######## design 1 ########
Design 1, clock routing:
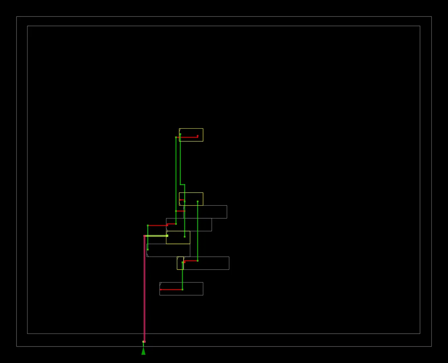

`config.mk`:
```
export PLATFORM = sky130hd
export DESIGN_NAME = rr_pkt_mux
export DESIGN_NICKNAME = d
export VERILOG_FILES = /design/src/rtl/rr_pkt_mux.sv
export SDC_FILE = /design/constraint.sdc
export NUM_CORES = 1
export LEC_CHECK = 0
export ABC_AREA = 0
export CAP_MARGIN = 20
export CORE_AREA = 2 2 86 68
export DETAILED_ROUTE_END_ITERATION = 10
export DIE_AREA = 0 0 88 70
export PLACE_DENSITY_LB_ADDON = 0.25
export SKIP_LAST_GASP = 1
export SYNTH_ARGS = -nofsm -noshare
export SYNTH_HDL_FRONTEND = slang
export SYNTH_SLANG_ARGS = --single-unit
```
`constraint.sdc`:
```
create_clock -name clk -period 2.7 [get_ports clk]
set_clock_uncertainty 0.2 [all_clocks]
set_input_delay 0.54 -clock clk [delete_from_list [all_inputs] [get_ports clk]]
set_output_delay 0.54 -clock clk [all_outputs]
set_load 0.01 [all_outputs]
```
`src/rtl/rr_pkt_mux.sv`:
```
`default_nettype none
// ============================================================================
// Module      : rr_pkt_mux
// Description : Packet-level multiplexer placed downstream of a round-robin
//               arbiter (rr_arb). It presents the input valids as requests,
//               waits for a registered one-hot grant, then locks onto the
//               granted channel and forwards whole packets (no beat
//               interleaving) to a single output stream. After the beat that
//               carries 'last' it drops all requests for one cycle so the
//               arbiter clears its grant and rotates to the next channel.
//
// Ports       : clk        - clock shared with the arbiter
//               rst        - asynchronous, active-high reset
//               req_bus    - request vector driven to the arbiter
//               grant_bus  - registered grant from the arbiter (one-hot/zero)
//               in_valid   - per-channel beat valid
//               in_data    - per-channel data, channel i at [i*DW +: DW]
//               in_last    - per-channel end-of-packet
//               in_ready   - per-channel beat accept
//               out_valid  - output beat valid
//               out_data   - output beat data
//               out_last   - output end-of-packet
//               out_ready  - downstream accept
//               grant_err  - sticky flag, grant seen with >1 bit set
//
// Revision    : 1.0 - initial release
// ============================================================================
module rr_pkt_mux #(
    parameter int NREQ = 4,
    parameter int DW   = 32
) (
    input  logic                clk,
    input  logic                rst,
    output logic [NREQ-1:0]     req_bus,
    input  logic [NREQ-1:0]     grant_bus,
    input  logic [NREQ-1:0]     in_valid,
    input  logic [NREQ*DW-1:0]  in_data,
    input  logic [NREQ-1:0]     in_last,
    output logic [NREQ-1:0]     in_ready,
    output logic                out_valid,
    output logic [DW-1:0]       out_data,
    output logic                out_last,
    input  logic                out_ready,
    output logic                grant_err
);

    localparam int c_SW = (NREQ > 1) ? $clog2(NREQ) : 1;

    localparam logic [1:0] c_IDLE = 2'd0;
    localparam logic [1:0] c_XFER = 2'd1;
    localparam logic [1:0] c_GAP  = 2'd2;

    logic [1:0]      r_state;
    logic [c_SW-1:0] r_sel;
    logic            r_grant_err;

    logic            w_grant_multi;
    logic            w_grant_one;
    logic            w_grant_hit;
    logic [c_SW-1:0] w_grant_idx;
    logic [NREQ-1:0] w_sel_onehot;
    logic            w_sel_valid;
    logic            w_sel_last;
    logic [DW-1:0]   w_sel_data;
    logic            w_last_done;

    // Grant decode. Clearing the lowest set bit leaves a non-zero value only
    // when two or more bits are set.
    always_comb begin
        w_grant_multi = (grant_bus & (grant_bus - NREQ'(1))) != '0;
        w_grant_one   = (grant_bus != '0) && !w_grant_multi;
        w_grant_idx   = '0;
        for (int i = 0; i < NREQ; i++) begin
            if (grant_bus[i]) begin
                w_grant_idx = c_SW'(i);
            end
        end
        // A grant only starts a packet if the granted channel still has a beat.
        w_grant_hit   = w_grant_one && ((grant_bus & in_valid) != '0);
    end

    // Selected-channel view of the input streams.
    always_comb begin
        w_sel_onehot = '0;
        w_sel_valid  = 1'b0;
        w_sel_last   = 1'b0;
        w_sel_data   = '0;
        for (int i = 0; i < NREQ; i++) begin
            if (r_sel == c_SW'(i)) begin
                w_sel_onehot[i] = 1'b1;
                w_sel_valid     = in_valid[i];
                w_sel_last      = in_last[i];
                w_sel_data      = in_data[i*DW +: DW];
            end
        end
        w_last_done = (r_state == c_XFER) && w_sel_valid && out_ready && w_sel_last;
    end

    // Output path is purely combinational from state/sel so the forwarded
    // stream adds no latency. During XFER the request is pinned to the
    // selected channel, which keeps the arbiter's grant from moving.
    always_comb begin
        req_bus   = '0;
        in_ready  = '0;
        out_valid = 1'b0;
        out_last  = 1'b0;
        out_data  = w_sel_data;
        if (!rst) begin
            case (r_state)
                c_IDLE: begin
                    req_bus = in_valid;
                end
                c_XFER: begin
                    req_bus   = w_sel_onehot;
                    out_valid = w_sel_valid;
                    out_last  = w_sel_last;
                    in_ready  = out_ready ? w_sel_onehot : '0;
                end
                default: begin
                    req_bus = '0;
                end
            endcase
        end
    end

    always_ff @(posedge clk or posedge rst) begin
        if (rst) begin
            r_state     <= c_IDLE;
            r_sel       <= '0;
            r_grant_err <= 1'b0;
        end else begin
            if (w_grant_multi) begin
                r_grant_err <= 1'b1;
            end
            case (r_state)
                c_IDLE: begin
                    if (w_grant_hit) begin
                        r_sel   <= w_grant_idx;
                        r_state <= c_XFER;
                    end
                end
                c_XFER: begin
                    if (w_last_done) begin
                        r_state <= c_GAP;
                    end
                end
                c_GAP: begin
                    // Requests are low for this one cycle so the arbiter
                    // drops its grant and advances its pointer.
                    r_state <= c_IDLE;
                end
                default: begin
                    r_state <= c_IDLE;
                end
            endcase
        end
    end

    assign grant_err = r_grant_err;

endmodule
`default_nettype wire

```
######## design 2 ########
### src/rtl/conv_encoder_tx.sv
// Rate-1/2 feedforward convolutional encoder. Every frame is followed by K-1 zero
// tail bits so that the decoder trellis ends in state 0. Valid/ready on both sides.
module conv_encoder_tx #(
   parameter int           K  = 3,
   parameter logic [K-1:0] G0 = 3'b111,
   parameter logic [K-1:0] G1 = 3'b101
) (
   input  logic       clk,
   input  logic       rst,
   input  logic       in_bit,
   input  logic       in_valid,
   input  logic       in_last,
   output logic       in_ready,
   output logic [1:0] sym_out,
   output logic       sym_valid,
   output logic       sym_last,
   input  logic       sym_ready,
   output logic       busy
);
   localparam int TW = $clog2(K);

   typedef enum logic [0:0] {
      ST_RUN  = 1'b0,
      ST_TAIL = 1'b1
   } state_t;

   // XOR reduction over the tapped register contents.
   function automatic logic parity_f(input logic [K-1:0] v);
      logic p;
      p = 1'b0;
      for (int i = 0; i < K; i++) begin
         p = p ^ v[i];
      end
      return p;
   endfunction

   state_t        state_q, state_d;
   logic [K-2:0]  sr_q, sr_d;
   logic [TW-1:0] cnt_q, cnt_d;
   logic [1:0]    sym_q, sym_d;
   logic          sym_valid_q, sym_valid_d;
   logic          sym_last_q, sym_last_d;
   logic          busy_q, busy_d;
   logic          out_free_s;
   logic          in_ready_s;
   logic          enc_s;
   logic          u_s;
   logic [K-1:0]  d_s;

   assign out_free_s = !sym_valid_q || sym_ready;
   assign d_s        = {u_s, sr_q};

   // Next-state, encode step and handshake logic.
   always_comb begin
      state_d     = state_q;
      sr_d        = sr_q;
      cnt_d       = cnt_q;
      sym_d       = sym_q;
      sym_valid_d = sym_valid_q && !sym_ready;
      sym_last_d  = sym_last_q;
      in_ready_s  = 1'b0;
      enc_s       = 1'b0;
      u_s         = 1'b0;

      case (state_q)
         ST_RUN: begin
            in_ready_s = out_free_s;
            if (in_valid && out_free_s) begin
               enc_s      = 1'b1;
               u_s        = in_bit;
               sym_last_d = 1'b0;
               if (in_last) begin
                  state_d = ST_TAIL;
                  cnt_d   = TW'(K - 1);
               end else begin
                  state_d = ST_RUN;
               end
            end else begin
               enc_s = 1'b0;
            end
         end
         ST_TAIL: begin
            if (out_free_s) begin
               enc_s = 1'b1;
               u_s   = 1'b0;
               cnt_d = cnt_q - TW'(1);
               // The last flush step leaves sr all-zero and closes the frame.
               if (cnt_q == TW'(1)) begin
                  sym_last_d = 1'b1;
                  state_d    = ST_RUN;
               end else begin
                  sym_last_d = 1'b0;
               end
            end else begin
               enc_s = 1'b0;
            end
         end
         default: begin
            state_d = ST_RUN;
         end
      endcase

      if (enc_s) begin
         sym_d       = {parity_f(G0 & d_s), parity_f(G1 & d_s)};
         sym_valid_d = 1'b1;
         sr_d        = {u_s, sr_q[K-2:1]};
      end else begin
         sym_d = sym_q;
      end
   end

   assign busy_d = (state_d == ST_TAIL) || sym_valid_d;

   // State and output registers with synchronous reset.
   always_ff @(posedge clk) begin
      if (rst) begin
         state_q     <= ST_RUN;
         sr_q        <= '0;
         cnt_q       <= '0;
         sym_q       <= 2'b00;
         sym_valid_q <= 1'b0;
         sym_last_q  <= 1'b0;
         busy_q      <= 1'b0;
      end else begin
         state_q     <= state_d;
         sr_q        <= sr_d;
         cnt_q       <= cnt_d;
         sym_q       <= sym_d;
         sym_valid_q <= sym_valid_d;
         sym_last_q  <= sym_last_d;
         busy_q      <= busy_d;
      end
   end

   assign in_ready  = in_ready_s;
   assign sym_out   = sym_q;
   assign sym_valid = sym_valid_q;
   assign sym_last  = sym_last_q;
   assign busy      = busy_q;

endmodule

### config.mk
export PLATFORM = sky130hd
export DESIGN_NAME = conv_encoder_tx
export DESIGN_NICKNAME = d
export VERILOG_FILES = /design/src/rtl/conv_encoder_tx.sv
export SDC_FILE = /design/constraint.sdc
export NUM_CORES = 1
export LEC_CHECK = 0
export CAP_MARGIN = 40
export CORE_AREA = 2 2 39 41
export DETAILED_ROUTE_END_ITERATION = 7
export DIE_AREA = 0 0 41 43
export SYNTH_ARGS = -nofsm -noshare
export SYNTH_HDL_FRONTEND = slang
export SYNTH_SLANG_ARGS = --single-unit
### constraint.sdc
create_clock -name clk -period 3.4 [get_ports clk]
set_clock_uncertainty 0.1 [all_clocks]
set_input_delay 0.51 -clock clk [delete_from_list [all_inputs] [get_ports clk]]
set_output_delay 0.51 -clock clk [all_outputs]
set_load 0.02 [all_outputs]
######## design 3 ########
$ cat src/rtl/text_overlay_mixer.sv
// Text overlay mixer: aligns background, syncs and box flag with the renderer's
// text stream, then alpha-blends text over background with a per-frame fade.
module text_overlay_mixer #(
  parameter int TEXT_LAT  = 3,
  parameter int FADE_STEP = 1
) (
  input  logic        clk,
  input  logic        reset,
  input  logic [10:0] hcount,
  input  logic [9:0]  vcount,
  input  logic        hsync,
  input  logic        vsync,
  input  logic        blank,
  input  logic [23:0] bg_pixel,
  input  logic [23:0] text_pixel,
  input  logic [10:0] box_x,
  input  logic [9:0]  box_y,
  input  logic [10:0] box_w,
  input  logic [9:0]  box_h,
  input  logic        show,
  output logic [23:0] pixel_out,
  output logic        hsync_out,
  output logic        vsync_out,
  output logic        blank_out,
  output logic [4:0]  alpha,
  output logic [1:0]  fade_state
);

  typedef enum logic [1:0] {
    IDLE     = 2'd0,
    FADE_IN  = 2'd1,
    HOLD     = 2'd2,
    FADE_OUT = 2'd3
  } fade_t;

  fade_t       state_r, state_nx;
  logic [4:0]  alpha_r, alpha_nx;
  logic        vsync_r;
  logic        tick_s;
  logic        in_box_s;
  logic [11:0] h12, x_lo, x_hi, v12, y_lo, y_hi;
  logic [5:0]  up_s, dn_s;

  // control bits per stage: {in_box, hsync, vsync, blank}
  logic [23:0] bg_pipe  [TEXT_LAT];
  logic [3:0]  ctl_pipe [TEXT_LAT];
  logic        box_d, hs_d, vs_d, bl_d, text_on_s;

  function automatic logic [7:0] blend(input logic [7:0] t, input logic [7:0] b,
                                       input logic [4:0] a);
    logic [12:0] pt, pb, sum;
    pt  = {5'd0, t} * {8'd0, a};
    pb  = {5'd0, b} * {8'd0, 5'd16 - a};
    sum = pt + pb;
    return sum[11:4];
  endfunction

  // Widen to 12 bits so box_x+box_w cannot wrap past the screen edge
  assign h12  = {1'b0, hcount};
  assign x_lo = {1'b0, box_x};
  assign x_hi = {1'b0, box_x} + {1'b0, box_w};
  assign v12  = {2'b00, vcount};
  assign y_lo = {2'b00, box_y};
  assign y_hi = {2'b00, box_y} + {2'b00, box_h};
  assign in_box_s = (h12 >= x_lo) && (h12 < x_hi) && (v12 >= y_lo) && (v12 < y_hi);

  assign tick_s = vsync && !vsync_r;
  assign box_d  = ctl_pipe[TEXT_LAT-1][3];
  assign hs_d   = ctl_pipe[TEXT_LAT-1][2];
  assign vs_d   = ctl_pipe[TEXT_LAT-1][1];
  assign bl_d   = ctl_pipe[TEXT_LAT-1][0];
  assign text_on_s = box_d && (text_pixel != 24'd0) && !bl_d;

  // Delay lines matching the renderer latency
  always_ff @(posedge clk) begin
    if (reset) begin
      for (int i = 0; i < TEXT_LAT; i++) begin
        bg_pipe[i]  <= 24'd0;
        ctl_pipe[i] <= 4'd0;
      end
      vsync_r <= 1'b0;
    end else begin
      for (int i = TEXT_LAT - 1; i > 0; i--) begin
        bg_pipe[i]  <= bg_pipe[i-1];
        ctl_pipe[i] <= ctl_pipe[i-1];
      end
      bg_pipe[0]  <= bg_pixel;
      ctl_pipe[0] <= {in_box_s, hsync, vsync, blank};
      vsync_r     <= vsync;
    end
  end

  // Final mix stage and delayed syncs
  always_ff @(posedge clk) begin
    if (reset) begin
      pixel_out <= 24'd0;
      hsync_out <= 1'b0;
      vsync_out <= 1'b0;
      blank_out <= 1'b0;
    end else begin
      hsync_out <= hs_d;
      vsync_out <= vs_d;
      blank_out <= bl_d;
      if (bl_d) begin
        pixel_out <= 24'd0;
      end else if (text_on_s) begin
        pixel_out <= {blend(text_pixel[23:16], bg_pipe[TEXT_LAT-1][23:16], alpha_r),
                      blend(text_pixel[15:8],  bg_pipe[TEXT_LAT-1][15:8],  alpha_r),
                      blend(text_pixel[7:0],   bg_pipe[TEXT_LAT-1][7:0],   alpha_r)};
      end else begin
        pixel_out <= bg_pipe[TEXT_LAT-1];
      end
    end
  end

  // Fade state register
  always_ff @(posedge clk) begin
    if (reset) begin
      state_r <= IDLE;
      alpha_r <= 5'd0;
    end else begin
      state_r <= state_nx;
      alpha_r <= alpha_nx;
    end
  end

  assign up_s = {1'b0, alpha_r} + 6'(FADE_STEP);
  assign dn_s = {1'b0, alpha_r} - 6'(FADE_STEP);

  // Fade next-state: only frame ticks move the state or alpha
  always_comb begin
    state_nx = state_r;
    alpha_nx = alpha_r;
    if (tick_s) begin
      case (state_r)
        IDLE: begin
          if (show) state_nx = FADE_IN;
          else      state_nx = IDLE;
        end
        FADE_IN: begin
          if (!show) begin
            state_nx = FADE_OUT;
          end else if (up_s >= 6'd16) begin
            alpha_nx = 5'd16;
            state_nx = HOLD;
          end else begin
            alpha_nx = up_s[4:0];
          end
        end
        HOLD: begin
          alpha_nx = 5'd16;
          if (!show) state_nx = FADE_OUT;
          else       state_nx = HOLD;
        end
        FADE_OUT: begin
          if (show) begin
            state_nx = FADE_IN;
          end else if ({1'b0, alpha_r} <= 6'(FADE_STEP)) begin
            alpha_nx = 5'd0;
            state_nx = IDLE;
          end else begin
            alpha_nx = dn_s[4:0];
          end
        end
        default: begin
          state_nx = IDLE;
          alpha_nx = 5'd0;
        end
      endcase
    end else begin
      state_nx = state_r;
      alpha_nx = alpha_r;
    end
  end

  assign alpha      = alpha_r;
  assign fade_state = state_r;

endmodule

$ cat config.mk
export PLATFORM = sky130hd
export DESIGN_NAME = text_overlay_mixer
export DESIGN_NICKNAME = d
export VERILOG_FILES = /design/src/rtl/text_overlay_mixer.sv
export SDC_FILE = /design/constraint.sdc
export NUM_CORES = 1
export LEC_CHECK = 0
export ABC_CLOCK_PERIOD_IN_PS = 10860
export CAP_MARGIN = 20
export CELL_PAD_IN_SITES_DETAIL_PLACEMENT = 0
export CELL_PAD_IN_SITES_GLOBAL_PLACEMENT = 1
export CORE_MARGIN = 5
export CORE_UTILIZATION = 38
export CTS_CLUSTER_DIAMETER = 40
export DETAILED_ROUTE_END_ITERATION = 12
export HOLD_SLACK_MARGIN = 0.03
export PLACE_DENSITY = 0.74
export SYNTH_ARGS = -nofsm -noshare
export SYNTH_HDL_FRONTEND = slang
export SYNTH_SLANG_ARGS = --single-unit
$ cat constraint.sdc
create_clock -name clk -period 10.86 [get_ports clk]
set_input_delay 3.258 -clock clk [delete_from_list [all_inputs] [get_ports clk]]
set_output_delay 3.258 -clock clk [all_outputs]
set_load 0.1 [all_outputs]
######## design 4 ########
===== src/rtl/note_scheduler.sv =====
`timescale 1ns/1ps
// note_scheduler: paces the falling-note matrix from a chart ROM.
// Emits a one-cycle step_en with the next chart lane mask, drains the
// matrix with ROWS empty rows after the chart ends, then flags completion.
module note_scheduler #(
    parameter logic [23:0] BASE_PERIOD = 24'd2_000_000,
    parameter logic [23:0] DIFF_STEP   = 24'd100_000,
    parameter logic [23:0] MIN_PERIOD  = 24'd200_000,
    parameter int unsigned ROWS        = 16,
    parameter int unsigned AW          = 8
) (
    input  logic          clk,
    input  logic          rst,
    input  logic          start,
    input  logic          stop,
    input  logic          pause,
    input  logic [3:0]    difficulty,
    output logic [AW-1:0] rom_addr,
    input  logic [7:0]    rom_data,
    output logic          step_en,
    output logic          note_valid,
    output logic [3:0]    new_note,
    output logic          game_active,
    output logic          chart_done
);

    localparam int unsigned DW = $clog2(ROWS) + 1;
    localparam logic [27:0] BASE_W = {4'd0, BASE_PERIOD};
    localparam logic [27:0] MIN_W  = {4'd0, MIN_PERIOD};

    typedef enum logic [2:0] {
        S_IDLE,
        S_LOAD,
        S_PLAY,
        S_DRAIN,
        S_DONE
    } state_t;

    state_t          state_q;
    logic [23:0]     period_q;
    logic [23:0]     div_q;
    logic [DW-1:0]   drain_q;
    logic [AW-1:0]   rom_addr_q;
    logic            hold_end_q;
    logic [3:0]      hold_mask_q;
    logic            cap_q;
    logic            top_q;
    logic            force_end_q;
    logic            step_q;
    logic            valid_q;
    logic [3:0]      note_q;
    logic            active_q;
    logic            done_q;

    logic [27:0]     prod_w;
    logic [27:0]     diff_w;
    logic [23:0]     period_d;
    logic            wrap_d;
    logic            rom_unused;

    // Lane bits [6:4] of the chart word carry no meaning here.
    assign rom_unused = ^rom_data[6:4];

    // Step period for the requested difficulty, floored at MIN_PERIOD.
    always_comb begin
        prod_w = {24'd0, difficulty} * {4'd0, DIFF_STEP};
        diff_w = BASE_W - prod_w;
        if ((prod_w > BASE_W) || (diff_w < MIN_W)) begin
            period_d = MIN_PERIOD;
        end else begin
            period_d = diff_w[23:0];
        end
        wrap_d = (div_q == (period_q - 24'd1));
    end

    // Sequencer FSM with divider, chart prefetch and registered outputs.
    // rom_addr runs one word ahead of the holding register: the ROM samples
    // the pre-edge address, so a capture one edge after each address change
    // picks up the word just emitted's successor. The extra capture after
    // LOAD re-reads word 0 so a restart from DONE never sees a stale word.
    always_ff @(posedge clk or posedge rst) begin
        if (rst) begin
            state_q     <= S_IDLE;
            period_q    <= '0;
            div_q       <= '0;
            drain_q     <= '0;
            rom_addr_q  <= '0;
            hold_end_q  <= 1'b0;
            hold_mask_q <= '0;
            cap_q       <= 1'b0;
            top_q       <= 1'b0;
            force_end_q <= 1'b0;
            step_q      <= 1'b0;
            valid_q     <= 1'b0;
            note_q      <= '0;
            active_q    <= 1'b0;
            done_q      <= 1'b0;
        end else begin
            step_q  <= 1'b0;
            valid_q <= 1'b0;
            note_q  <= '0;
            if (stop) begin
                state_q     <= S_IDLE;
                div_q       <= '0;
                drain_q     <= '0;
                rom_addr_q  <= '0;
                hold_end_q  <= 1'b0;
                hold_mask_q <= '0;
                cap_q       <= 1'b0;
                top_q       <= 1'b0;
                force_end_q <= 1'b0;
                active_q    <= 1'b0;
                done_q      <= 1'b0;
            end else begin
                if (cap_q) begin
                    hold_end_q  <= rom_data[7];
                    hold_mask_q <= rom_data[3:0];
                    cap_q       <= 1'b0;
                end
                case (state_q)
                    S_IDLE, S_DONE: begin
                        if (state_q == S_IDLE) begin
                            rom_addr_q <= '0;
                        end
                        if (start) begin
                            period_q    <= period_d;
                            rom_addr_q  <= '0;
                            div_q       <= '0;
                            top_q       <= 1'b0;
                            force_end_q <= 1'b0;
                            active_q    <= 1'b1;
                            done_q      <= 1'b0;
                            state_q     <= S_LOAD;
                        end
                    end
                    S_LOAD: begin
                        hold_end_q  <= rom_data[7];
                        hold_mask_q <= rom_data[3:0];
                        cap_q       <= 1'b1;
                        rom_addr_q  <= AW'(1);
                        div_q       <= '0;
                        state_q     <= S_PLAY;
                    end
                    S_PLAY: begin
                        if (!pause) begin
                            if (wrap_d) begin
                                div_q  <= '0;
                                step_q <= 1'b1;
                                if (hold_end_q || force_end_q) begin
                                    drain_q <= DW'(ROWS - 1);
                                    if (ROWS == 1) begin
                                        active_q <= 1'b0;
                                        done_q   <= 1'b1;
                                        state_q  <= S_DONE;
                                    end else begin
                                        state_q  <= S_DRAIN;
                                    end
                                end else begin
                                    valid_q <= 1'b1;
                                    note_q  <= hold_mask_q;
                                    if (top_q) begin
                                        force_end_q <= 1'b1;
                                    end else begin
                                        cap_q <= 1'b1;
                                        if (rom_addr_q == '1) begin
                                            top_q <= 1'b1;
                                        end else begin
                                            rom_addr_q <= rom_addr_q + 1'b1;
                                        end
                                    end
                                end
                            end else begin
                                div_q <= div_q + 24'd1;
                            end
                        end
                    end
                    S_DRAIN: begin
                        if (!pause) begin
                            if (wrap_d) begin
                                div_q  <= '0;
                                step_q <= 1'b1;
                                if (drain_q <= DW'(1)) begin
                                    drain_q  <= '0;
                                    active_q <= 1'b0;
                                    done_q   <= 1'b1;
                                    state_q  <= S_DONE;
                                end else begin
                                    drain_q <= drain_q - 1'b1;
                                end
                            end else begin
                                div_q <= div_q + 24'd1;
                            end
                        end
                    end
                    default: begin
                        state_q <= S_IDLE;
                    end
                endcase
            end
        end
    end

    assign rom_addr    = rom_addr_q;
    assign step_en     = step_q;
    assign note_valid  = valid_q;
    assign new_note    = note_q;
    assign game_active = active_q;
    assign chart_done  = done_q;

endmodule

===== config.mk =====
export PLATFORM = sky130hd
export DESIGN_NAME = note_scheduler
export DESIGN_NICKNAME = d
export VERILOG_FILES = /design/src/rtl/note_scheduler.sv
export SDC_FILE = /design/constraint.sdc
export NUM_CORES = 1
export LEC_CHECK = 0
export ABC_AREA = 1
export CAP_MARGIN = 25
export CELL_PAD_IN_SITES_DETAIL_PLACEMENT = 0
export CELL_PAD_IN_SITES_GLOBAL_PLACEMENT = 1
export CORE_ASPECT_RATIO = 1.25
export CORE_UTILIZATION = 49
export CTS_BUF_LIST = sky130_fd_sc_hd__clkbuf_8
export DETAILED_ROUTE_END_ITERATION = 8
export PLACE_DENSITY_LB_ADDON = 0.1
export RECOVER_POWER = 50
export SLEW_MARGIN = 20
export SYNTH_ARGS = -nofsm -noshare
export SYNTH_HDL_FRONTEND = slang
export SYNTH_SLANG_ARGS = --single-unit

===== constraint.sdc =====
create_clock -name clk -period 4.91 [get_ports clk]
set_input_delay 1.2275 -clock clk [delete_from_list [all_inputs] [get_ports clk]]
set_output_delay 1.2275 -clock clk [all_outputs]
set_load 0.005 [all_outputs]

######## design 5 ########
### config.mk
export PLATFORM = sky130hd
export DESIGN_NAME = imem_loader
export DESIGN_NICKNAME = d
export VERILOG_FILES = /design/src/rtl/imem_loader.sv
export SDC_FILE = /design/constraint.sdc
export NUM_CORES = 1
export LEC_CHECK = 0
export ABC_CLOCK_PERIOD_IN_PS = 2100
export CAP_MARGIN = 30
export CORE_ASPECT_RATIO = 1.25
export CORE_MARGIN = 2
export CORE_UTILIZATION = 49
export CTS_BUF_LIST = sky130_fd_sc_hd__clkbuf_8 sky130_fd_sc_hd__clkbuf_16
export CTS_CLUSTER_SIZE = 12
export DETAILED_ROUTE_END_ITERATION = 10
export GPL_TIMING_DRIVEN = 0
export MAX_ROUTING_LAYER = met4
export PLACE_DENSITY = 0.91
export SYNTH_ARGS = -nofsm -noshare
export SYNTH_HDL_FRONTEND = slang
export SYNTH_SLANG_ARGS = --single-unit
### constraint.sdc
create_clock -name clk -period 2.1 [get_ports clk]
set_input_delay 0.315 -clock clk [delete_from_list [all_inputs] [get_ports clk]]
set_output_delay 0.315 -clock clk [all_outputs]
set_load 0.02 [all_outputs]
### src/rtl/imem_loader.sv
// Serial byte-stream loader that fills instruction memory word by word.
// Bytes assemble big-endian; the CPU is held while busy is high.
module imem_loader #(
  parameter int WORDS = 16
) (
  input  logic        clk,
  input  logic        rst_n,
  input  logic        start,
  input  logic [4:0]  word_count,
  input  logic        abort,
  input  logic        in_valid,
  input  logic [7:0]  in_data,
  output logic        in_ready,
  output logic        mem_we,
  output logic [5:0]  mem_addr,
  output logic [31:0] mem_wdata,
  output logic        busy,
  output logic        done
);

  localparam logic [4:0] MAXW = 5'(WORDS);

  typedef enum logic [1:0] {
    IDLE,
    LOAD,
    WRITE,
    DONE
  } state_t;

  state_t      state;
  state_t      state_nx;
  logic [4:0]  n;
  logic [4:0]  n_clamp;
  logic [1:0]  byte_cnt;
  logic [4:0]  word_idx;
  logic [31:0] word;
  logic        xfer;
  logic        last;

  assign n_clamp = (word_count > MAXW) ? MAXW : word_count;
  assign xfer    = in_valid & in_ready;
  assign last    = (word_idx == n - 5'd1);

  always_ff @(posedge clk or negedge rst_n) begin
    if (!rst_n) state <= IDLE;
    else        state <= state_nx;
  end

  always_comb begin
    state_nx = state;
    unique case (state)
      IDLE:
        if (start) state_nx = (n_clamp == 5'd0) ? DONE : LOAD;
      LOAD:
        if (abort)                         state_nx = IDLE;
        else if (xfer && byte_cnt == 2'd3) state_nx = WRITE;
      WRITE:
        if (abort)     state_nx = IDLE;
        else if (last) state_nx = DONE;
        else           state_nx = LOAD;
      DONE:
        state_nx = IDLE;
    endcase
  end

  always_comb begin
    in_ready  = 1'b0;
    mem_we    = 1'b0;
    mem_addr  = '0;
    mem_wdata = '0;
    busy      = 1'b1;
    done      = 1'b0;
    unique case (state)
      IDLE:  busy = 1'b0;
      // abort withdraws ready so a simultaneous byte stays with the source
      LOAD:  in_ready = ~abort;
      WRITE: begin
        mem_we    = ~abort;
        mem_addr  = {word_idx[3:0], 2'b00};
        mem_wdata = word;
      end
      DONE:  done = 1'b1;
    endcase
  end

  always_ff @(posedge clk or negedge rst_n) begin
    if (!rst_n) begin
      n        <= '0;
      byte_cnt <= '0;
      word_idx <= '0;
      word     <= '0;
    end else begin
      unique case (state)
        IDLE:
          if (start) begin
            n        <= n_clamp;
            byte_cnt <= '0;
            word_idx <= '0;
            word     <= '0;
          end
        LOAD:
          if (abort) begin
            byte_cnt <= '0;
            word     <= '0;
          end else if (xfer) begin
            byte_cnt <= byte_cnt + 2'd1;
            word     <= {word[23:0], in_data};
          end
        WRITE:
          if (abort) begin
            byte_cnt <= '0;
            word     <= '0;
          end else begin
            word_idx <= word_idx + 5'd1;
          end
        DONE: ;
      endcase
    end
  end

endmodule

Design 5, I/O nets highlighted:
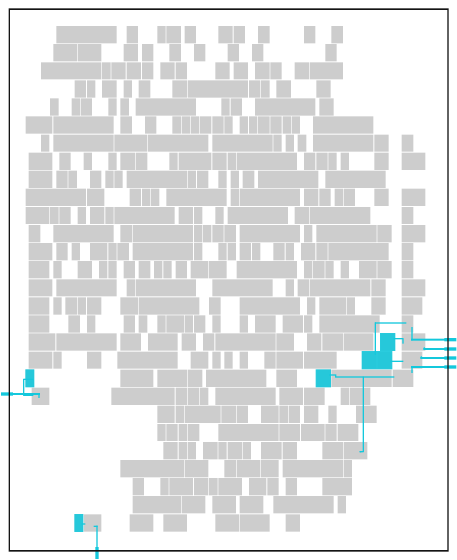
Key: mem_addr = cyan [bits 6, direction output, end cells 6, buffers 6, wire 68.2 um]
number of port buffers: 57
I/O Pins: 60

==> results.ini, design 5 <==
[run_status]
status=finished, final reports clean

[run]
maxCapViolations=0

[synthesis]
async_reset_ff_share_pct=100
area_leaders=dfrtp_1, nand2_1, and2_1
synth_seq_share_pct=49.2

[finish]
final_nets=358
sh_comb_area_pct=35.8
sh_seq_area_pct=38.5
logic_gates=202
dominant_cells=sequential cells
diodes=0

[cts]
ctsHoldBuffers=1
postCtsSetupRepairBufs=0
clock-sinks=46
path_clk_slew_ps=80
clock_latency_ps=310

[die]
die_y_um=81.2
n_tap_cell=60
core.rowCount=28

[grt]
use_met1_pct=24.9
gr-max-usage-layer=met2

[place]
post-place-ws_ps=-535

[detailed_routing]
drt-met1-wl_um=2090

[final_timing]
max_freq_mhz=504
tns_ps=0

[setup_path]
crit_path_top_delay_cell=dfrtp_2

## design 5: placed cells by master, fill, tap and decap left out, drive strengths merged, types with 2 or more instances in the layout
cell type      count
nand3b             3
xnor2              3
buf               14
dlygate4sd2        7
conb               2
o21ai             39
clkdlybuf4s15      7
xor2               5
clkinv             2
clkbuf            36
clkdlybuf4s50     17
nand2             75
inv                5
nor2               9
nand2b             5
dfrtp             46
ha                 3
nor3               3
nand4              2
a21oi              3
and2              38
## design 5: worst min-delay path by stage
stage / start / end / slack (ps) / depth (start not counted)
6_report: rst_n / n[4] / 480 / 2
2_1_floorplan: rst_n / byte_cnt[0] / 20 / 0
3_3_place_gp: word[30] / word[30] / 460 / 2
5_1_grt: word[31] / word[31] / 500 / 2
4_1_cts: word[30] / word[30] / 480 / 2
3_5_place_dp: rst_n / state[0] / 290 / 1
## design 5: power by group
part	internal, W	switching [W]
registers	0.00106	0.000164
clock network	0.000230	0.000298
logic	0.000436	0.000685
## design 5: flip-flops by register name, summed over array words and instances, names as in the netlist
signal and flops:
state 2, n 5, byte_cnt 2, word_idx 5, word 32
Design 4, clock routing:
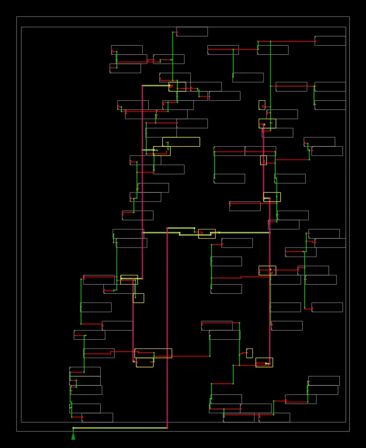
worst clock skew: 12.9 ps
Worst-Skew Late Latency: 370 ps

==> results.ini, design 4 <==
[cts]
clock-sinks=73
cts_made_buffers=9
cts_tree=done

[synthesis]
ys_warn_count=0
yosysTopAreaCell=dfrtp_1
fp_nets=864
mux_share_pct=0.175
ys_sh_adder_pct=5.25
aoi_share_pct=7.94

[run_status]
status=finished, final reports clean

[setup_path]
reg2reg_to=drain_q[3]
crit_end=period_q[7]
worst_path_most_repeated_cell=nand2_1

[final_timing]
tns_ps=0
max_freq_mhz=234
slew_headroom_pct=15.2

[die]
ioPinCount=33

[run]
warnings=34

[hold_path]
hold_depth=2

-- design 4: metal layers --
metal,global-route usage (%),wire length (um),vias to the layer above,part of all wire (%)
met3,2.22,281,22,2.1
li1,-,-,2673,-
met1,26.6,5650,2390,42
met5,0,0,-,0
met2,46.0,7220,72,54
met4,10.2,310,0,2.3
-- design 4: flip-flops by register name, indices dropped and copies added (netlist names) --
signal	flops
div_q	24
period_q	17
rom_addr	8
drain_q	5
hold_mask_q	4
new_note	4
state_q	3
cap_q	1
chart_done	1
force_end_q	1
game_active	1
hold_end_q	1
note_valid	1
step_en	1
top_q	1
-- design 4: final cells by class --
cell class | count | share of cell area, %
Multi-Input combinational cell | 616 | 52.9
Sequential cell | 73 | 28.8
Inverter | 120 | 7.15
Timing Repair Buffer | 34 | 5.13
Tap cell | 135 | 2.67
Clock buffer | 9 | 1.95
Clock inverter | 6 | 1.32
-- design 4: power groups by stage --
stage	Sequential [W]	Clock, W	Combinational, W
after floorplan	0.000842	0	0.00101
after global placement	0.000870	0	0.00122
after detailed placement	0.000876	0	0.00124
after CTS	0.000865	0.000522	0.00125
after global routing	0.000883	0.000548	0.00141
final	0.000865	0.000516	0.00124
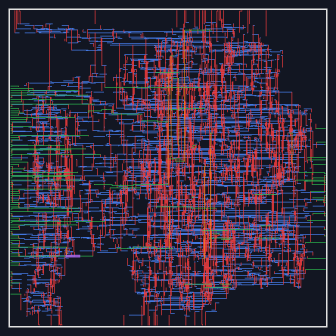
Design 3: metal layers overlaid
Key: M1 = blue [wire length 14,400 um]; M5 = purple [wire length 7.40 um]; M4 = orange [wire length 423 um]; M2 = red [wire length 13,700 um]; M3 = green [wire length 1,810 um]
gr usage total: 17.3%
drt total wl: 30,300 um
Vias: 9,405
wire per inst: 15.2 um

==> results.ini, design 3 <==
[run_status]
status=finished, final reports clean

[finish]
n_all_buffers=159
n_sequential_cell=118
reg.largest.list=bg_pipe: 72 flops, pixel_out: 24 flops, ctl_pipe: 12 flops
buf_share_pct=10.3
largest_reg_flops=72
dominant_cells=logic gates

[grt]
antenna_found_initial=1
global_route.overflow_total=0

[synthesis]
ys_warn_count=0
ys_types=62
async_reset_ff_share_pct=0
edf_count=0

[setup_path]
crit_family=adder cells
worstPathRequired_ps=11150
critPathKind=input port to flop
path_max_fanout=6

[cts]
clockBufferDepth=2
cts_tree=done
cts_made_buffers=17

[run]
maxCapViolations=0

[final_timing]
layout_setup_ws_ps=2490

[detailed_routing]
via_per_inst=4.72

[pwr]
pg_comb_w=0.000404
power_leakage_nw=7.17

[hold_path]
hp-class=flop to flop

-- design 3: worst paths after layout --
path,start,to,slack (ps),cells past startpoint
setup / recovery,text_pixel[3],pixel_out[5],2490,19
hold / removal,bg_pipe[0][37],bg_pipe[0][61],430,1
setup reg to reg,alpha[0],pixel_out[5],4600,23
hold reg to reg,bg_pipe[0][37],bg_pipe[0][61],430,1
-- design 3: metal layers --
metal	track usage, %	wire [um]	up-vias
li1	-	-	4669
met1	23.8	14400	4533
met2	27.5	13700	181
met3	4.34	1810	20
met4	3.92	422	2
met5	0	7	-
-- design 3: cell families after synthesis --
logic type | after synthesis | share of synthesized area (%)
buffers and inverters | 282 | 8.43
AND-OR/OR-AND | 161 | 8.60
adder cells (fa/ha/maj) | 310 | 40.0
XOR/XNOR | 54 | 3.75
flip-flops | 118 | 18.7
AND/OR/NAND/NOR | 468 | 19.9
multiplexers | 8 | 0.635
-- design 3: Yosys cell counts, types with 19 or more instances --
cell type	count
nor2b_1	92
o21ai_0	19
and2_1	139
xnor2_1	38
nor2_1	61
inv_1	239
dfxtp_1	118
a21oi_1	58
fa_1	155
ha_1	155
nand2_1	117
clkbuf_1	37
Design 2, metal layers overlaid:
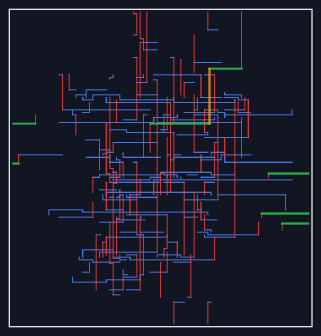
Key: M4 = orange [wire length 7.50 um]; M2 = red [wire length 414 um]; M1 = blue [wire length 493 um]; M3 = green [wire length 31.4 um]
wire per inst: 11.4 um
drt total wl: 945 um

==> results.ini, design 2 <==
[synthesis]
area_leaders=dfxtp_1, a21oi_1, o21ai_0
ys_cells=55
ys_sh_adder_pct=2.58
top_cell=dfxtp_1

[hold_path]
hp-class=flop to flop

[final_timing]
setup-violations-final=0
rsz0062_at_grt=no
hold_violations=0

[place]
dp_cells=79

[detailed_routing]
drt_first_iter_violations=7
met3_wirelength_um=31

[finish]
final_nets=75
n_all_buffers=11
final_util_pct=45.3

[die]
die_w_um=41

[setup_path]
crit_family=buffers and inverters
cp_slowest_stage_delay_ps=540
path_max_fanout=13

[pwr]
power_frac_clock_pct=36.3

[grt]
grt_pass1_vias=390
use_met1_pct=22.2

[run_status]
status=finished, final reports clean

design 2: placed cells by master, fill, tap and decap left out:
| cell | instances |
|---|---|
| a2111oi_2 | 1 |
| a21oi_1 | 7 |
| a31oi_1 | 1 |
| and2_1 | 1 |
| clkbuf_4 | 3 |
| clkbuf_8 | 1 |
| clkdlybuf4s50_1 | 11 |
| dfxtp_1 | 10 |
| ha_1 | 1 |
| inv_1 | 3 |
| nand2_2 | 1 |
| nand2b_1 | 1 |
| nand3_1 | 2 |
| nand3b_1 | 2 |
| nand4b_1 | 1 |
| nor2_1 | 4 |
| nor2b_1 | 1 |
| nor2b_2 | 1 |
| nor3_1 | 2 |
| nor4b_1 | 1 |
| o21ai_0 | 7 |
| o41ai_1 | 1 |
| or2_2 | 1 |
| or3_4 | 1 |
| xnor2_1 | 2 |
design 2: final timing paths:
check	end	depth (start not counted)
setup reg to reg	sym_out[0]	3
hold reg to reg	sym_last	2
setup / recovery	in_ready	4
hold / removal	sym_last	2
design 2: state kept, by name (all words and copies together), names as in the netlist:
| name | cells |
|---|---|
| busy | 1 |
| state_q | 1 |
| sym_out | 2 |
| sym_last | 1 |
| sr_q | 2 |
| sym_valid | 1 |
| cnt_q | 2 |
Design 1, gate families picked out:
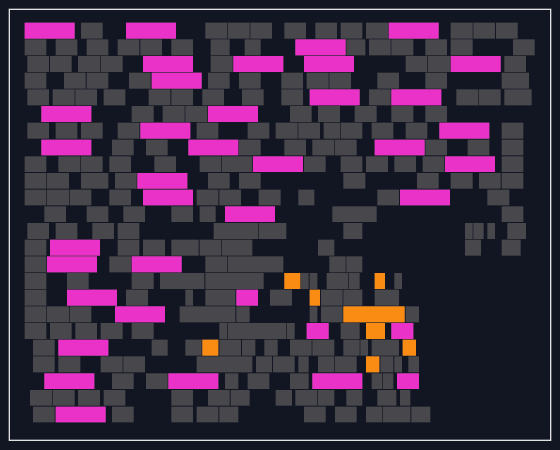
Key: aoi and oai cells = orange [cells 8]; mux cells = magenta [cells 38, most used mux4_2, where spread over the die]
most numerous logic cell after layout: clkdlybuf4s50_1
Finished Layout Cells: 368
logic share of the area: 31.1%

About 'clock routing' of design 1:
flip-flops: 5
Worst-Skew Late Latency: 220 ps

==> results.ini, design 1 <==
[run_status]
status=finished, final reports clean

[detailed_routing]
met3_wirelength_um=399
via_per_inst=4.52
drt_first_iter_violations=28
drt-met1-wl_um=2530
firstDrtPassIters=4

[pwr]
pg_comb_w=0.00196
p_switching_w=0.000819
combPwrFrac_pct=85.5
irDropWorstVdd_mv=0.319

[grt]
global_route.overflow_total=0

[cts]
cts_tree=done
postCtsSetupRepairBufs=2
htreeDepth=1
ctsHoldBuffers=0

[final_timing]
fin_crit_sh_pct=99.1
setup-violations-final=0

[setup_path]
critPathKind=input port to output pin

[finish]
fin_area_sq_mm=0.00337
final_nets=434
area_growth_pct=173
fill_cells=471

[synthesis]
avgSynthCellArea_sq_um=13.3
mux_share_pct=65.3
fp_nets=236

[die]
n_tap_cell=78

[place]
place_area_sq_mm=0.00328

[design 1: Yosys cell counts]
cell | count | share of area [%]
nand2_1 | 1 | 0.30
nor2b_1 | 2 | 1.0
nor3b_1 | 1 | 0.61
a31oi_1 | 2 | 1.0
maj3_1 | 1 | 0.81
nand2b_1 | 1 | 0.51
o21bai_1 | 2 | 1.2
buf_2 | 5 | 2.0
nor3_1 | 7 | 2.8
nor2_1 | 6 | 1.8
a21oi_1 | 2 | 0.81
buf_1 | 2 | 0.61
a221oi_1 | 1 | 0.71
a2111oi_4 | 1 | 2.2
and4b_1 | 1 | 0.81
nand3_1 | 1 | 0.41
mux4_2 | 34 | 62
buf_4 | 1 | 0.61
xnor2_1 | 1 | 0.71
mux2i_1 | 4 | 3.2
clkbuf_1 | 3 | 0.91
inv_1 | 4 | 1.2
nor4b_1 | 1 | 0.71
a22o_1 | 1 | 0.71
dfrtp_1 | 5 | 10
or3_4 | 1 | 0.91
and3_1 | 2 | 1.0
[design 1: registers in the layout, summed over array words and instances (netlist names)]
| signal | cells |
|---|---|
| r_state | 2 |
| grant_err | 1 |
| r_sel | 2 |
[design 1: critical path, delay by kind of cell]
kind                   cells  cell delay (ps)
buffers and inverters      2              940
muxes                      1              460

######## design 6 ########
Design 6, gate families picked out:
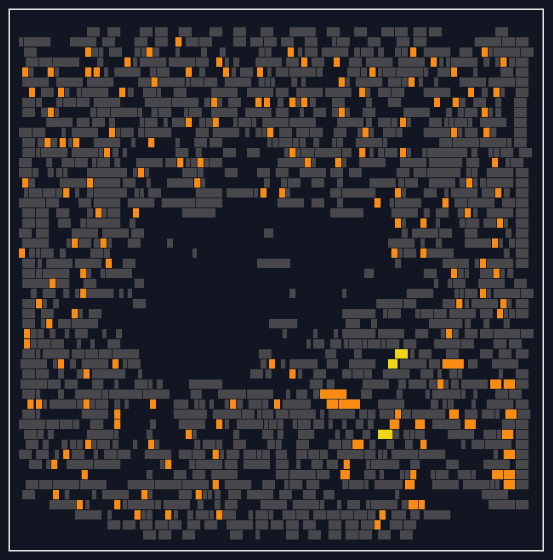

## config.mk

```make
export PLATFORM = sky130hd
export DESIGN_NAME = id_ex_stage_flat
export DESIGN_NICKNAME = d
export VERILOG_FILES = /design/src/rtl/id_ex_stage_if.sv /design/src/rtl/id_ex_stage.sv /design/src/flat_wrapper.sv
export SDC_FILE = /design/constraint.sdc
export NUM_CORES = 1
export LEC_CHECK = 0
export CORE_AREA = 2 2 142 144
export CTS_CLUSTER_SIZE = 10
export DETAILED_ROUTE_END_ITERATION = 6
export DIE_AREA = 0 0 144 146
export GPL_TIMING_DRIVEN = 0
export PLACE_DENSITY = 0.7
export SLEW_MARGIN = 20
export SYNTH_ARGS = -nofsm -noshare
export SYNTH_HDL_FRONTEND = slang
export SYNTH_SLANG_ARGS = --single-unit
```

## constraint.sdc

```tcl
create_clock -name clk -period 2.6 [get_ports clk]
set_input_delay 0.26 -clock clk [delete_from_list [all_inputs] [get_ports clk]]
set_output_delay 0.26 -clock clk [all_outputs]
set_load 0.1 [all_outputs]
```

## src/rtl/id_ex_stage_if.sv

```systemverilog
// ID -> EX bundle: the decoded ID-side fields and the registered EX-side copy.
// master drives id_* and observes ex_*; slave (the ID/EX register) does the reverse.
interface id_ex_stage_if #(
   parameter int CTRL_W = 8
);
   // ID side
   logic              id_valid;
   logic [31:0]       id_pc;
   logic [4:0]        id_rs_addr;
   logic [4:0]        id_rt_addr;
   logic [4:0]        id_rd_addr;
   logic              id_uses_rs;
   logic              id_uses_rt;
   logic [31:0]       id_rs_data;
   logic [31:0]       id_rt_data;
   logic [31:0]       id_imm;
   logic [CTRL_W-1:0] id_ctrl;
   logic              id_mem_read;
   logic              id_reg_write;

   // EX side
   logic              ex_valid;
   logic              ex_mem_read;
   logic              ex_reg_write;
   logic [31:0]       ex_pc;
   logic [31:0]       ex_rs_data;
   logic [31:0]       ex_rt_data;
   logic [31:0]       ex_imm;
   logic [4:0]        ex_rs_addr;
   logic [4:0]        ex_rt_addr;
   logic [4:0]        ex_rd_addr;
   logic [CTRL_W-1:0] ex_ctrl;

   modport master (
      output id_valid, id_pc, id_rs_addr, id_rt_addr, id_rd_addr,
      output id_uses_rs, id_uses_rt, id_rs_data, id_rt_data,
      output id_imm, id_ctrl, id_mem_read, id_reg_write,
      input  ex_valid, ex_mem_read, ex_reg_write, ex_pc,
      input  ex_rs_data, ex_rt_data, ex_imm,
      input  ex_rs_addr, ex_rt_addr, ex_rd_addr, ex_ctrl
   );

   modport slave (
      input  id_valid, id_pc, id_rs_addr, id_rt_addr, id_rd_addr,
      input  id_uses_rs, id_uses_rt, id_rs_data, id_rt_data,
      input  id_imm, id_ctrl, id_mem_read, id_reg_write,
      output ex_valid, ex_mem_read, ex_reg_write, ex_pc,
      output ex_rs_data, ex_rt_data, ex_imm,
      output ex_rs_addr, ex_rt_addr, ex_rd_addr, ex_ctrl
   );
endinterface

```

## src/rtl/id_ex_stage.sv

```systemverilog
// ID/EX pipeline register with load-use bubble insertion and stall counter.
// Ports: clk, rst_n (sync, active-low); bus (id_ex_stage_if.slave: id_* in,
//   ex_* out); wb_reg_write/wb_rd_addr/wb_rd_data (write-back port);
//   flush, hold (in); stall (comb out); stall_cnt (saturating bubble count).
// Option: define WB_BYPASS_EN to forward same-cycle write-back data onto
//   the captured rs/rt values.
module id_ex_stage #(
   parameter int CTRL_W = 8,
   parameter int CNT_W  = 16
) (
   input  logic             clk,
   input  logic             rst_n,
   id_ex_stage_if.slave     bus,
   input  logic             wb_reg_write,
   input  logic [4:0]       wb_rd_addr,
   input  logic [31:0]      wb_rd_data,
   input  logic             flush,
   input  logic             hold,
   output logic             stall,
   output logic [CNT_W-1:0] stall_cnt
);

   // Control half: cleared by bubbles and flushes.
   typedef struct packed {
      logic              valid;
      logic              memRead;
      logic              regWrite;
      logic [CTRL_W-1:0] ctrl;
   } exCtl_t;

   // Data half: only ever loaded or held, never cleared outside reset.
   typedef struct packed {
      logic [31:0] pc;
      logic [31:0] rsData;
      logic [31:0] rtData;
      logic [31:0] imm;
      logic [4:0]  rsAddr;
      logic [4:0]  rtAddr;
      logic [4:0]  rdAddr;
   } exDat_t;

   exCtl_t           ctlQ;
   exCtl_t           ctlD;
   exDat_t           datQ;
   exDat_t           datD;
   logic [CNT_W-1:0] cntQ;
   logic [CNT_W-1:0] cntD;

   logic             rsHit;
   logic             rtHit;
   logic             loadUse;
   logic [31:0]      rsCap;
   logic [31:0]      rtCap;

   // Hazard only against a real load in EX that writes a non-zero register.
   assign rsHit = bus.id_uses_rs &
                  (bus.id_rs_addr == datQ.rdAddr);
   assign rtHit = bus.id_uses_rt &
                  (bus.id_rt_addr == datQ.rdAddr);

   assign loadUse = bus.id_valid &
                    ctlQ.valid &
                    ctlQ.memRead &
                    (datQ.rdAddr != 5'd0) &
                    (rsHit | rtHit);

   // A flush discards the ID instruction, so there is nothing to freeze for.
   assign stall = ~flush & (hold | loadUse);

`ifdef WB_BYPASS_EN
   logic rsByp;
   logic rtByp;

   // The RF writes on the same edge we capture, so its read port still
   // shows the old value; take the write-back data directly instead.
   assign rsByp = wb_reg_write &
                  (wb_rd_addr != 5'd0) &
                  (wb_rd_addr == bus.id_rs_addr);
   assign rtByp = wb_reg_write &
                  (wb_rd_addr != 5'd0) &
                  (wb_rd_addr == bus.id_rt_addr);

   assign rsCap = rsByp ? wb_rd_data : bus.id_rs_data;
   assign rtCap = rtByp ? wb_rd_data : bus.id_rt_data;
`else
   logic unusedWb;

   assign unusedWb = ^{wb_reg_write, wb_rd_addr, wb_rd_data};
   assign rsCap    = bus.id_rs_data;
   assign rtCap    = bus.id_rt_data;
`endif

   always_comb begin
      ctlD = ctlQ;
      datD = datQ;
      cntD = cntQ;

      if (flush) begin
         ctlD = '0;
      end else if (hold) begin
         ctlD = ctlQ;
      end else if (loadUse) begin
         ctlD = '0;
         if (~&cntQ)
            cntD = cntQ + 1'b1;
      end else begin
         ctlD.valid    = bus.id_valid;
         ctlD.memRead  = bus.id_valid & bus.id_mem_read;
         ctlD.regWrite = bus.id_valid & bus.id_reg_write;
         ctlD.ctrl     = bus.id_valid ? bus.id_ctrl : '0;
         datD.pc       = bus.id_pc;
         datD.rsData   = rsCap;
         datD.rtData   = rtCap;
         datD.imm      = bus.id_imm;
         datD.rsAddr   = bus.id_rs_addr;
         datD.rtAddr   = bus.id_rt_addr;
         datD.rdAddr   = bus.id_rd_addr;
      end
   end

   always_ff @(posedge clk) begin
      if (!rst_n) begin
         ctlQ <= '0;
         datQ <= '0;
         cntQ <= '0;
      end else begin
         ctlQ <= ctlD;
         datQ <= datD;
         cntQ <= cntD;
      end
   end

   assign bus.ex_valid     = ctlQ.valid;
   assign bus.ex_mem_read  = ctlQ.memRead;
   assign bus.ex_reg_write = ctlQ.regWrite;
   assign bus.ex_ctrl      = ctlQ.ctrl;
   assign bus.ex_pc        = datQ.pc;
   assign bus.ex_rs_data   = datQ.rsData;
   assign bus.ex_rt_data   = datQ.rtData;
   assign bus.ex_imm       = datQ.imm;
   assign bus.ex_rs_addr   = datQ.rsAddr;
   assign bus.ex_rt_addr   = datQ.rtAddr;
   assign bus.ex_rd_addr   = datQ.rdAddr;
   assign stall_cnt        = cntQ;

endmodule

```

## src/flat_wrapper.sv

```systemverilog
// flat-port wrapper written by rule: the top's interface ports become plain ports
module id_ex_stage_flat 
#(
   parameter int CTRL_W = 8,
   parameter int CNT_W  = 16
)
  (clk, rst_n, wb_reg_write, wb_rd_addr, wb_rd_data, flush, hold, stall, stall_cnt, bus_id_valid, bus_id_pc, bus_id_rs_addr, bus_id_rt_addr, bus_id_rd_addr, bus_id_uses_rs, bus_id_uses_rt, bus_id_rs_data, bus_id_rt_data, bus_id_imm, bus_id_ctrl, bus_id_mem_read, bus_id_reg_write, bus_ex_valid, bus_ex_mem_read, bus_ex_reg_write, bus_ex_pc, bus_ex_rs_data, bus_ex_rt_data, bus_ex_imm, bus_ex_rs_addr, bus_ex_rt_addr, bus_ex_rd_addr, bus_ex_ctrl);
  id_ex_stage_if #(.CTRL_W(CTRL_W)) bus_i ();
  input  logic clk;
  input  logic rst_n;
  input  logic wb_reg_write;
  input  logic [4:0] wb_rd_addr;
  input  logic [31:0] wb_rd_data;
  input  logic flush;
  input  logic hold;
  output logic stall;
  output logic [CNT_W-1:0] stall_cnt;
  input wire logic [$bits(bus_i.id_valid)-1:0] bus_id_valid;
  input wire logic [$bits(bus_i.id_pc)-1:0] bus_id_pc;
  input wire logic [$bits(bus_i.id_rs_addr)-1:0] bus_id_rs_addr;
  input wire logic [$bits(bus_i.id_rt_addr)-1:0] bus_id_rt_addr;
  input wire logic [$bits(bus_i.id_rd_addr)-1:0] bus_id_rd_addr;
  input wire logic [$bits(bus_i.id_uses_rs)-1:0] bus_id_uses_rs;
  input wire logic [$bits(bus_i.id_uses_rt)-1:0] bus_id_uses_rt;
  input wire logic [$bits(bus_i.id_rs_data)-1:0] bus_id_rs_data;
  input wire logic [$bits(bus_i.id_rt_data)-1:0] bus_id_rt_data;
  input wire logic [$bits(bus_i.id_imm)-1:0] bus_id_imm;
  input wire logic [$bits(bus_i.id_ctrl)-1:0] bus_id_ctrl;
  input wire logic [$bits(bus_i.id_mem_read)-1:0] bus_id_mem_read;
  input wire logic [$bits(bus_i.id_reg_write)-1:0] bus_id_reg_write;
  output wire logic [$bits(bus_i.ex_valid)-1:0] bus_ex_valid;
  output wire logic [$bits(bus_i.ex_mem_read)-1:0] bus_ex_mem_read;
  output wire logic [$bits(bus_i.ex_reg_write)-1:0] bus_ex_reg_write;
  output wire logic [$bits(bus_i.ex_pc)-1:0] bus_ex_pc;
  output wire logic [$bits(bus_i.ex_rs_data)-1:0] bus_ex_rs_data;
  output wire logic [$bits(bus_i.ex_rt_data)-1:0] bus_ex_rt_data;
  output wire logic [$bits(bus_i.ex_imm)-1:0] bus_ex_imm;
  output wire logic [$bits(bus_i.ex_rs_addr)-1:0] bus_ex_rs_addr;
  output wire logic [$bits(bus_i.ex_rt_addr)-1:0] bus_ex_rt_addr;
  output wire logic [$bits(bus_i.ex_rd_addr)-1:0] bus_ex_rd_addr;
  output wire logic [$bits(bus_i.ex_ctrl)-1:0] bus_ex_ctrl;
  assign bus_i.id_valid = bus_id_valid;
  assign bus_i.id_pc = bus_id_pc;
  assign bus_i.id_rs_addr = bus_id_rs_addr;
  assign bus_i.id_rt_addr = bus_id_rt_addr;
  assign bus_i.id_rd_addr = bus_id_rd_addr;
  assign bus_i.id_uses_rs = bus_id_uses_rs;
  assign bus_i.id_uses_rt = bus_id_uses_rt;
  assign bus_i.id_rs_data = bus_id_rs_data;
  assign bus_i.id_rt_data = bus_id_rt_data;
  assign bus_i.id_imm = bus_id_imm;
  assign bus_i.id_ctrl = bus_id_ctrl;
  assign bus_i.id_mem_read = bus_id_mem_read;
  assign bus_i.id_reg_write = bus_id_reg_write;
  assign bus_ex_valid = bus_i.ex_valid;
  assign bus_ex_mem_read = bus_i.ex_mem_read;
  assign bus_ex_reg_write = bus_i.ex_reg_write;
  assign bus_ex_pc = bus_i.ex_pc;
  assign bus_ex_rs_data = bus_i.ex_rs_data;
  assign bus_ex_rt_data = bus_i.ex_rt_data;
  assign bus_ex_imm = bus_i.ex_imm;
  assign bus_ex_rs_addr = bus_i.ex_rs_addr;
  assign bus_ex_rt_addr = bus_i.ex_rt_addr;
  assign bus_ex_rd_addr = bus_i.ex_rd_addr;
  assign bus_ex_ctrl = bus_i.ex_ctrl;
  id_ex_stage #(.CTRL_W(CTRL_W), .CNT_W(CNT_W)) u_core (.clk(clk), .rst_n(rst_n), .bus(bus_i), .wb_reg_write(wb_reg_write), .wb_rd_addr(wb_rd_addr), .wb_rd_data(wb_rd_data), .flush(flush), .hold(hold), .stall(stall), .stall_cnt(stall_cnt));
endmodule
```

######## design 7 ########
**config.mk**
```make
export PLATFORM = sky130hd
export DESIGN_NAME = apu_noise_control
export DESIGN_NICKNAME = d
export VERILOG_FILES = /design/src/rtl/apu_noise_control.sv
export SDC_FILE = /design/constraint.sdc
export NUM_CORES = 1
export LEC_CHECK = 0
export CAP_MARGIN = 20
export CORE_MARGIN = 3
export CORE_UTILIZATION = 55
export DETAILED_ROUTE_END_ITERATION = 6
export PLACE_DENSITY = 0.8
export SYNTH_ARGS = -nofsm -noshare
export SYNTH_HDL_FRONTEND = slang
export SYNTH_SLANG_ARGS = --single-unit
```
**constraint.sdc**
```tcl
create_clock -name i_clk -period 4.7 [get_ports i_clk]
set_clock_uncertainty 0.15 [all_clocks]
set_input_delay 0.705 -clock i_clk [delete_from_list [all_inputs] [get_ports i_clk]]
set_output_delay 0.705 -clock i_clk [all_outputs]
set_load 0.05 [all_outputs]
```
**src/rtl/apu_noise_control.sv**
```systemverilog
// APU noise channel register front-end: $400C-$400F decode, envelope and length counter.
// Optional LFSR short-mode select is enabled by defining APU_NOISE_SHORT_MODE_EN.
`timescale 1ns/1ps

module apu_noise_control (
    input  logic        i_clk,
    input  logic        i_rst_n,
    input  logic        i_reg_wr_stb,
    input  logic [1:0]  i_reg_addr,
    input  logic [7:0]  i_reg_data,
    input  logic        i_enable,
    input  logic        i_quarter_frame_stb,
    input  logic        i_half_frame_stb,
    output logic [11:0] o_timer_period,
    output logic        o_period_load_stb,
    output logic        o_mode,
    output logic [3:0]  o_volume,
    output logic        o_length_active
);

    localparam logic [1:0] ADDR_ENV    = 2'd0;
    localparam logic [1:0] ADDR_PERIOD = 2'd2;
    localparam logic [1:0] ADDR_LENGTH = 2'd3;

    function automatic logic [11:0] f_period(input logic [3:0] idx);
        case (idx)
            4'd0:    f_period = 12'd4;
            4'd1:    f_period = 12'd8;
            4'd2:    f_period = 12'd16;
            4'd3:    f_period = 12'd32;
            4'd4:    f_period = 12'd64;
            4'd5:    f_period = 12'd96;
            4'd6:    f_period = 12'd128;
            4'd7:    f_period = 12'd160;
            4'd8:    f_period = 12'd202;
            4'd9:    f_period = 12'd254;
            4'd10:   f_period = 12'd380;
            4'd11:   f_period = 12'd508;
            4'd12:   f_period = 12'd762;
            4'd13:   f_period = 12'd1016;
            4'd14:   f_period = 12'd2034;
            default: f_period = 12'd4068;
        endcase
    endfunction

    function automatic logic [7:0] f_length(input logic [4:0] idx);
        case (idx)
            5'd0:    f_length = 8'd10;
            5'd1:    f_length = 8'd254;
            5'd2:    f_length = 8'd20;
            5'd3:    f_length = 8'd2;
            5'd4:    f_length = 8'd40;
            5'd5:    f_length = 8'd4;
            5'd6:    f_length = 8'd80;
            5'd7:    f_length = 8'd6;
            5'd8:    f_length = 8'd160;
            5'd9:    f_length = 8'd8;
            5'd10:   f_length = 8'd60;
            5'd11:   f_length = 8'd10;
            5'd12:   f_length = 8'd14;
            5'd13:   f_length = 8'd12;
            5'd14:   f_length = 8'd26;
            5'd15:   f_length = 8'd14;
            5'd16:   f_length = 8'd12;
            5'd17:   f_length = 8'd16;
            5'd18:   f_length = 8'd24;
            5'd19:   f_length = 8'd18;
            5'd20:   f_length = 8'd48;
            5'd21:   f_length = 8'd20;
            5'd22:   f_length = 8'd96;
            5'd23:   f_length = 8'd22;
            5'd24:   f_length = 8'd192;
            5'd25:   f_length = 8'd24;
            5'd26:   f_length = 8'd72;
            5'd27:   f_length = 8'd26;
            5'd28:   f_length = 8'd16;
            5'd29:   f_length = 8'd28;
            5'd30:   f_length = 8'd32;
            default: f_length = 8'd30;
        endcase
    endfunction

    logic w_wr_env;
    logic w_wr_period;
    logic w_wr_length;
    logic [3:0] w_volume;

    logic       r_loop;
    logic       r_const;
    logic [3:0] r_vol;
    logic [3:0] r_period_idx;
    logic       r_period_wr;
    logic [7:0] r_length;
    logic       r_start;
    logic [3:0] r_decay;
    logic [3:0] r_divider;

    logic [11:0] r_timer_period_q;
    logic        r_period_load_q;
    logic [3:0]  r_volume_q;
    logic        r_length_active_q;

    assign w_wr_env    = i_reg_wr_stb && (i_reg_addr == ADDR_ENV);
    assign w_wr_period = i_reg_wr_stb && (i_reg_addr == ADDR_PERIOD);
    assign w_wr_length = i_reg_wr_stb && (i_reg_addr == ADDR_LENGTH);

    // NOTE: all state updates are non-blocking, so any event on the same edge sees pre-write values.
    always_ff @(posedge i_clk or negedge i_rst_n) begin
        if (!i_rst_n) begin
            r_loop  <= 1'b0;
            r_const <= 1'b0;
            r_vol   <= 4'd0;
        end else if (w_wr_env) begin
            r_loop  <= i_reg_data[5];
            r_const <= i_reg_data[4];
            r_vol   <= i_reg_data[3:0];
        end
    end

    always_ff @(posedge i_clk or negedge i_rst_n) begin
        if (!i_rst_n) begin
            r_period_idx <= 4'd0;
            r_period_wr  <= 1'b0;
        end else begin
            r_period_wr <= w_wr_period;
            if (w_wr_period) begin
                r_period_idx <= i_reg_data[3:0];
            end
        end
    end

    // Channel disable overrides a same-cycle load; a load overrides a same-cycle decrement.
    always_ff @(posedge i_clk or negedge i_rst_n) begin
        if (!i_rst_n) begin
            r_length <= 8'd0;
        end else if (!i_enable) begin
            r_length <= 8'd0;
        end else if (w_wr_length) begin
            r_length <= f_length(i_reg_data[7:3]);
        end else if (i_half_frame_stb && !r_loop && (r_length != 8'd0)) begin
            r_length <= r_length - 8'd1;
        end
    end

    always_ff @(posedge i_clk or negedge i_rst_n) begin
        if (!i_rst_n) begin
            r_start <= 1'b0;
        end else if (w_wr_length) begin
            r_start <= 1'b1;
        end else if (i_quarter_frame_stb) begin
            r_start <= 1'b0;
        end
    end

    always_ff @(posedge i_clk or negedge i_rst_n) begin
        if (!i_rst_n) begin
            r_decay   <= 4'd0;
            r_divider <= 4'd0;
        end else if (i_quarter_frame_stb) begin
            if (r_start) begin
                r_decay   <= 4'hF;
                r_divider <= r_vol;
            end else if (r_divider == 4'd0) begin
                r_divider <= r_vol;
                if (r_decay != 4'd0) begin
                    r_decay <= r_decay - 4'd1;
                end else if (r_loop) begin
                    r_decay <= 4'hF;
                end
            end else begin
                r_divider <= r_divider - 4'd1;
            end
        end
    end

    assign w_volume = (r_length == 8'd0) ? 4'd0 : (r_const ? r_vol : r_decay);

    always_ff @(posedge i_clk or negedge i_rst_n) begin
        if (!i_rst_n) begin
            r_timer_period_q  <= 12'd4;
            r_period_load_q   <= 1'b0;
            r_volume_q        <= 4'd0;
            r_length_active_q <= 1'b0;
        end else begin
            r_timer_period_q  <= f_period(r_period_idx);
            r_period_load_q   <= r_period_wr;
            r_volume_q        <= w_volume;
            r_length_active_q <= (r_length != 8'd0);
        end
    end

`ifdef APU_NOISE_SHORT_MODE_EN
    logic r_mode;
    logic r_mode_q;

    always_ff @(posedge i_clk or negedge i_rst_n) begin
        if (!i_rst_n) begin
            r_mode   <= 1'b0;
            r_mode_q <= 1'b0;
        end else begin
            if (w_wr_period) begin
                r_mode <= i_reg_data[7];
            end
            r_mode_q <= r_mode;
        end
    end

    assign o_mode = r_mode_q;
`else
    assign o_mode = 1'b0;
`endif

    assign o_timer_period    = r_timer_period_q;
    assign o_period_load_stb = r_period_load_q;
    assign o_volume          = r_volume_q;
    assign o_length_active   = r_length_active_q;

endmodule

```
######## design 8 ########
`src/rtl/mux_4x1_rr_arbiter.sv`:
```
// Round-robin arbiter for four requesters that drives a registered 4:1 mux select.
// Each grant tenure lasts at most HOLD_MAX cycles.
module mux_4x1_rr_arbiter #(
    parameter int HOLD_MAX = 4
) (
    input  logic       clk,
    input  logic       rst,
    input  logic [3:0] req,
    input  logic [3:0] d,
    output logic [3:0] gnt,
    output logic       s1,
    output logic       s0,
    output logic       valid,
    output logic       y
);

    localparam logic [3:0] HOLD_CNT = 4'(HOLD_MAX);

    typedef enum logic {IDLE, GRANT} state_t;

    state_t     state, state_nxt;
    logic [1:0] ptr, ptr_nxt;
    logic [3:0] cnt, cnt_nxt;
    logic [1:0] sel, sel_nxt;
    logic [3:0] gnt_nxt;
    logic       valid_nxt;
    logic [1:0] search_start;
    logic [2:0] pick;

    // Returns {found, index} for the first set bit of r, searching from start upward (mod 4).
    function automatic logic [2:0] rr_pick(input logic [3:0] r, input logic [1:0] start);
        logic [2:0] res;
        logic [1:0] cand;
        res = 3'b000;
        for (int i = 3; i >= 0; i--) begin
            cand = start + 2'(i);
            if (r[cand]) res = {1'b1, cand};
        end
        return res;
    endfunction

    // While granted, the search for a successor begins just past the current owner.
    assign search_start = (state == GRANT) ? sel + 2'd1 : ptr;
    assign pick         = rr_pick(req, search_start);

    always_comb begin
        state_nxt = state;
        ptr_nxt   = ptr;
        cnt_nxt   = cnt;
        sel_nxt   = sel;
        gnt_nxt   = gnt;
        valid_nxt = valid;
        case (state)
            IDLE: begin
                if (pick[2]) begin
                    state_nxt = GRANT;
                    sel_nxt   = pick[1:0];
                    gnt_nxt   = 4'b0001 << pick[1:0];
                    valid_nxt = 1'b1;
                    cnt_nxt   = 4'd1;
                end else begin
                    gnt_nxt   = 4'b0000;
                    valid_nxt = 1'b0;
                end
            end
            GRANT: begin
                if (req[sel] && (cnt < HOLD_CNT)) begin
                    cnt_nxt = cnt + 4'd1;
                end else begin
                    ptr_nxt = sel + 2'd1;
                    if (pick[2]) begin
                        sel_nxt = pick[1:0];
                        gnt_nxt = 4'b0001 << pick[1:0];
                        cnt_nxt = 4'd1;
                    end else begin
                        state_nxt = IDLE;
                        gnt_nxt   = 4'b0000;
                        valid_nxt = 1'b0;
                        cnt_nxt   = 4'd0;
                    end
                end
            end
            default: begin
                state_nxt = IDLE;
                gnt_nxt   = 4'b0000;
                valid_nxt = 1'b0;
            end
        endcase
    end

    always_ff @(posedge clk or posedge rst) begin
        if (rst) begin
            state <= IDLE;
            ptr   <= 2'd0;
            cnt   <= 4'd0;
            sel   <= 2'd0;
            gnt   <= 4'b0000;
            valid <= 1'b0;
        end else begin
            state <= state_nxt;
            ptr   <= ptr_nxt;
            cnt   <= cnt_nxt;
            sel   <= sel_nxt;
            gnt   <= gnt_nxt;
            valid <= valid_nxt;
        end
    end

    assign s1 = sel[1];
    assign s0 = sel[0];
    assign y  = valid & d[sel];

endmodule

```
`config.mk`:
```
export PLATFORM = sky130hd
export DESIGN_NAME = mux_4x1_rr_arbiter
export DESIGN_NICKNAME = d
export VERILOG_FILES = /design/src/rtl/mux_4x1_rr_arbiter.sv
export SDC_FILE = /design/constraint.sdc
export NUM_CORES = 1
export LEC_CHECK = 0
export ABC_AREA = 1
export CAP_MARGIN = 20
export CORE_ASPECT_RATIO = 1.2
export CORE_UTILIZATION = 55
export CTS_CLUSTER_DIAMETER = 150
export DETAILED_ROUTE_END_ITERATION = 7
export PLACE_DENSITY = 0.83
export SLEW_MARGIN = 0
export SYNTH_ARGS = -nofsm -noshare
export SYNTH_HDL_FRONTEND = slang
export SYNTH_SLANG_ARGS = --single-unit
export TNS_END_PERCENT = 5
```
`constraint.sdc`:
```
create_clock -name clk -period 3.35 [get_ports clk]
set_clock_uncertainty 0.15 [all_clocks]
set_input_delay 0.8375 -clock clk [delete_from_list [all_inputs] [get_ports clk]]
set_output_delay 0.8375 -clock clk [all_outputs]
set_load 0.02 [all_outputs]
```
######## design 9 ########
==> config.mk <==
export PLATFORM = sky130hd
export DESIGN_NAME = cam_arb
export DESIGN_NICKNAME = d
export VERILOG_FILES = /design/src/rtl/cam_arb_pkg.sv /design/src/rtl/cam_arb_sel.sv /design/src/rtl/cam_arb.sv
export SDC_FILE = /design/constraint.sdc
export NUM_CORES = 1
export LEC_CHECK = 0
export ABC_CLOCK_PERIOD_IN_PS = 1800
export CAP_MARGIN = 20
export CORE_MARGIN = 3
export CORE_UTILIZATION = 41
export CTS_CLUSTER_SIZE = 25
export DETAILED_ROUTE_END_ITERATION = 8
export HOLD_SLACK_MARGIN = 0.12
export PLACE_DENSITY = 0.82
export SYNTH_ARGS = -nofsm -noshare
export SYNTH_HDL_FRONTEND = slang
export SYNTH_SLANG_ARGS = --single-unit
==> constraint.sdc <==
create_clock -name clk -period 1.8 [get_ports clk]
set_input_delay 0.36 -clock clk [delete_from_list [all_inputs] [get_ports clk]]
set_output_delay 0.36 -clock clk [all_outputs]
set_load 0.1 [all_outputs]
==> src/rtl/cam_arb_pkg.sv <==
// rtl/cam_arb_pkg.sv - shared types for the two-requester CAM arbiter
package cam_arb_pkg;

    // Requester opcodes; 2'b11 is reserved and answered with an error response.
    typedef enum logic [1:0] {
        OP_READ   = 2'b00,
        OP_WRITE  = 2'b01,
        OP_SEARCH = 2'b10,
        OP_RSVD   = 2'b11
    } op_e;

    typedef enum logic [1:0] {
        ST_IDLE  = 2'b00,
        ST_ISSUE = 2'b01,
        ST_RESP  = 2'b10
    } state_e;

endpackage

==> src/rtl/cam_arb_sel.sv <==
// rtl/cam_arb_sel.sv - two-way grant selector
// Ports:
//   req_i   [1:0]  request vector, bit n = requester n
//   ptr_i          requester favoured when both request
//   grant_o [1:0]  one-hot grant (all zero when nothing requests)
module cam_arb_sel (
    input  logic [1:0] req_i,
    input  logic       ptr_i,
    output logic [1:0] grant_o
);

    always_comb begin
        grant_o = 2'b00;
        if (req_i == 2'b11) begin
            grant_o = ptr_i ? 2'b10 : 2'b01;
        end else begin
            // A single request (or none) is already one-hot.
            grant_o = req_i;
        end
    end

endmodule

==> src/rtl/cam_arb.sv <==
// rtl/cam_arb.sv - arbitrates two requesters onto one CAM, one op in flight
// Build option: CAM_ARB_RR_EN selects round-robin between simultaneous
// requests; without it requester 0 always wins.
// Ports:
//   clk, rst                      clock, asynchronous active-low reset
//   req_valid_i/req_ready_o [1:0] per-requester command handshake
//   req_op_i/index_i/data_i       packed per-requester command fields
//   rsp_valid_o/rsp_ready_i [1:0] per-requester response handshake
//   rsp_hit/err/data/index_o      shared response payload
//   cam_*_o                       CAM strobes, indices and write/search data
//   cam_*_i                       combinational CAM read/search results
module cam_arb
    import cam_arb_pkg::*;
#(
    parameter int WORD_SIZE = 32,
    parameter int WORD_BITS = 5
) (
    input  logic                   clk,
    input  logic                   rst,
    input  logic [1:0]             req_valid_i,
    output logic [1:0]             req_ready_o,
    input  logic [3:0]             req_op_i,
    input  logic [2*WORD_BITS-1:0] req_index_i,
    input  logic [2*WORD_SIZE-1:0] req_data_i,
    output logic [1:0]             rsp_valid_o,
    input  logic [1:0]             rsp_ready_i,
    output logic                   rsp_hit_o,
    output logic                   rsp_err_o,
    output logic [WORD_SIZE-1:0]   rsp_data_o,
    output logic [WORD_BITS-1:0]   rsp_index_o,
    output logic                   cam_read_o,
    output logic                   cam_write_o,
    output logic                   cam_search_o,
    output logic [WORD_BITS-1:0]   cam_read_index_o,
    output logic [WORD_BITS-1:0]   cam_write_index_o,
    output logic [WORD_SIZE-1:0]   cam_data_o,
    input  logic                   cam_read_valid_i,
    input  logic [WORD_SIZE-1:0]   cam_read_value_i,
    input  logic                   cam_search_valid_i,
    input  logic [WORD_BITS-1:0]   cam_search_index_i
);

    state_e               state_q;
    logic [1:0]           grant_q;
    op_e                  op_q;
    logic [WORD_BITS-1:0] index_q;
    logic [WORD_SIZE-1:0] data_q;
    logic                 rsp_hit_q;
    logic                 rsp_err_q;
    logic [WORD_SIZE-1:0] rsp_data_q;
    logic [WORD_BITS-1:0] rsp_index_q;

    logic [1:0] sel_grant;
    logic       ptr;
    logic       gidx;

    cam_arb_sel u_sel (
        .req_i   (req_valid_i),
        .ptr_i   (ptr),
        .grant_o (sel_grant)
    );

    assign gidx = sel_grant[1];

`ifdef CAM_ARB_RR_EN
    logic ptr_q;

    // Favour whichever requester did not win the most recent grant.
    always_ff @(posedge clk or negedge rst) begin
        if (!rst) begin
            ptr_q <= 1'b0;
        end else if (state_q == ST_IDLE && |req_valid_i) begin
            ptr_q <= sel_grant[0];
        end
    end

    assign ptr = ptr_q;
`else
    assign ptr = 1'b0;
`endif

    always_ff @(posedge clk or negedge rst) begin
        if (!rst) begin
            state_q     <= ST_IDLE;
            grant_q     <= 2'b00;
            op_q        <= OP_READ;
            index_q     <= '0;
            data_q      <= '0;
            rsp_hit_q   <= 1'b0;
            rsp_err_q   <= 1'b0;
            rsp_data_q  <= '0;
            rsp_index_q <= '0;
        end else begin
            case (state_q)
                ST_IDLE: begin
                    if (|req_valid_i) begin
                        grant_q <= sel_grant;
                        op_q    <= op_e'(gidx ? req_op_i[3:2] : req_op_i[1:0]);
                        index_q <= gidx ? req_index_i[2*WORD_BITS-1:WORD_BITS]
                                        : req_index_i[WORD_BITS-1:0];
                        data_q  <= gidx ? req_data_i[2*WORD_SIZE-1:WORD_SIZE]
                                        : req_data_i[WORD_SIZE-1:0];
                        state_q <= ST_ISSUE;
                    end
                end
                ST_ISSUE: begin
                    // CAM results are combinational, so they are valid for
                    // the strobe driven during this same cycle.
                    case (op_q)
                        OP_READ: begin
                            rsp_hit_q   <= cam_read_valid_i;
                            rsp_err_q   <= 1'b0;
                            rsp_data_q  <= cam_read_value_i;
                            rsp_index_q <= '0;
                        end
                        OP_WRITE: begin
                            rsp_hit_q   <= 1'b1;
                            rsp_err_q   <= 1'b0;
                            rsp_data_q  <= '0;
                            rsp_index_q <= '0;
                        end
                        OP_SEARCH: begin
                            rsp_hit_q   <= cam_search_valid_i;
                            rsp_err_q   <= 1'b0;
                            rsp_data_q  <= '0;
                            rsp_index_q <= cam_search_valid_i ? cam_search_index_i : '0;
                        end
                        default: begin
                            rsp_hit_q   <= 1'b0;
                            rsp_err_q   <= 1'b1;
                            rsp_data_q  <= '0;
                            rsp_index_q <= '0;
                        end
                    endcase
                    state_q <= ST_RESP;
                end
                ST_RESP: begin
                    if (|(rsp_ready_i & grant_q)) begin
                        state_q <= ST_IDLE;
                    end
                end
                default: state_q <= ST_IDLE;
            endcase
        end
    end

    logic issue;
    assign issue = (state_q == ST_ISSUE);

    // Ready is the live selector output so the grant and its accept pulse
    // land in the same IDLE cycle.
    assign req_ready_o       = (state_q == ST_IDLE) ? sel_grant : 2'b00;
    assign rsp_valid_o       = (state_q == ST_RESP) ? grant_q : 2'b00;
    assign rsp_hit_o         = rsp_hit_q;
    assign rsp_err_o         = rsp_err_q;
    assign rsp_data_o        = rsp_data_q;
    assign rsp_index_o       = rsp_index_q;

    assign cam_read_o        = issue && (op_q == OP_READ);
    assign cam_write_o       = issue && (op_q == OP_WRITE);
    assign cam_search_o      = issue && (op_q == OP_SEARCH);
    assign cam_read_index_o  = cam_read_o  ? index_q : '0;
    assign cam_write_index_o = cam_write_o ? index_q : '0;
    assign cam_data_o        = (cam_write_o || cam_search_o) ? data_q : '0;

endmodule

Design 8, routed clock nets over the placement:
The bar under the picture is 10 um long.
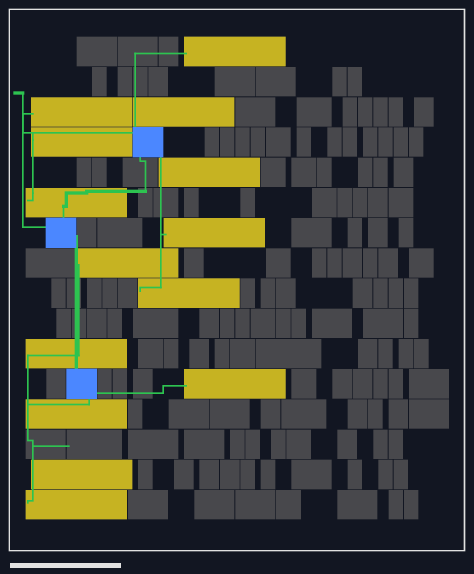
Key: clock wires = green [length 140 um]; clock-net drivers = blue [count 3]; flip-flops = yellow [count 14]
There are 4 routed clock nets.
clk pwr: 0.000117 W
Worst-Skew Late Latency: 270 ps
Clock power frac: 8.4%

==> results.ini, design 8 <==
[run_status]
status=finished, final reports clean

[finish]
fin_area_sq_mm=0.00120
fin_cells=181

[detailed_routing]
wl_per_cell_um=11.0

[pwr]
seqPwrFrac_pct=22.1
p_per_area_mw_per_mm2=1160

[die]
n_tap_cell=18

[cts]
clockBufferDepth=2
htreeDepth=1

[synthesis]
synth_cells=144

[setup_path]
crit_path_top_delay_cell=clkdlybuf4s50_1
crit_end=y
worstPathRequired_ps=2360
crit_chain=clkdlybuf4s50_1 > nor2_1 > nor2_1 > o21ai_0 > a21oi_1 > dlymetal6s2s_1

[hold_path]
hold_depth=2

[design 8: per-layer routing]
metal	wire, um	vias up	GRT usage [%]
met5	0	-	0
met4	13	0	6.67
met3	16	2	1.38
met2	1070	10	42.2
met1	897	422	29.8
li1	-	496	-
[design 8: logic make-up (layout without fill, tap and decap cells)]
family	after synthesis	after routing	share of synthesized area [%]
AOI/OAI and AO/OA	18	18	10.9
and+or+nand+nor	93	93	43.8
buffers and inverters	18	37	8.79
adders and majority gates	1	1	1.26
DFF	14	14	35.2
[design 8: cells in the mapped netlist]
cell type   n
a21oi_1     3
a21oi_2     1
buf_6       2
dfrtp_1    14
ha_1        1
inv_1      11
inv_2       3
inv_4       2
nand2_1    55
nand2_2     9
nand2_4     1
nand3_1    13
nand3_2     3
nand4_1     2
nor2_1      7
nor2_4      2
o21ai_0     7
o21ai_1     5
o21ai_2     1
o21ai_4     1
or2_1       1
[design 8: worst min-delay path, cell delays in order (launching register included)]
cell and delay, ps:
dfrtp_1 350, nand2_1 50, nand2_1 60
Design 6, clock routing:
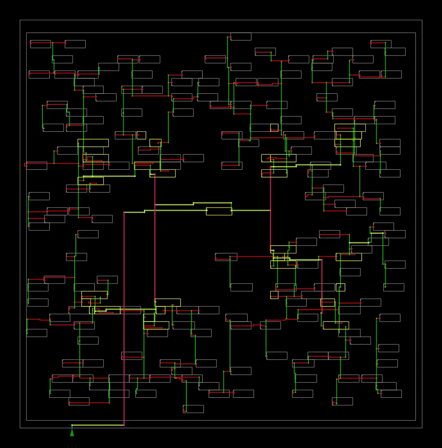
worst clock skew: 9.28 ps
clock buffer count: 18

## Picture notes: 'gate families picked out' of design 6
Key: aoi and oai cells = orange [cells 161, most used o21ai_0, where spread over the die]; non-inverting ao/oa cells = yellow [cells 3]
logic share of the area: 25.9%
most numerous logic cell after layout: clkdlybuf4s50_1

==> results.ini, design 6 <==
[pwr]
p_switching_w=0.00233
p_per_area_mw_per_mm2=654
combPwrFrac_pct=23.1

[final_timing]
layout_setup_ws_ps=81.9
setup-violations-final=0
tns_ps=0

[run_status]
status=finished, final reports clean

[setup_path]
crit_path_top_delay_cell=clkdlybuf4s50_1
critPathLaunchType=input port

[cts]
path_clk_slew_ps=70
cts_tree=done
clock_latency_ps=420

[detailed_routing]
routed.top_layer=met4
via_per_inst=4.87

[finish]
fin_cells=1401
final_cell_mix=clkdlybuf4s50_1, dfxtp_1, nand3_1
fill_cells=1840

[synthesis]
syn_area_sq_mm=0.00645
ys_warn_count=0

[run]
maxCapViolations=0

[grt]
track_usage_pct=21.5

[die]
core_area_sq_mm=0.0193

design 6: kinds of logic after synthesis:
kind of cell    count (synthesis)  share of synthesized area, %
mux                            11                          1.71
buf+inv                        70                          4.54
xor+xnor                       18                          2.45
fa+ha+maj                       1                         0.194
simple gates                  343                          24.1
compound gates                164                          14.2
flops                         170                          52.8
design 6: metrics by stage:
stage	hold WS [ps]	utilization (%)
global placement	442	52.2
global route	392	55.3
CTS	380	55.3
detailed placement	451	52.2
finish	394	55.3
floorplan	390	-
design 6: worst max path at each step:
stage | endpoint | startpoint | cells after the start
after detailed placement | stall | bus_id_rs_addr[1] | 8
after global placement | stall | bus_id_rs_addr[1] | 8
after floorplan | u_core.stall_cnt[14] | u_core.stall_cnt[7] | 6
after CTS | stall | u_core.bus.ex_rd_addr[1] | 6
after global routing | stall | u_core.bus.ex_rd_addr[1] | 6
final | stall | bus_id_rs_addr[1] | 7
design 6: critical path, delay by kind of cell:
family,cells,cell delay (ps)
XOR/XNOR,1,240
AND/OR/NAND/NOR,2,420
buffers and inverters,2,770
AND-OR/OR-AND,2,570
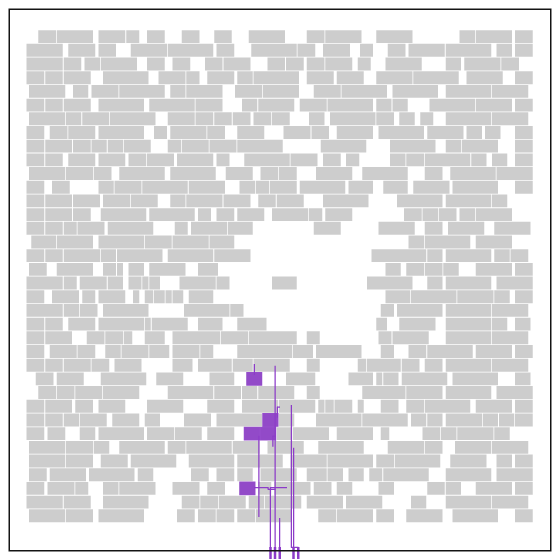
Design 9: I/O nets highlighted
Key: cam_write_index_o = purple [bits 5, direction output, end cells 5, buffers 5, wire 135 um]
number of port buffers: 210
I/O Pins: 211

==> results.ini, design 9 <==
[detailed_routing]
vias=3213

[run_status]
status=finished, violations left
failed_checks=setup timing

[place]
place_area_sq_mm=0.00748
dp_hpwl_um=9490

[pwr]
power_leakage_nw=3.52

[die]
die_w_um=107
die_area_sq_mm=0.0115

[final_timing]
slew_headroom_pct=73.7
layout_setup_ws_ps=-195
setup-violations-final=45

[synthesis]
synth_cells=292
syn_area_sq_mm=0.00421
top_area_share_pct=48.8
simple_gate_share_pct=10.1
ys_types=28
yosys_area_sq_mm=0.00421
top_cell=dfrtp_1
async_reset_ff_share_pct=100

[run]
maxCapViolations=0

[cts]
postCtsSetupRepairBufs=3
clockBufferDepth=2
cts_made_buffers=9

[hold_path]
hp-class=input port to async pin

[setup_path]
crit_family=flip-flops
critPathLaunchType=flop

[grt]
use_met3_pct=8.22
met2_usage_pct=36.5
antenna_found_initial=0

[finish]
final_common_cell=clkdlybuf4s50_1

design 9: stage by stage:
stage               setup slack [ps]  hold WS [ps]  std cells  total power [W]  TNS, ps
floorplan                       -640          64.4        292          0.00205    -3930
global placement                -167           298        631          0.00237    -5830
detailed placement              -216           307        631          0.00238    -7380
CTS                             -224           492        651          0.00386    -9210
global route                    -264           532        654          0.00396   -10640
finish                          -195           514        654          0.00382    -7470
design 9: final cells by class:
class / count / share of cell area, %
Clock buffer: 9 / 1.58
Clock inverter: 7 / 1.29
Inverter: 1 / 0.0479
Multi-Input combinational cell: 187 / 27.0
Sequential cell: 82 / 26.2
Tap cell: 133 / 2.12
Timing Repair Buffer: 235 / 41.8
design 9: where the power goes:
group | internal (W) | switching [W]
clock network | 0.000796 | 0.000674
logic | 0.000361 | 0.000142
registers | 0.00184 | 0.00000127
total | 0.00300 | 0.000817
design 9: cell families (layout without fill, tap and decap cells):
logic type                after synthesis  count (layout)
AOI/OAI and AO/OA                      43              43
xor gates and xnor gates                1               1
buffers and inverters                  23             252
DFF                                    82              82
muxes                                  78              78
and+or+nand+nor                        65              65
Design 7, metal layers overlaid:
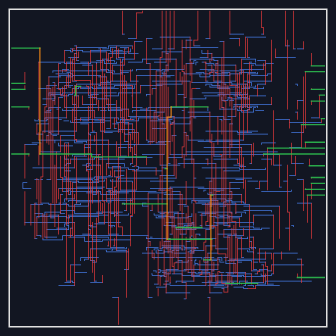
Key: M4 = orange [wire length 71.0 um]; M3 = green [wire length 170 um]; M2 = red [wire length 2,520 um]; M1 = blue [wire length 2,160 um]
Vias: 1,935
drt total wl: 4920 um
wire per inst: 15.1 um

==> results.ini, design 7 <==
[synthesis]
ys_warn_count=0
syn_area_sq_mm=0.00247
ys_types=54
top_cell=dfrtp_1

[cts]
clockBufferDepth=2
htreeDepth=2

[finish]
final_cell_mix=dfrtp_1, clkdlybuf4s50_1, inv_1
fin_area_sq_mm=0.00293
final_layout_size_suffix_gt1_share_pct=9.06
regArea_sq_mm=0.00113
final_util_pct=70.3

[detailed_routing]
drt_first_iter_violations=191

[final_timing]
setup-violations-final=0

[setup_path]
crit_chain=clkdlybuf4s50_1 > inv_1 > ha_1 > mux4_2 > o2111ai_1 > o21ai_1

[run_status]
status=finished, final reports clean

[pwr]
p_seq_w=0.000577

-- design 7: kinds of logic (layout without fill, tap and decap cells) --
family                     after synthesis  after routing  synth area share [%]
and+or+nand+nor                         72             72                  16.9
AOI/OAI and AO/OA                       62             62                  16.5
DFF                                     45             45                  45.6
buffers and inverters                   35             62                  5.66
muxes                                   19             19                  8.80
adders and majority gates               10             10                  4.95
xor gates and xnor gates                 4              4                  1.42
other                                    1              2                 0.152
-- design 7: critical path, delay by kind of cell --
kind	cells	cell delay [ps]
compound gates	2	290
fa+ha+maj	1	330
buf+inv	2	880
mux	1	450
-- design 7: worst paths after layout --
kind,end,cells past startpoint,startpoint,slack [ps]
max in group asynchronous,r_length[5],1,i_rst_n,3410
min in group asynchronous,r_divider[2],1,i_rst_n,400
max reg2reg,r_decay[0],6,r_divider[0],2720
min,o_period_load_stb,0,r_period_wr,210
max,r_length[2],6,i_reg_data[3],2080
min reg2reg,o_period_load_stb,0,r_period_wr,210
-- design 7: registers in the layout (all words and copies together) (netlist names) --
signal	cells
o_period_load_stb	1
r_vol	4
o_length_active	1
r_start	1
r_const	1
r_period_idx	4
o_volume	4
r_length	8
r_divider	4
r_period_wr	1
o_timer_period	11
r_loop	1
r_decay	4


==> screenshots <==
Gate families picked out.
image #1
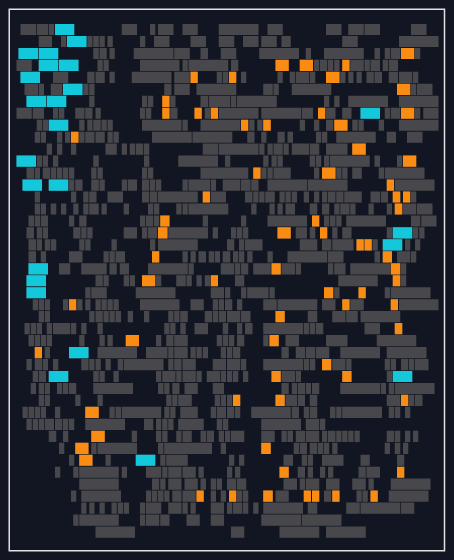
image #2
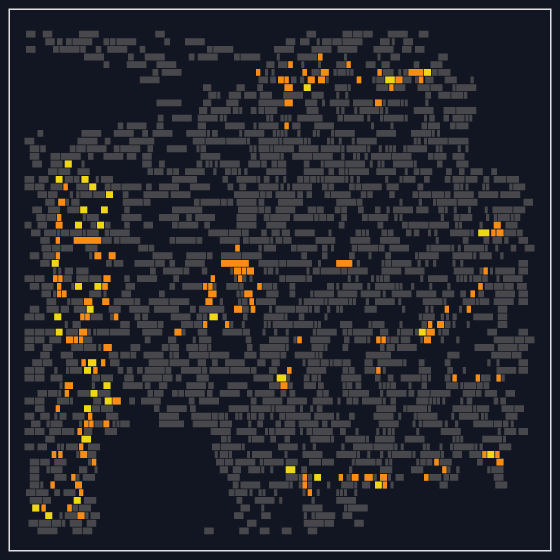
image #3
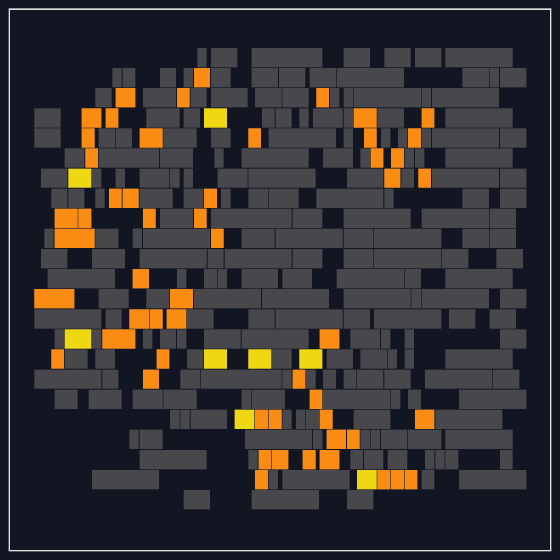
image #4
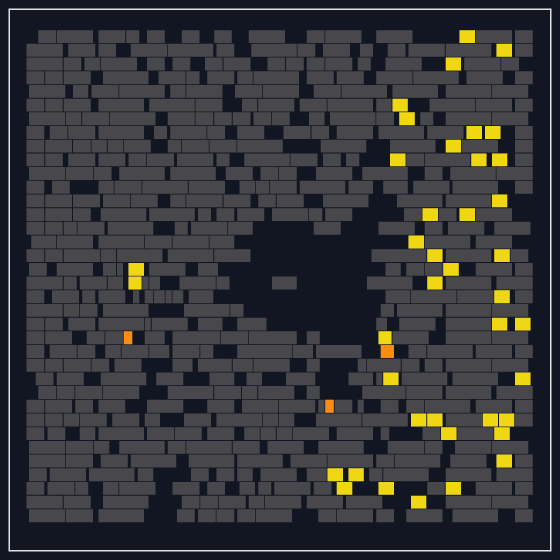
image #5
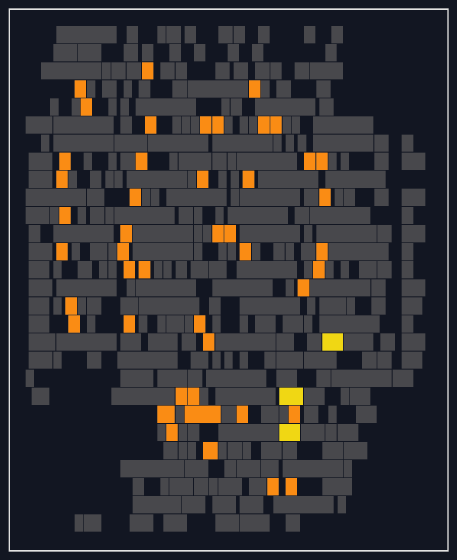
image #6
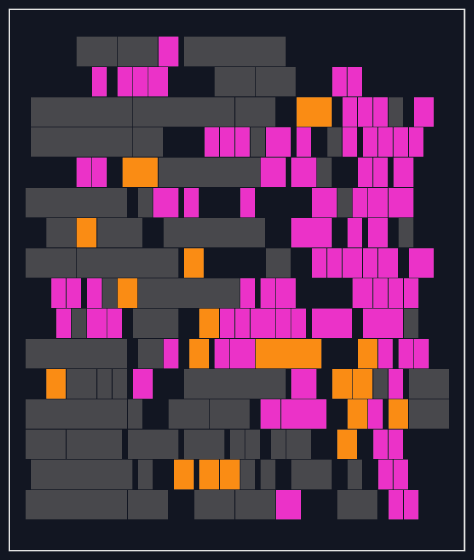
- image #4 = design 9
- image #5 = design 5
- image #3 = design 7
- image #1 = design 4
- image #2 = design 3
- image #6 = design 8
The one with the fewest cells is image #6.
The one with the most cells is image #2.


==> notes/layouts.md <==
Pictures saved along the way, in no particular order.

I/O nets highlighted.
picture 1
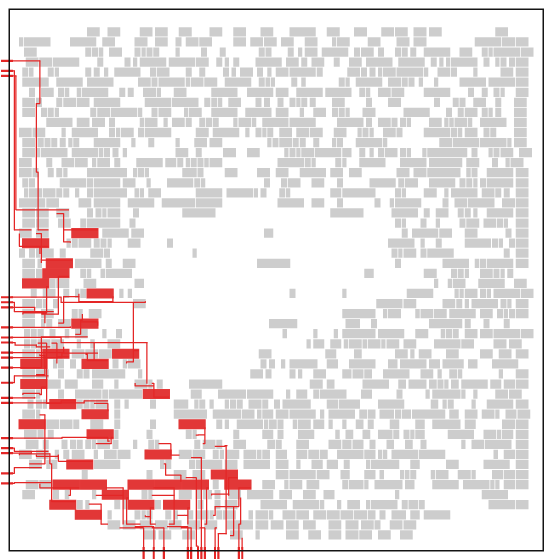
picture 2
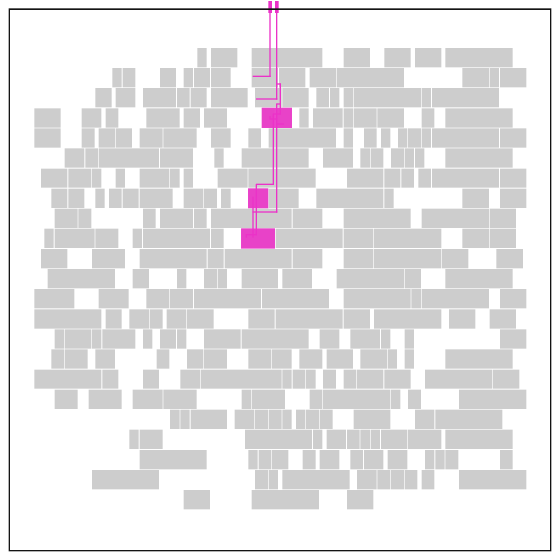
picture 3
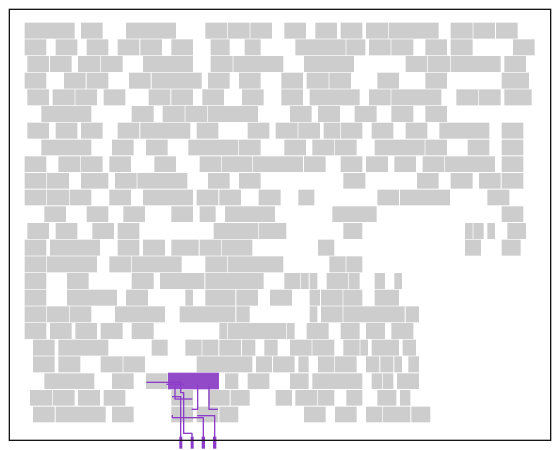
picture 4
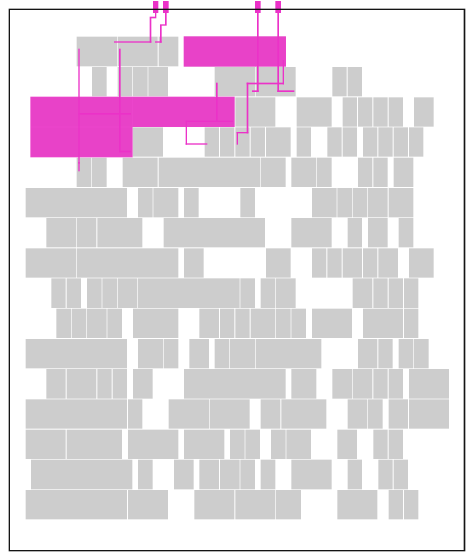
picture 5
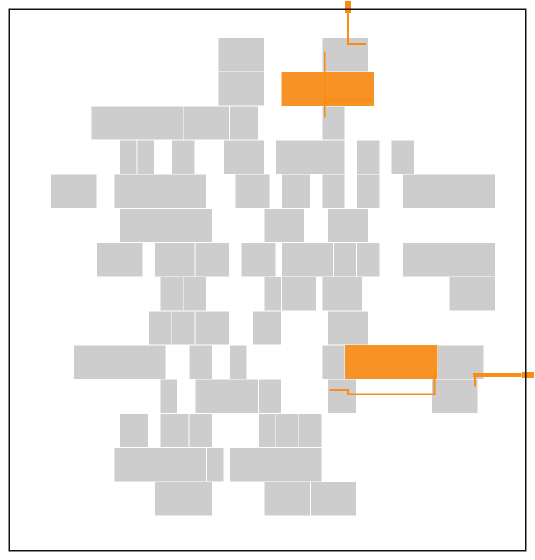
picture 6
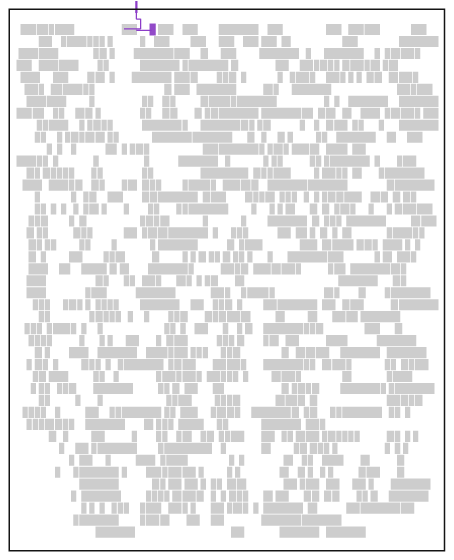
picture 4: design 8
picture 6: design 4
picture 5: design 2
picture 2: design 7
picture 3: design 1
picture 1: design 6

Power figures rest on the tool's default switching activity, not on a simulated workload.
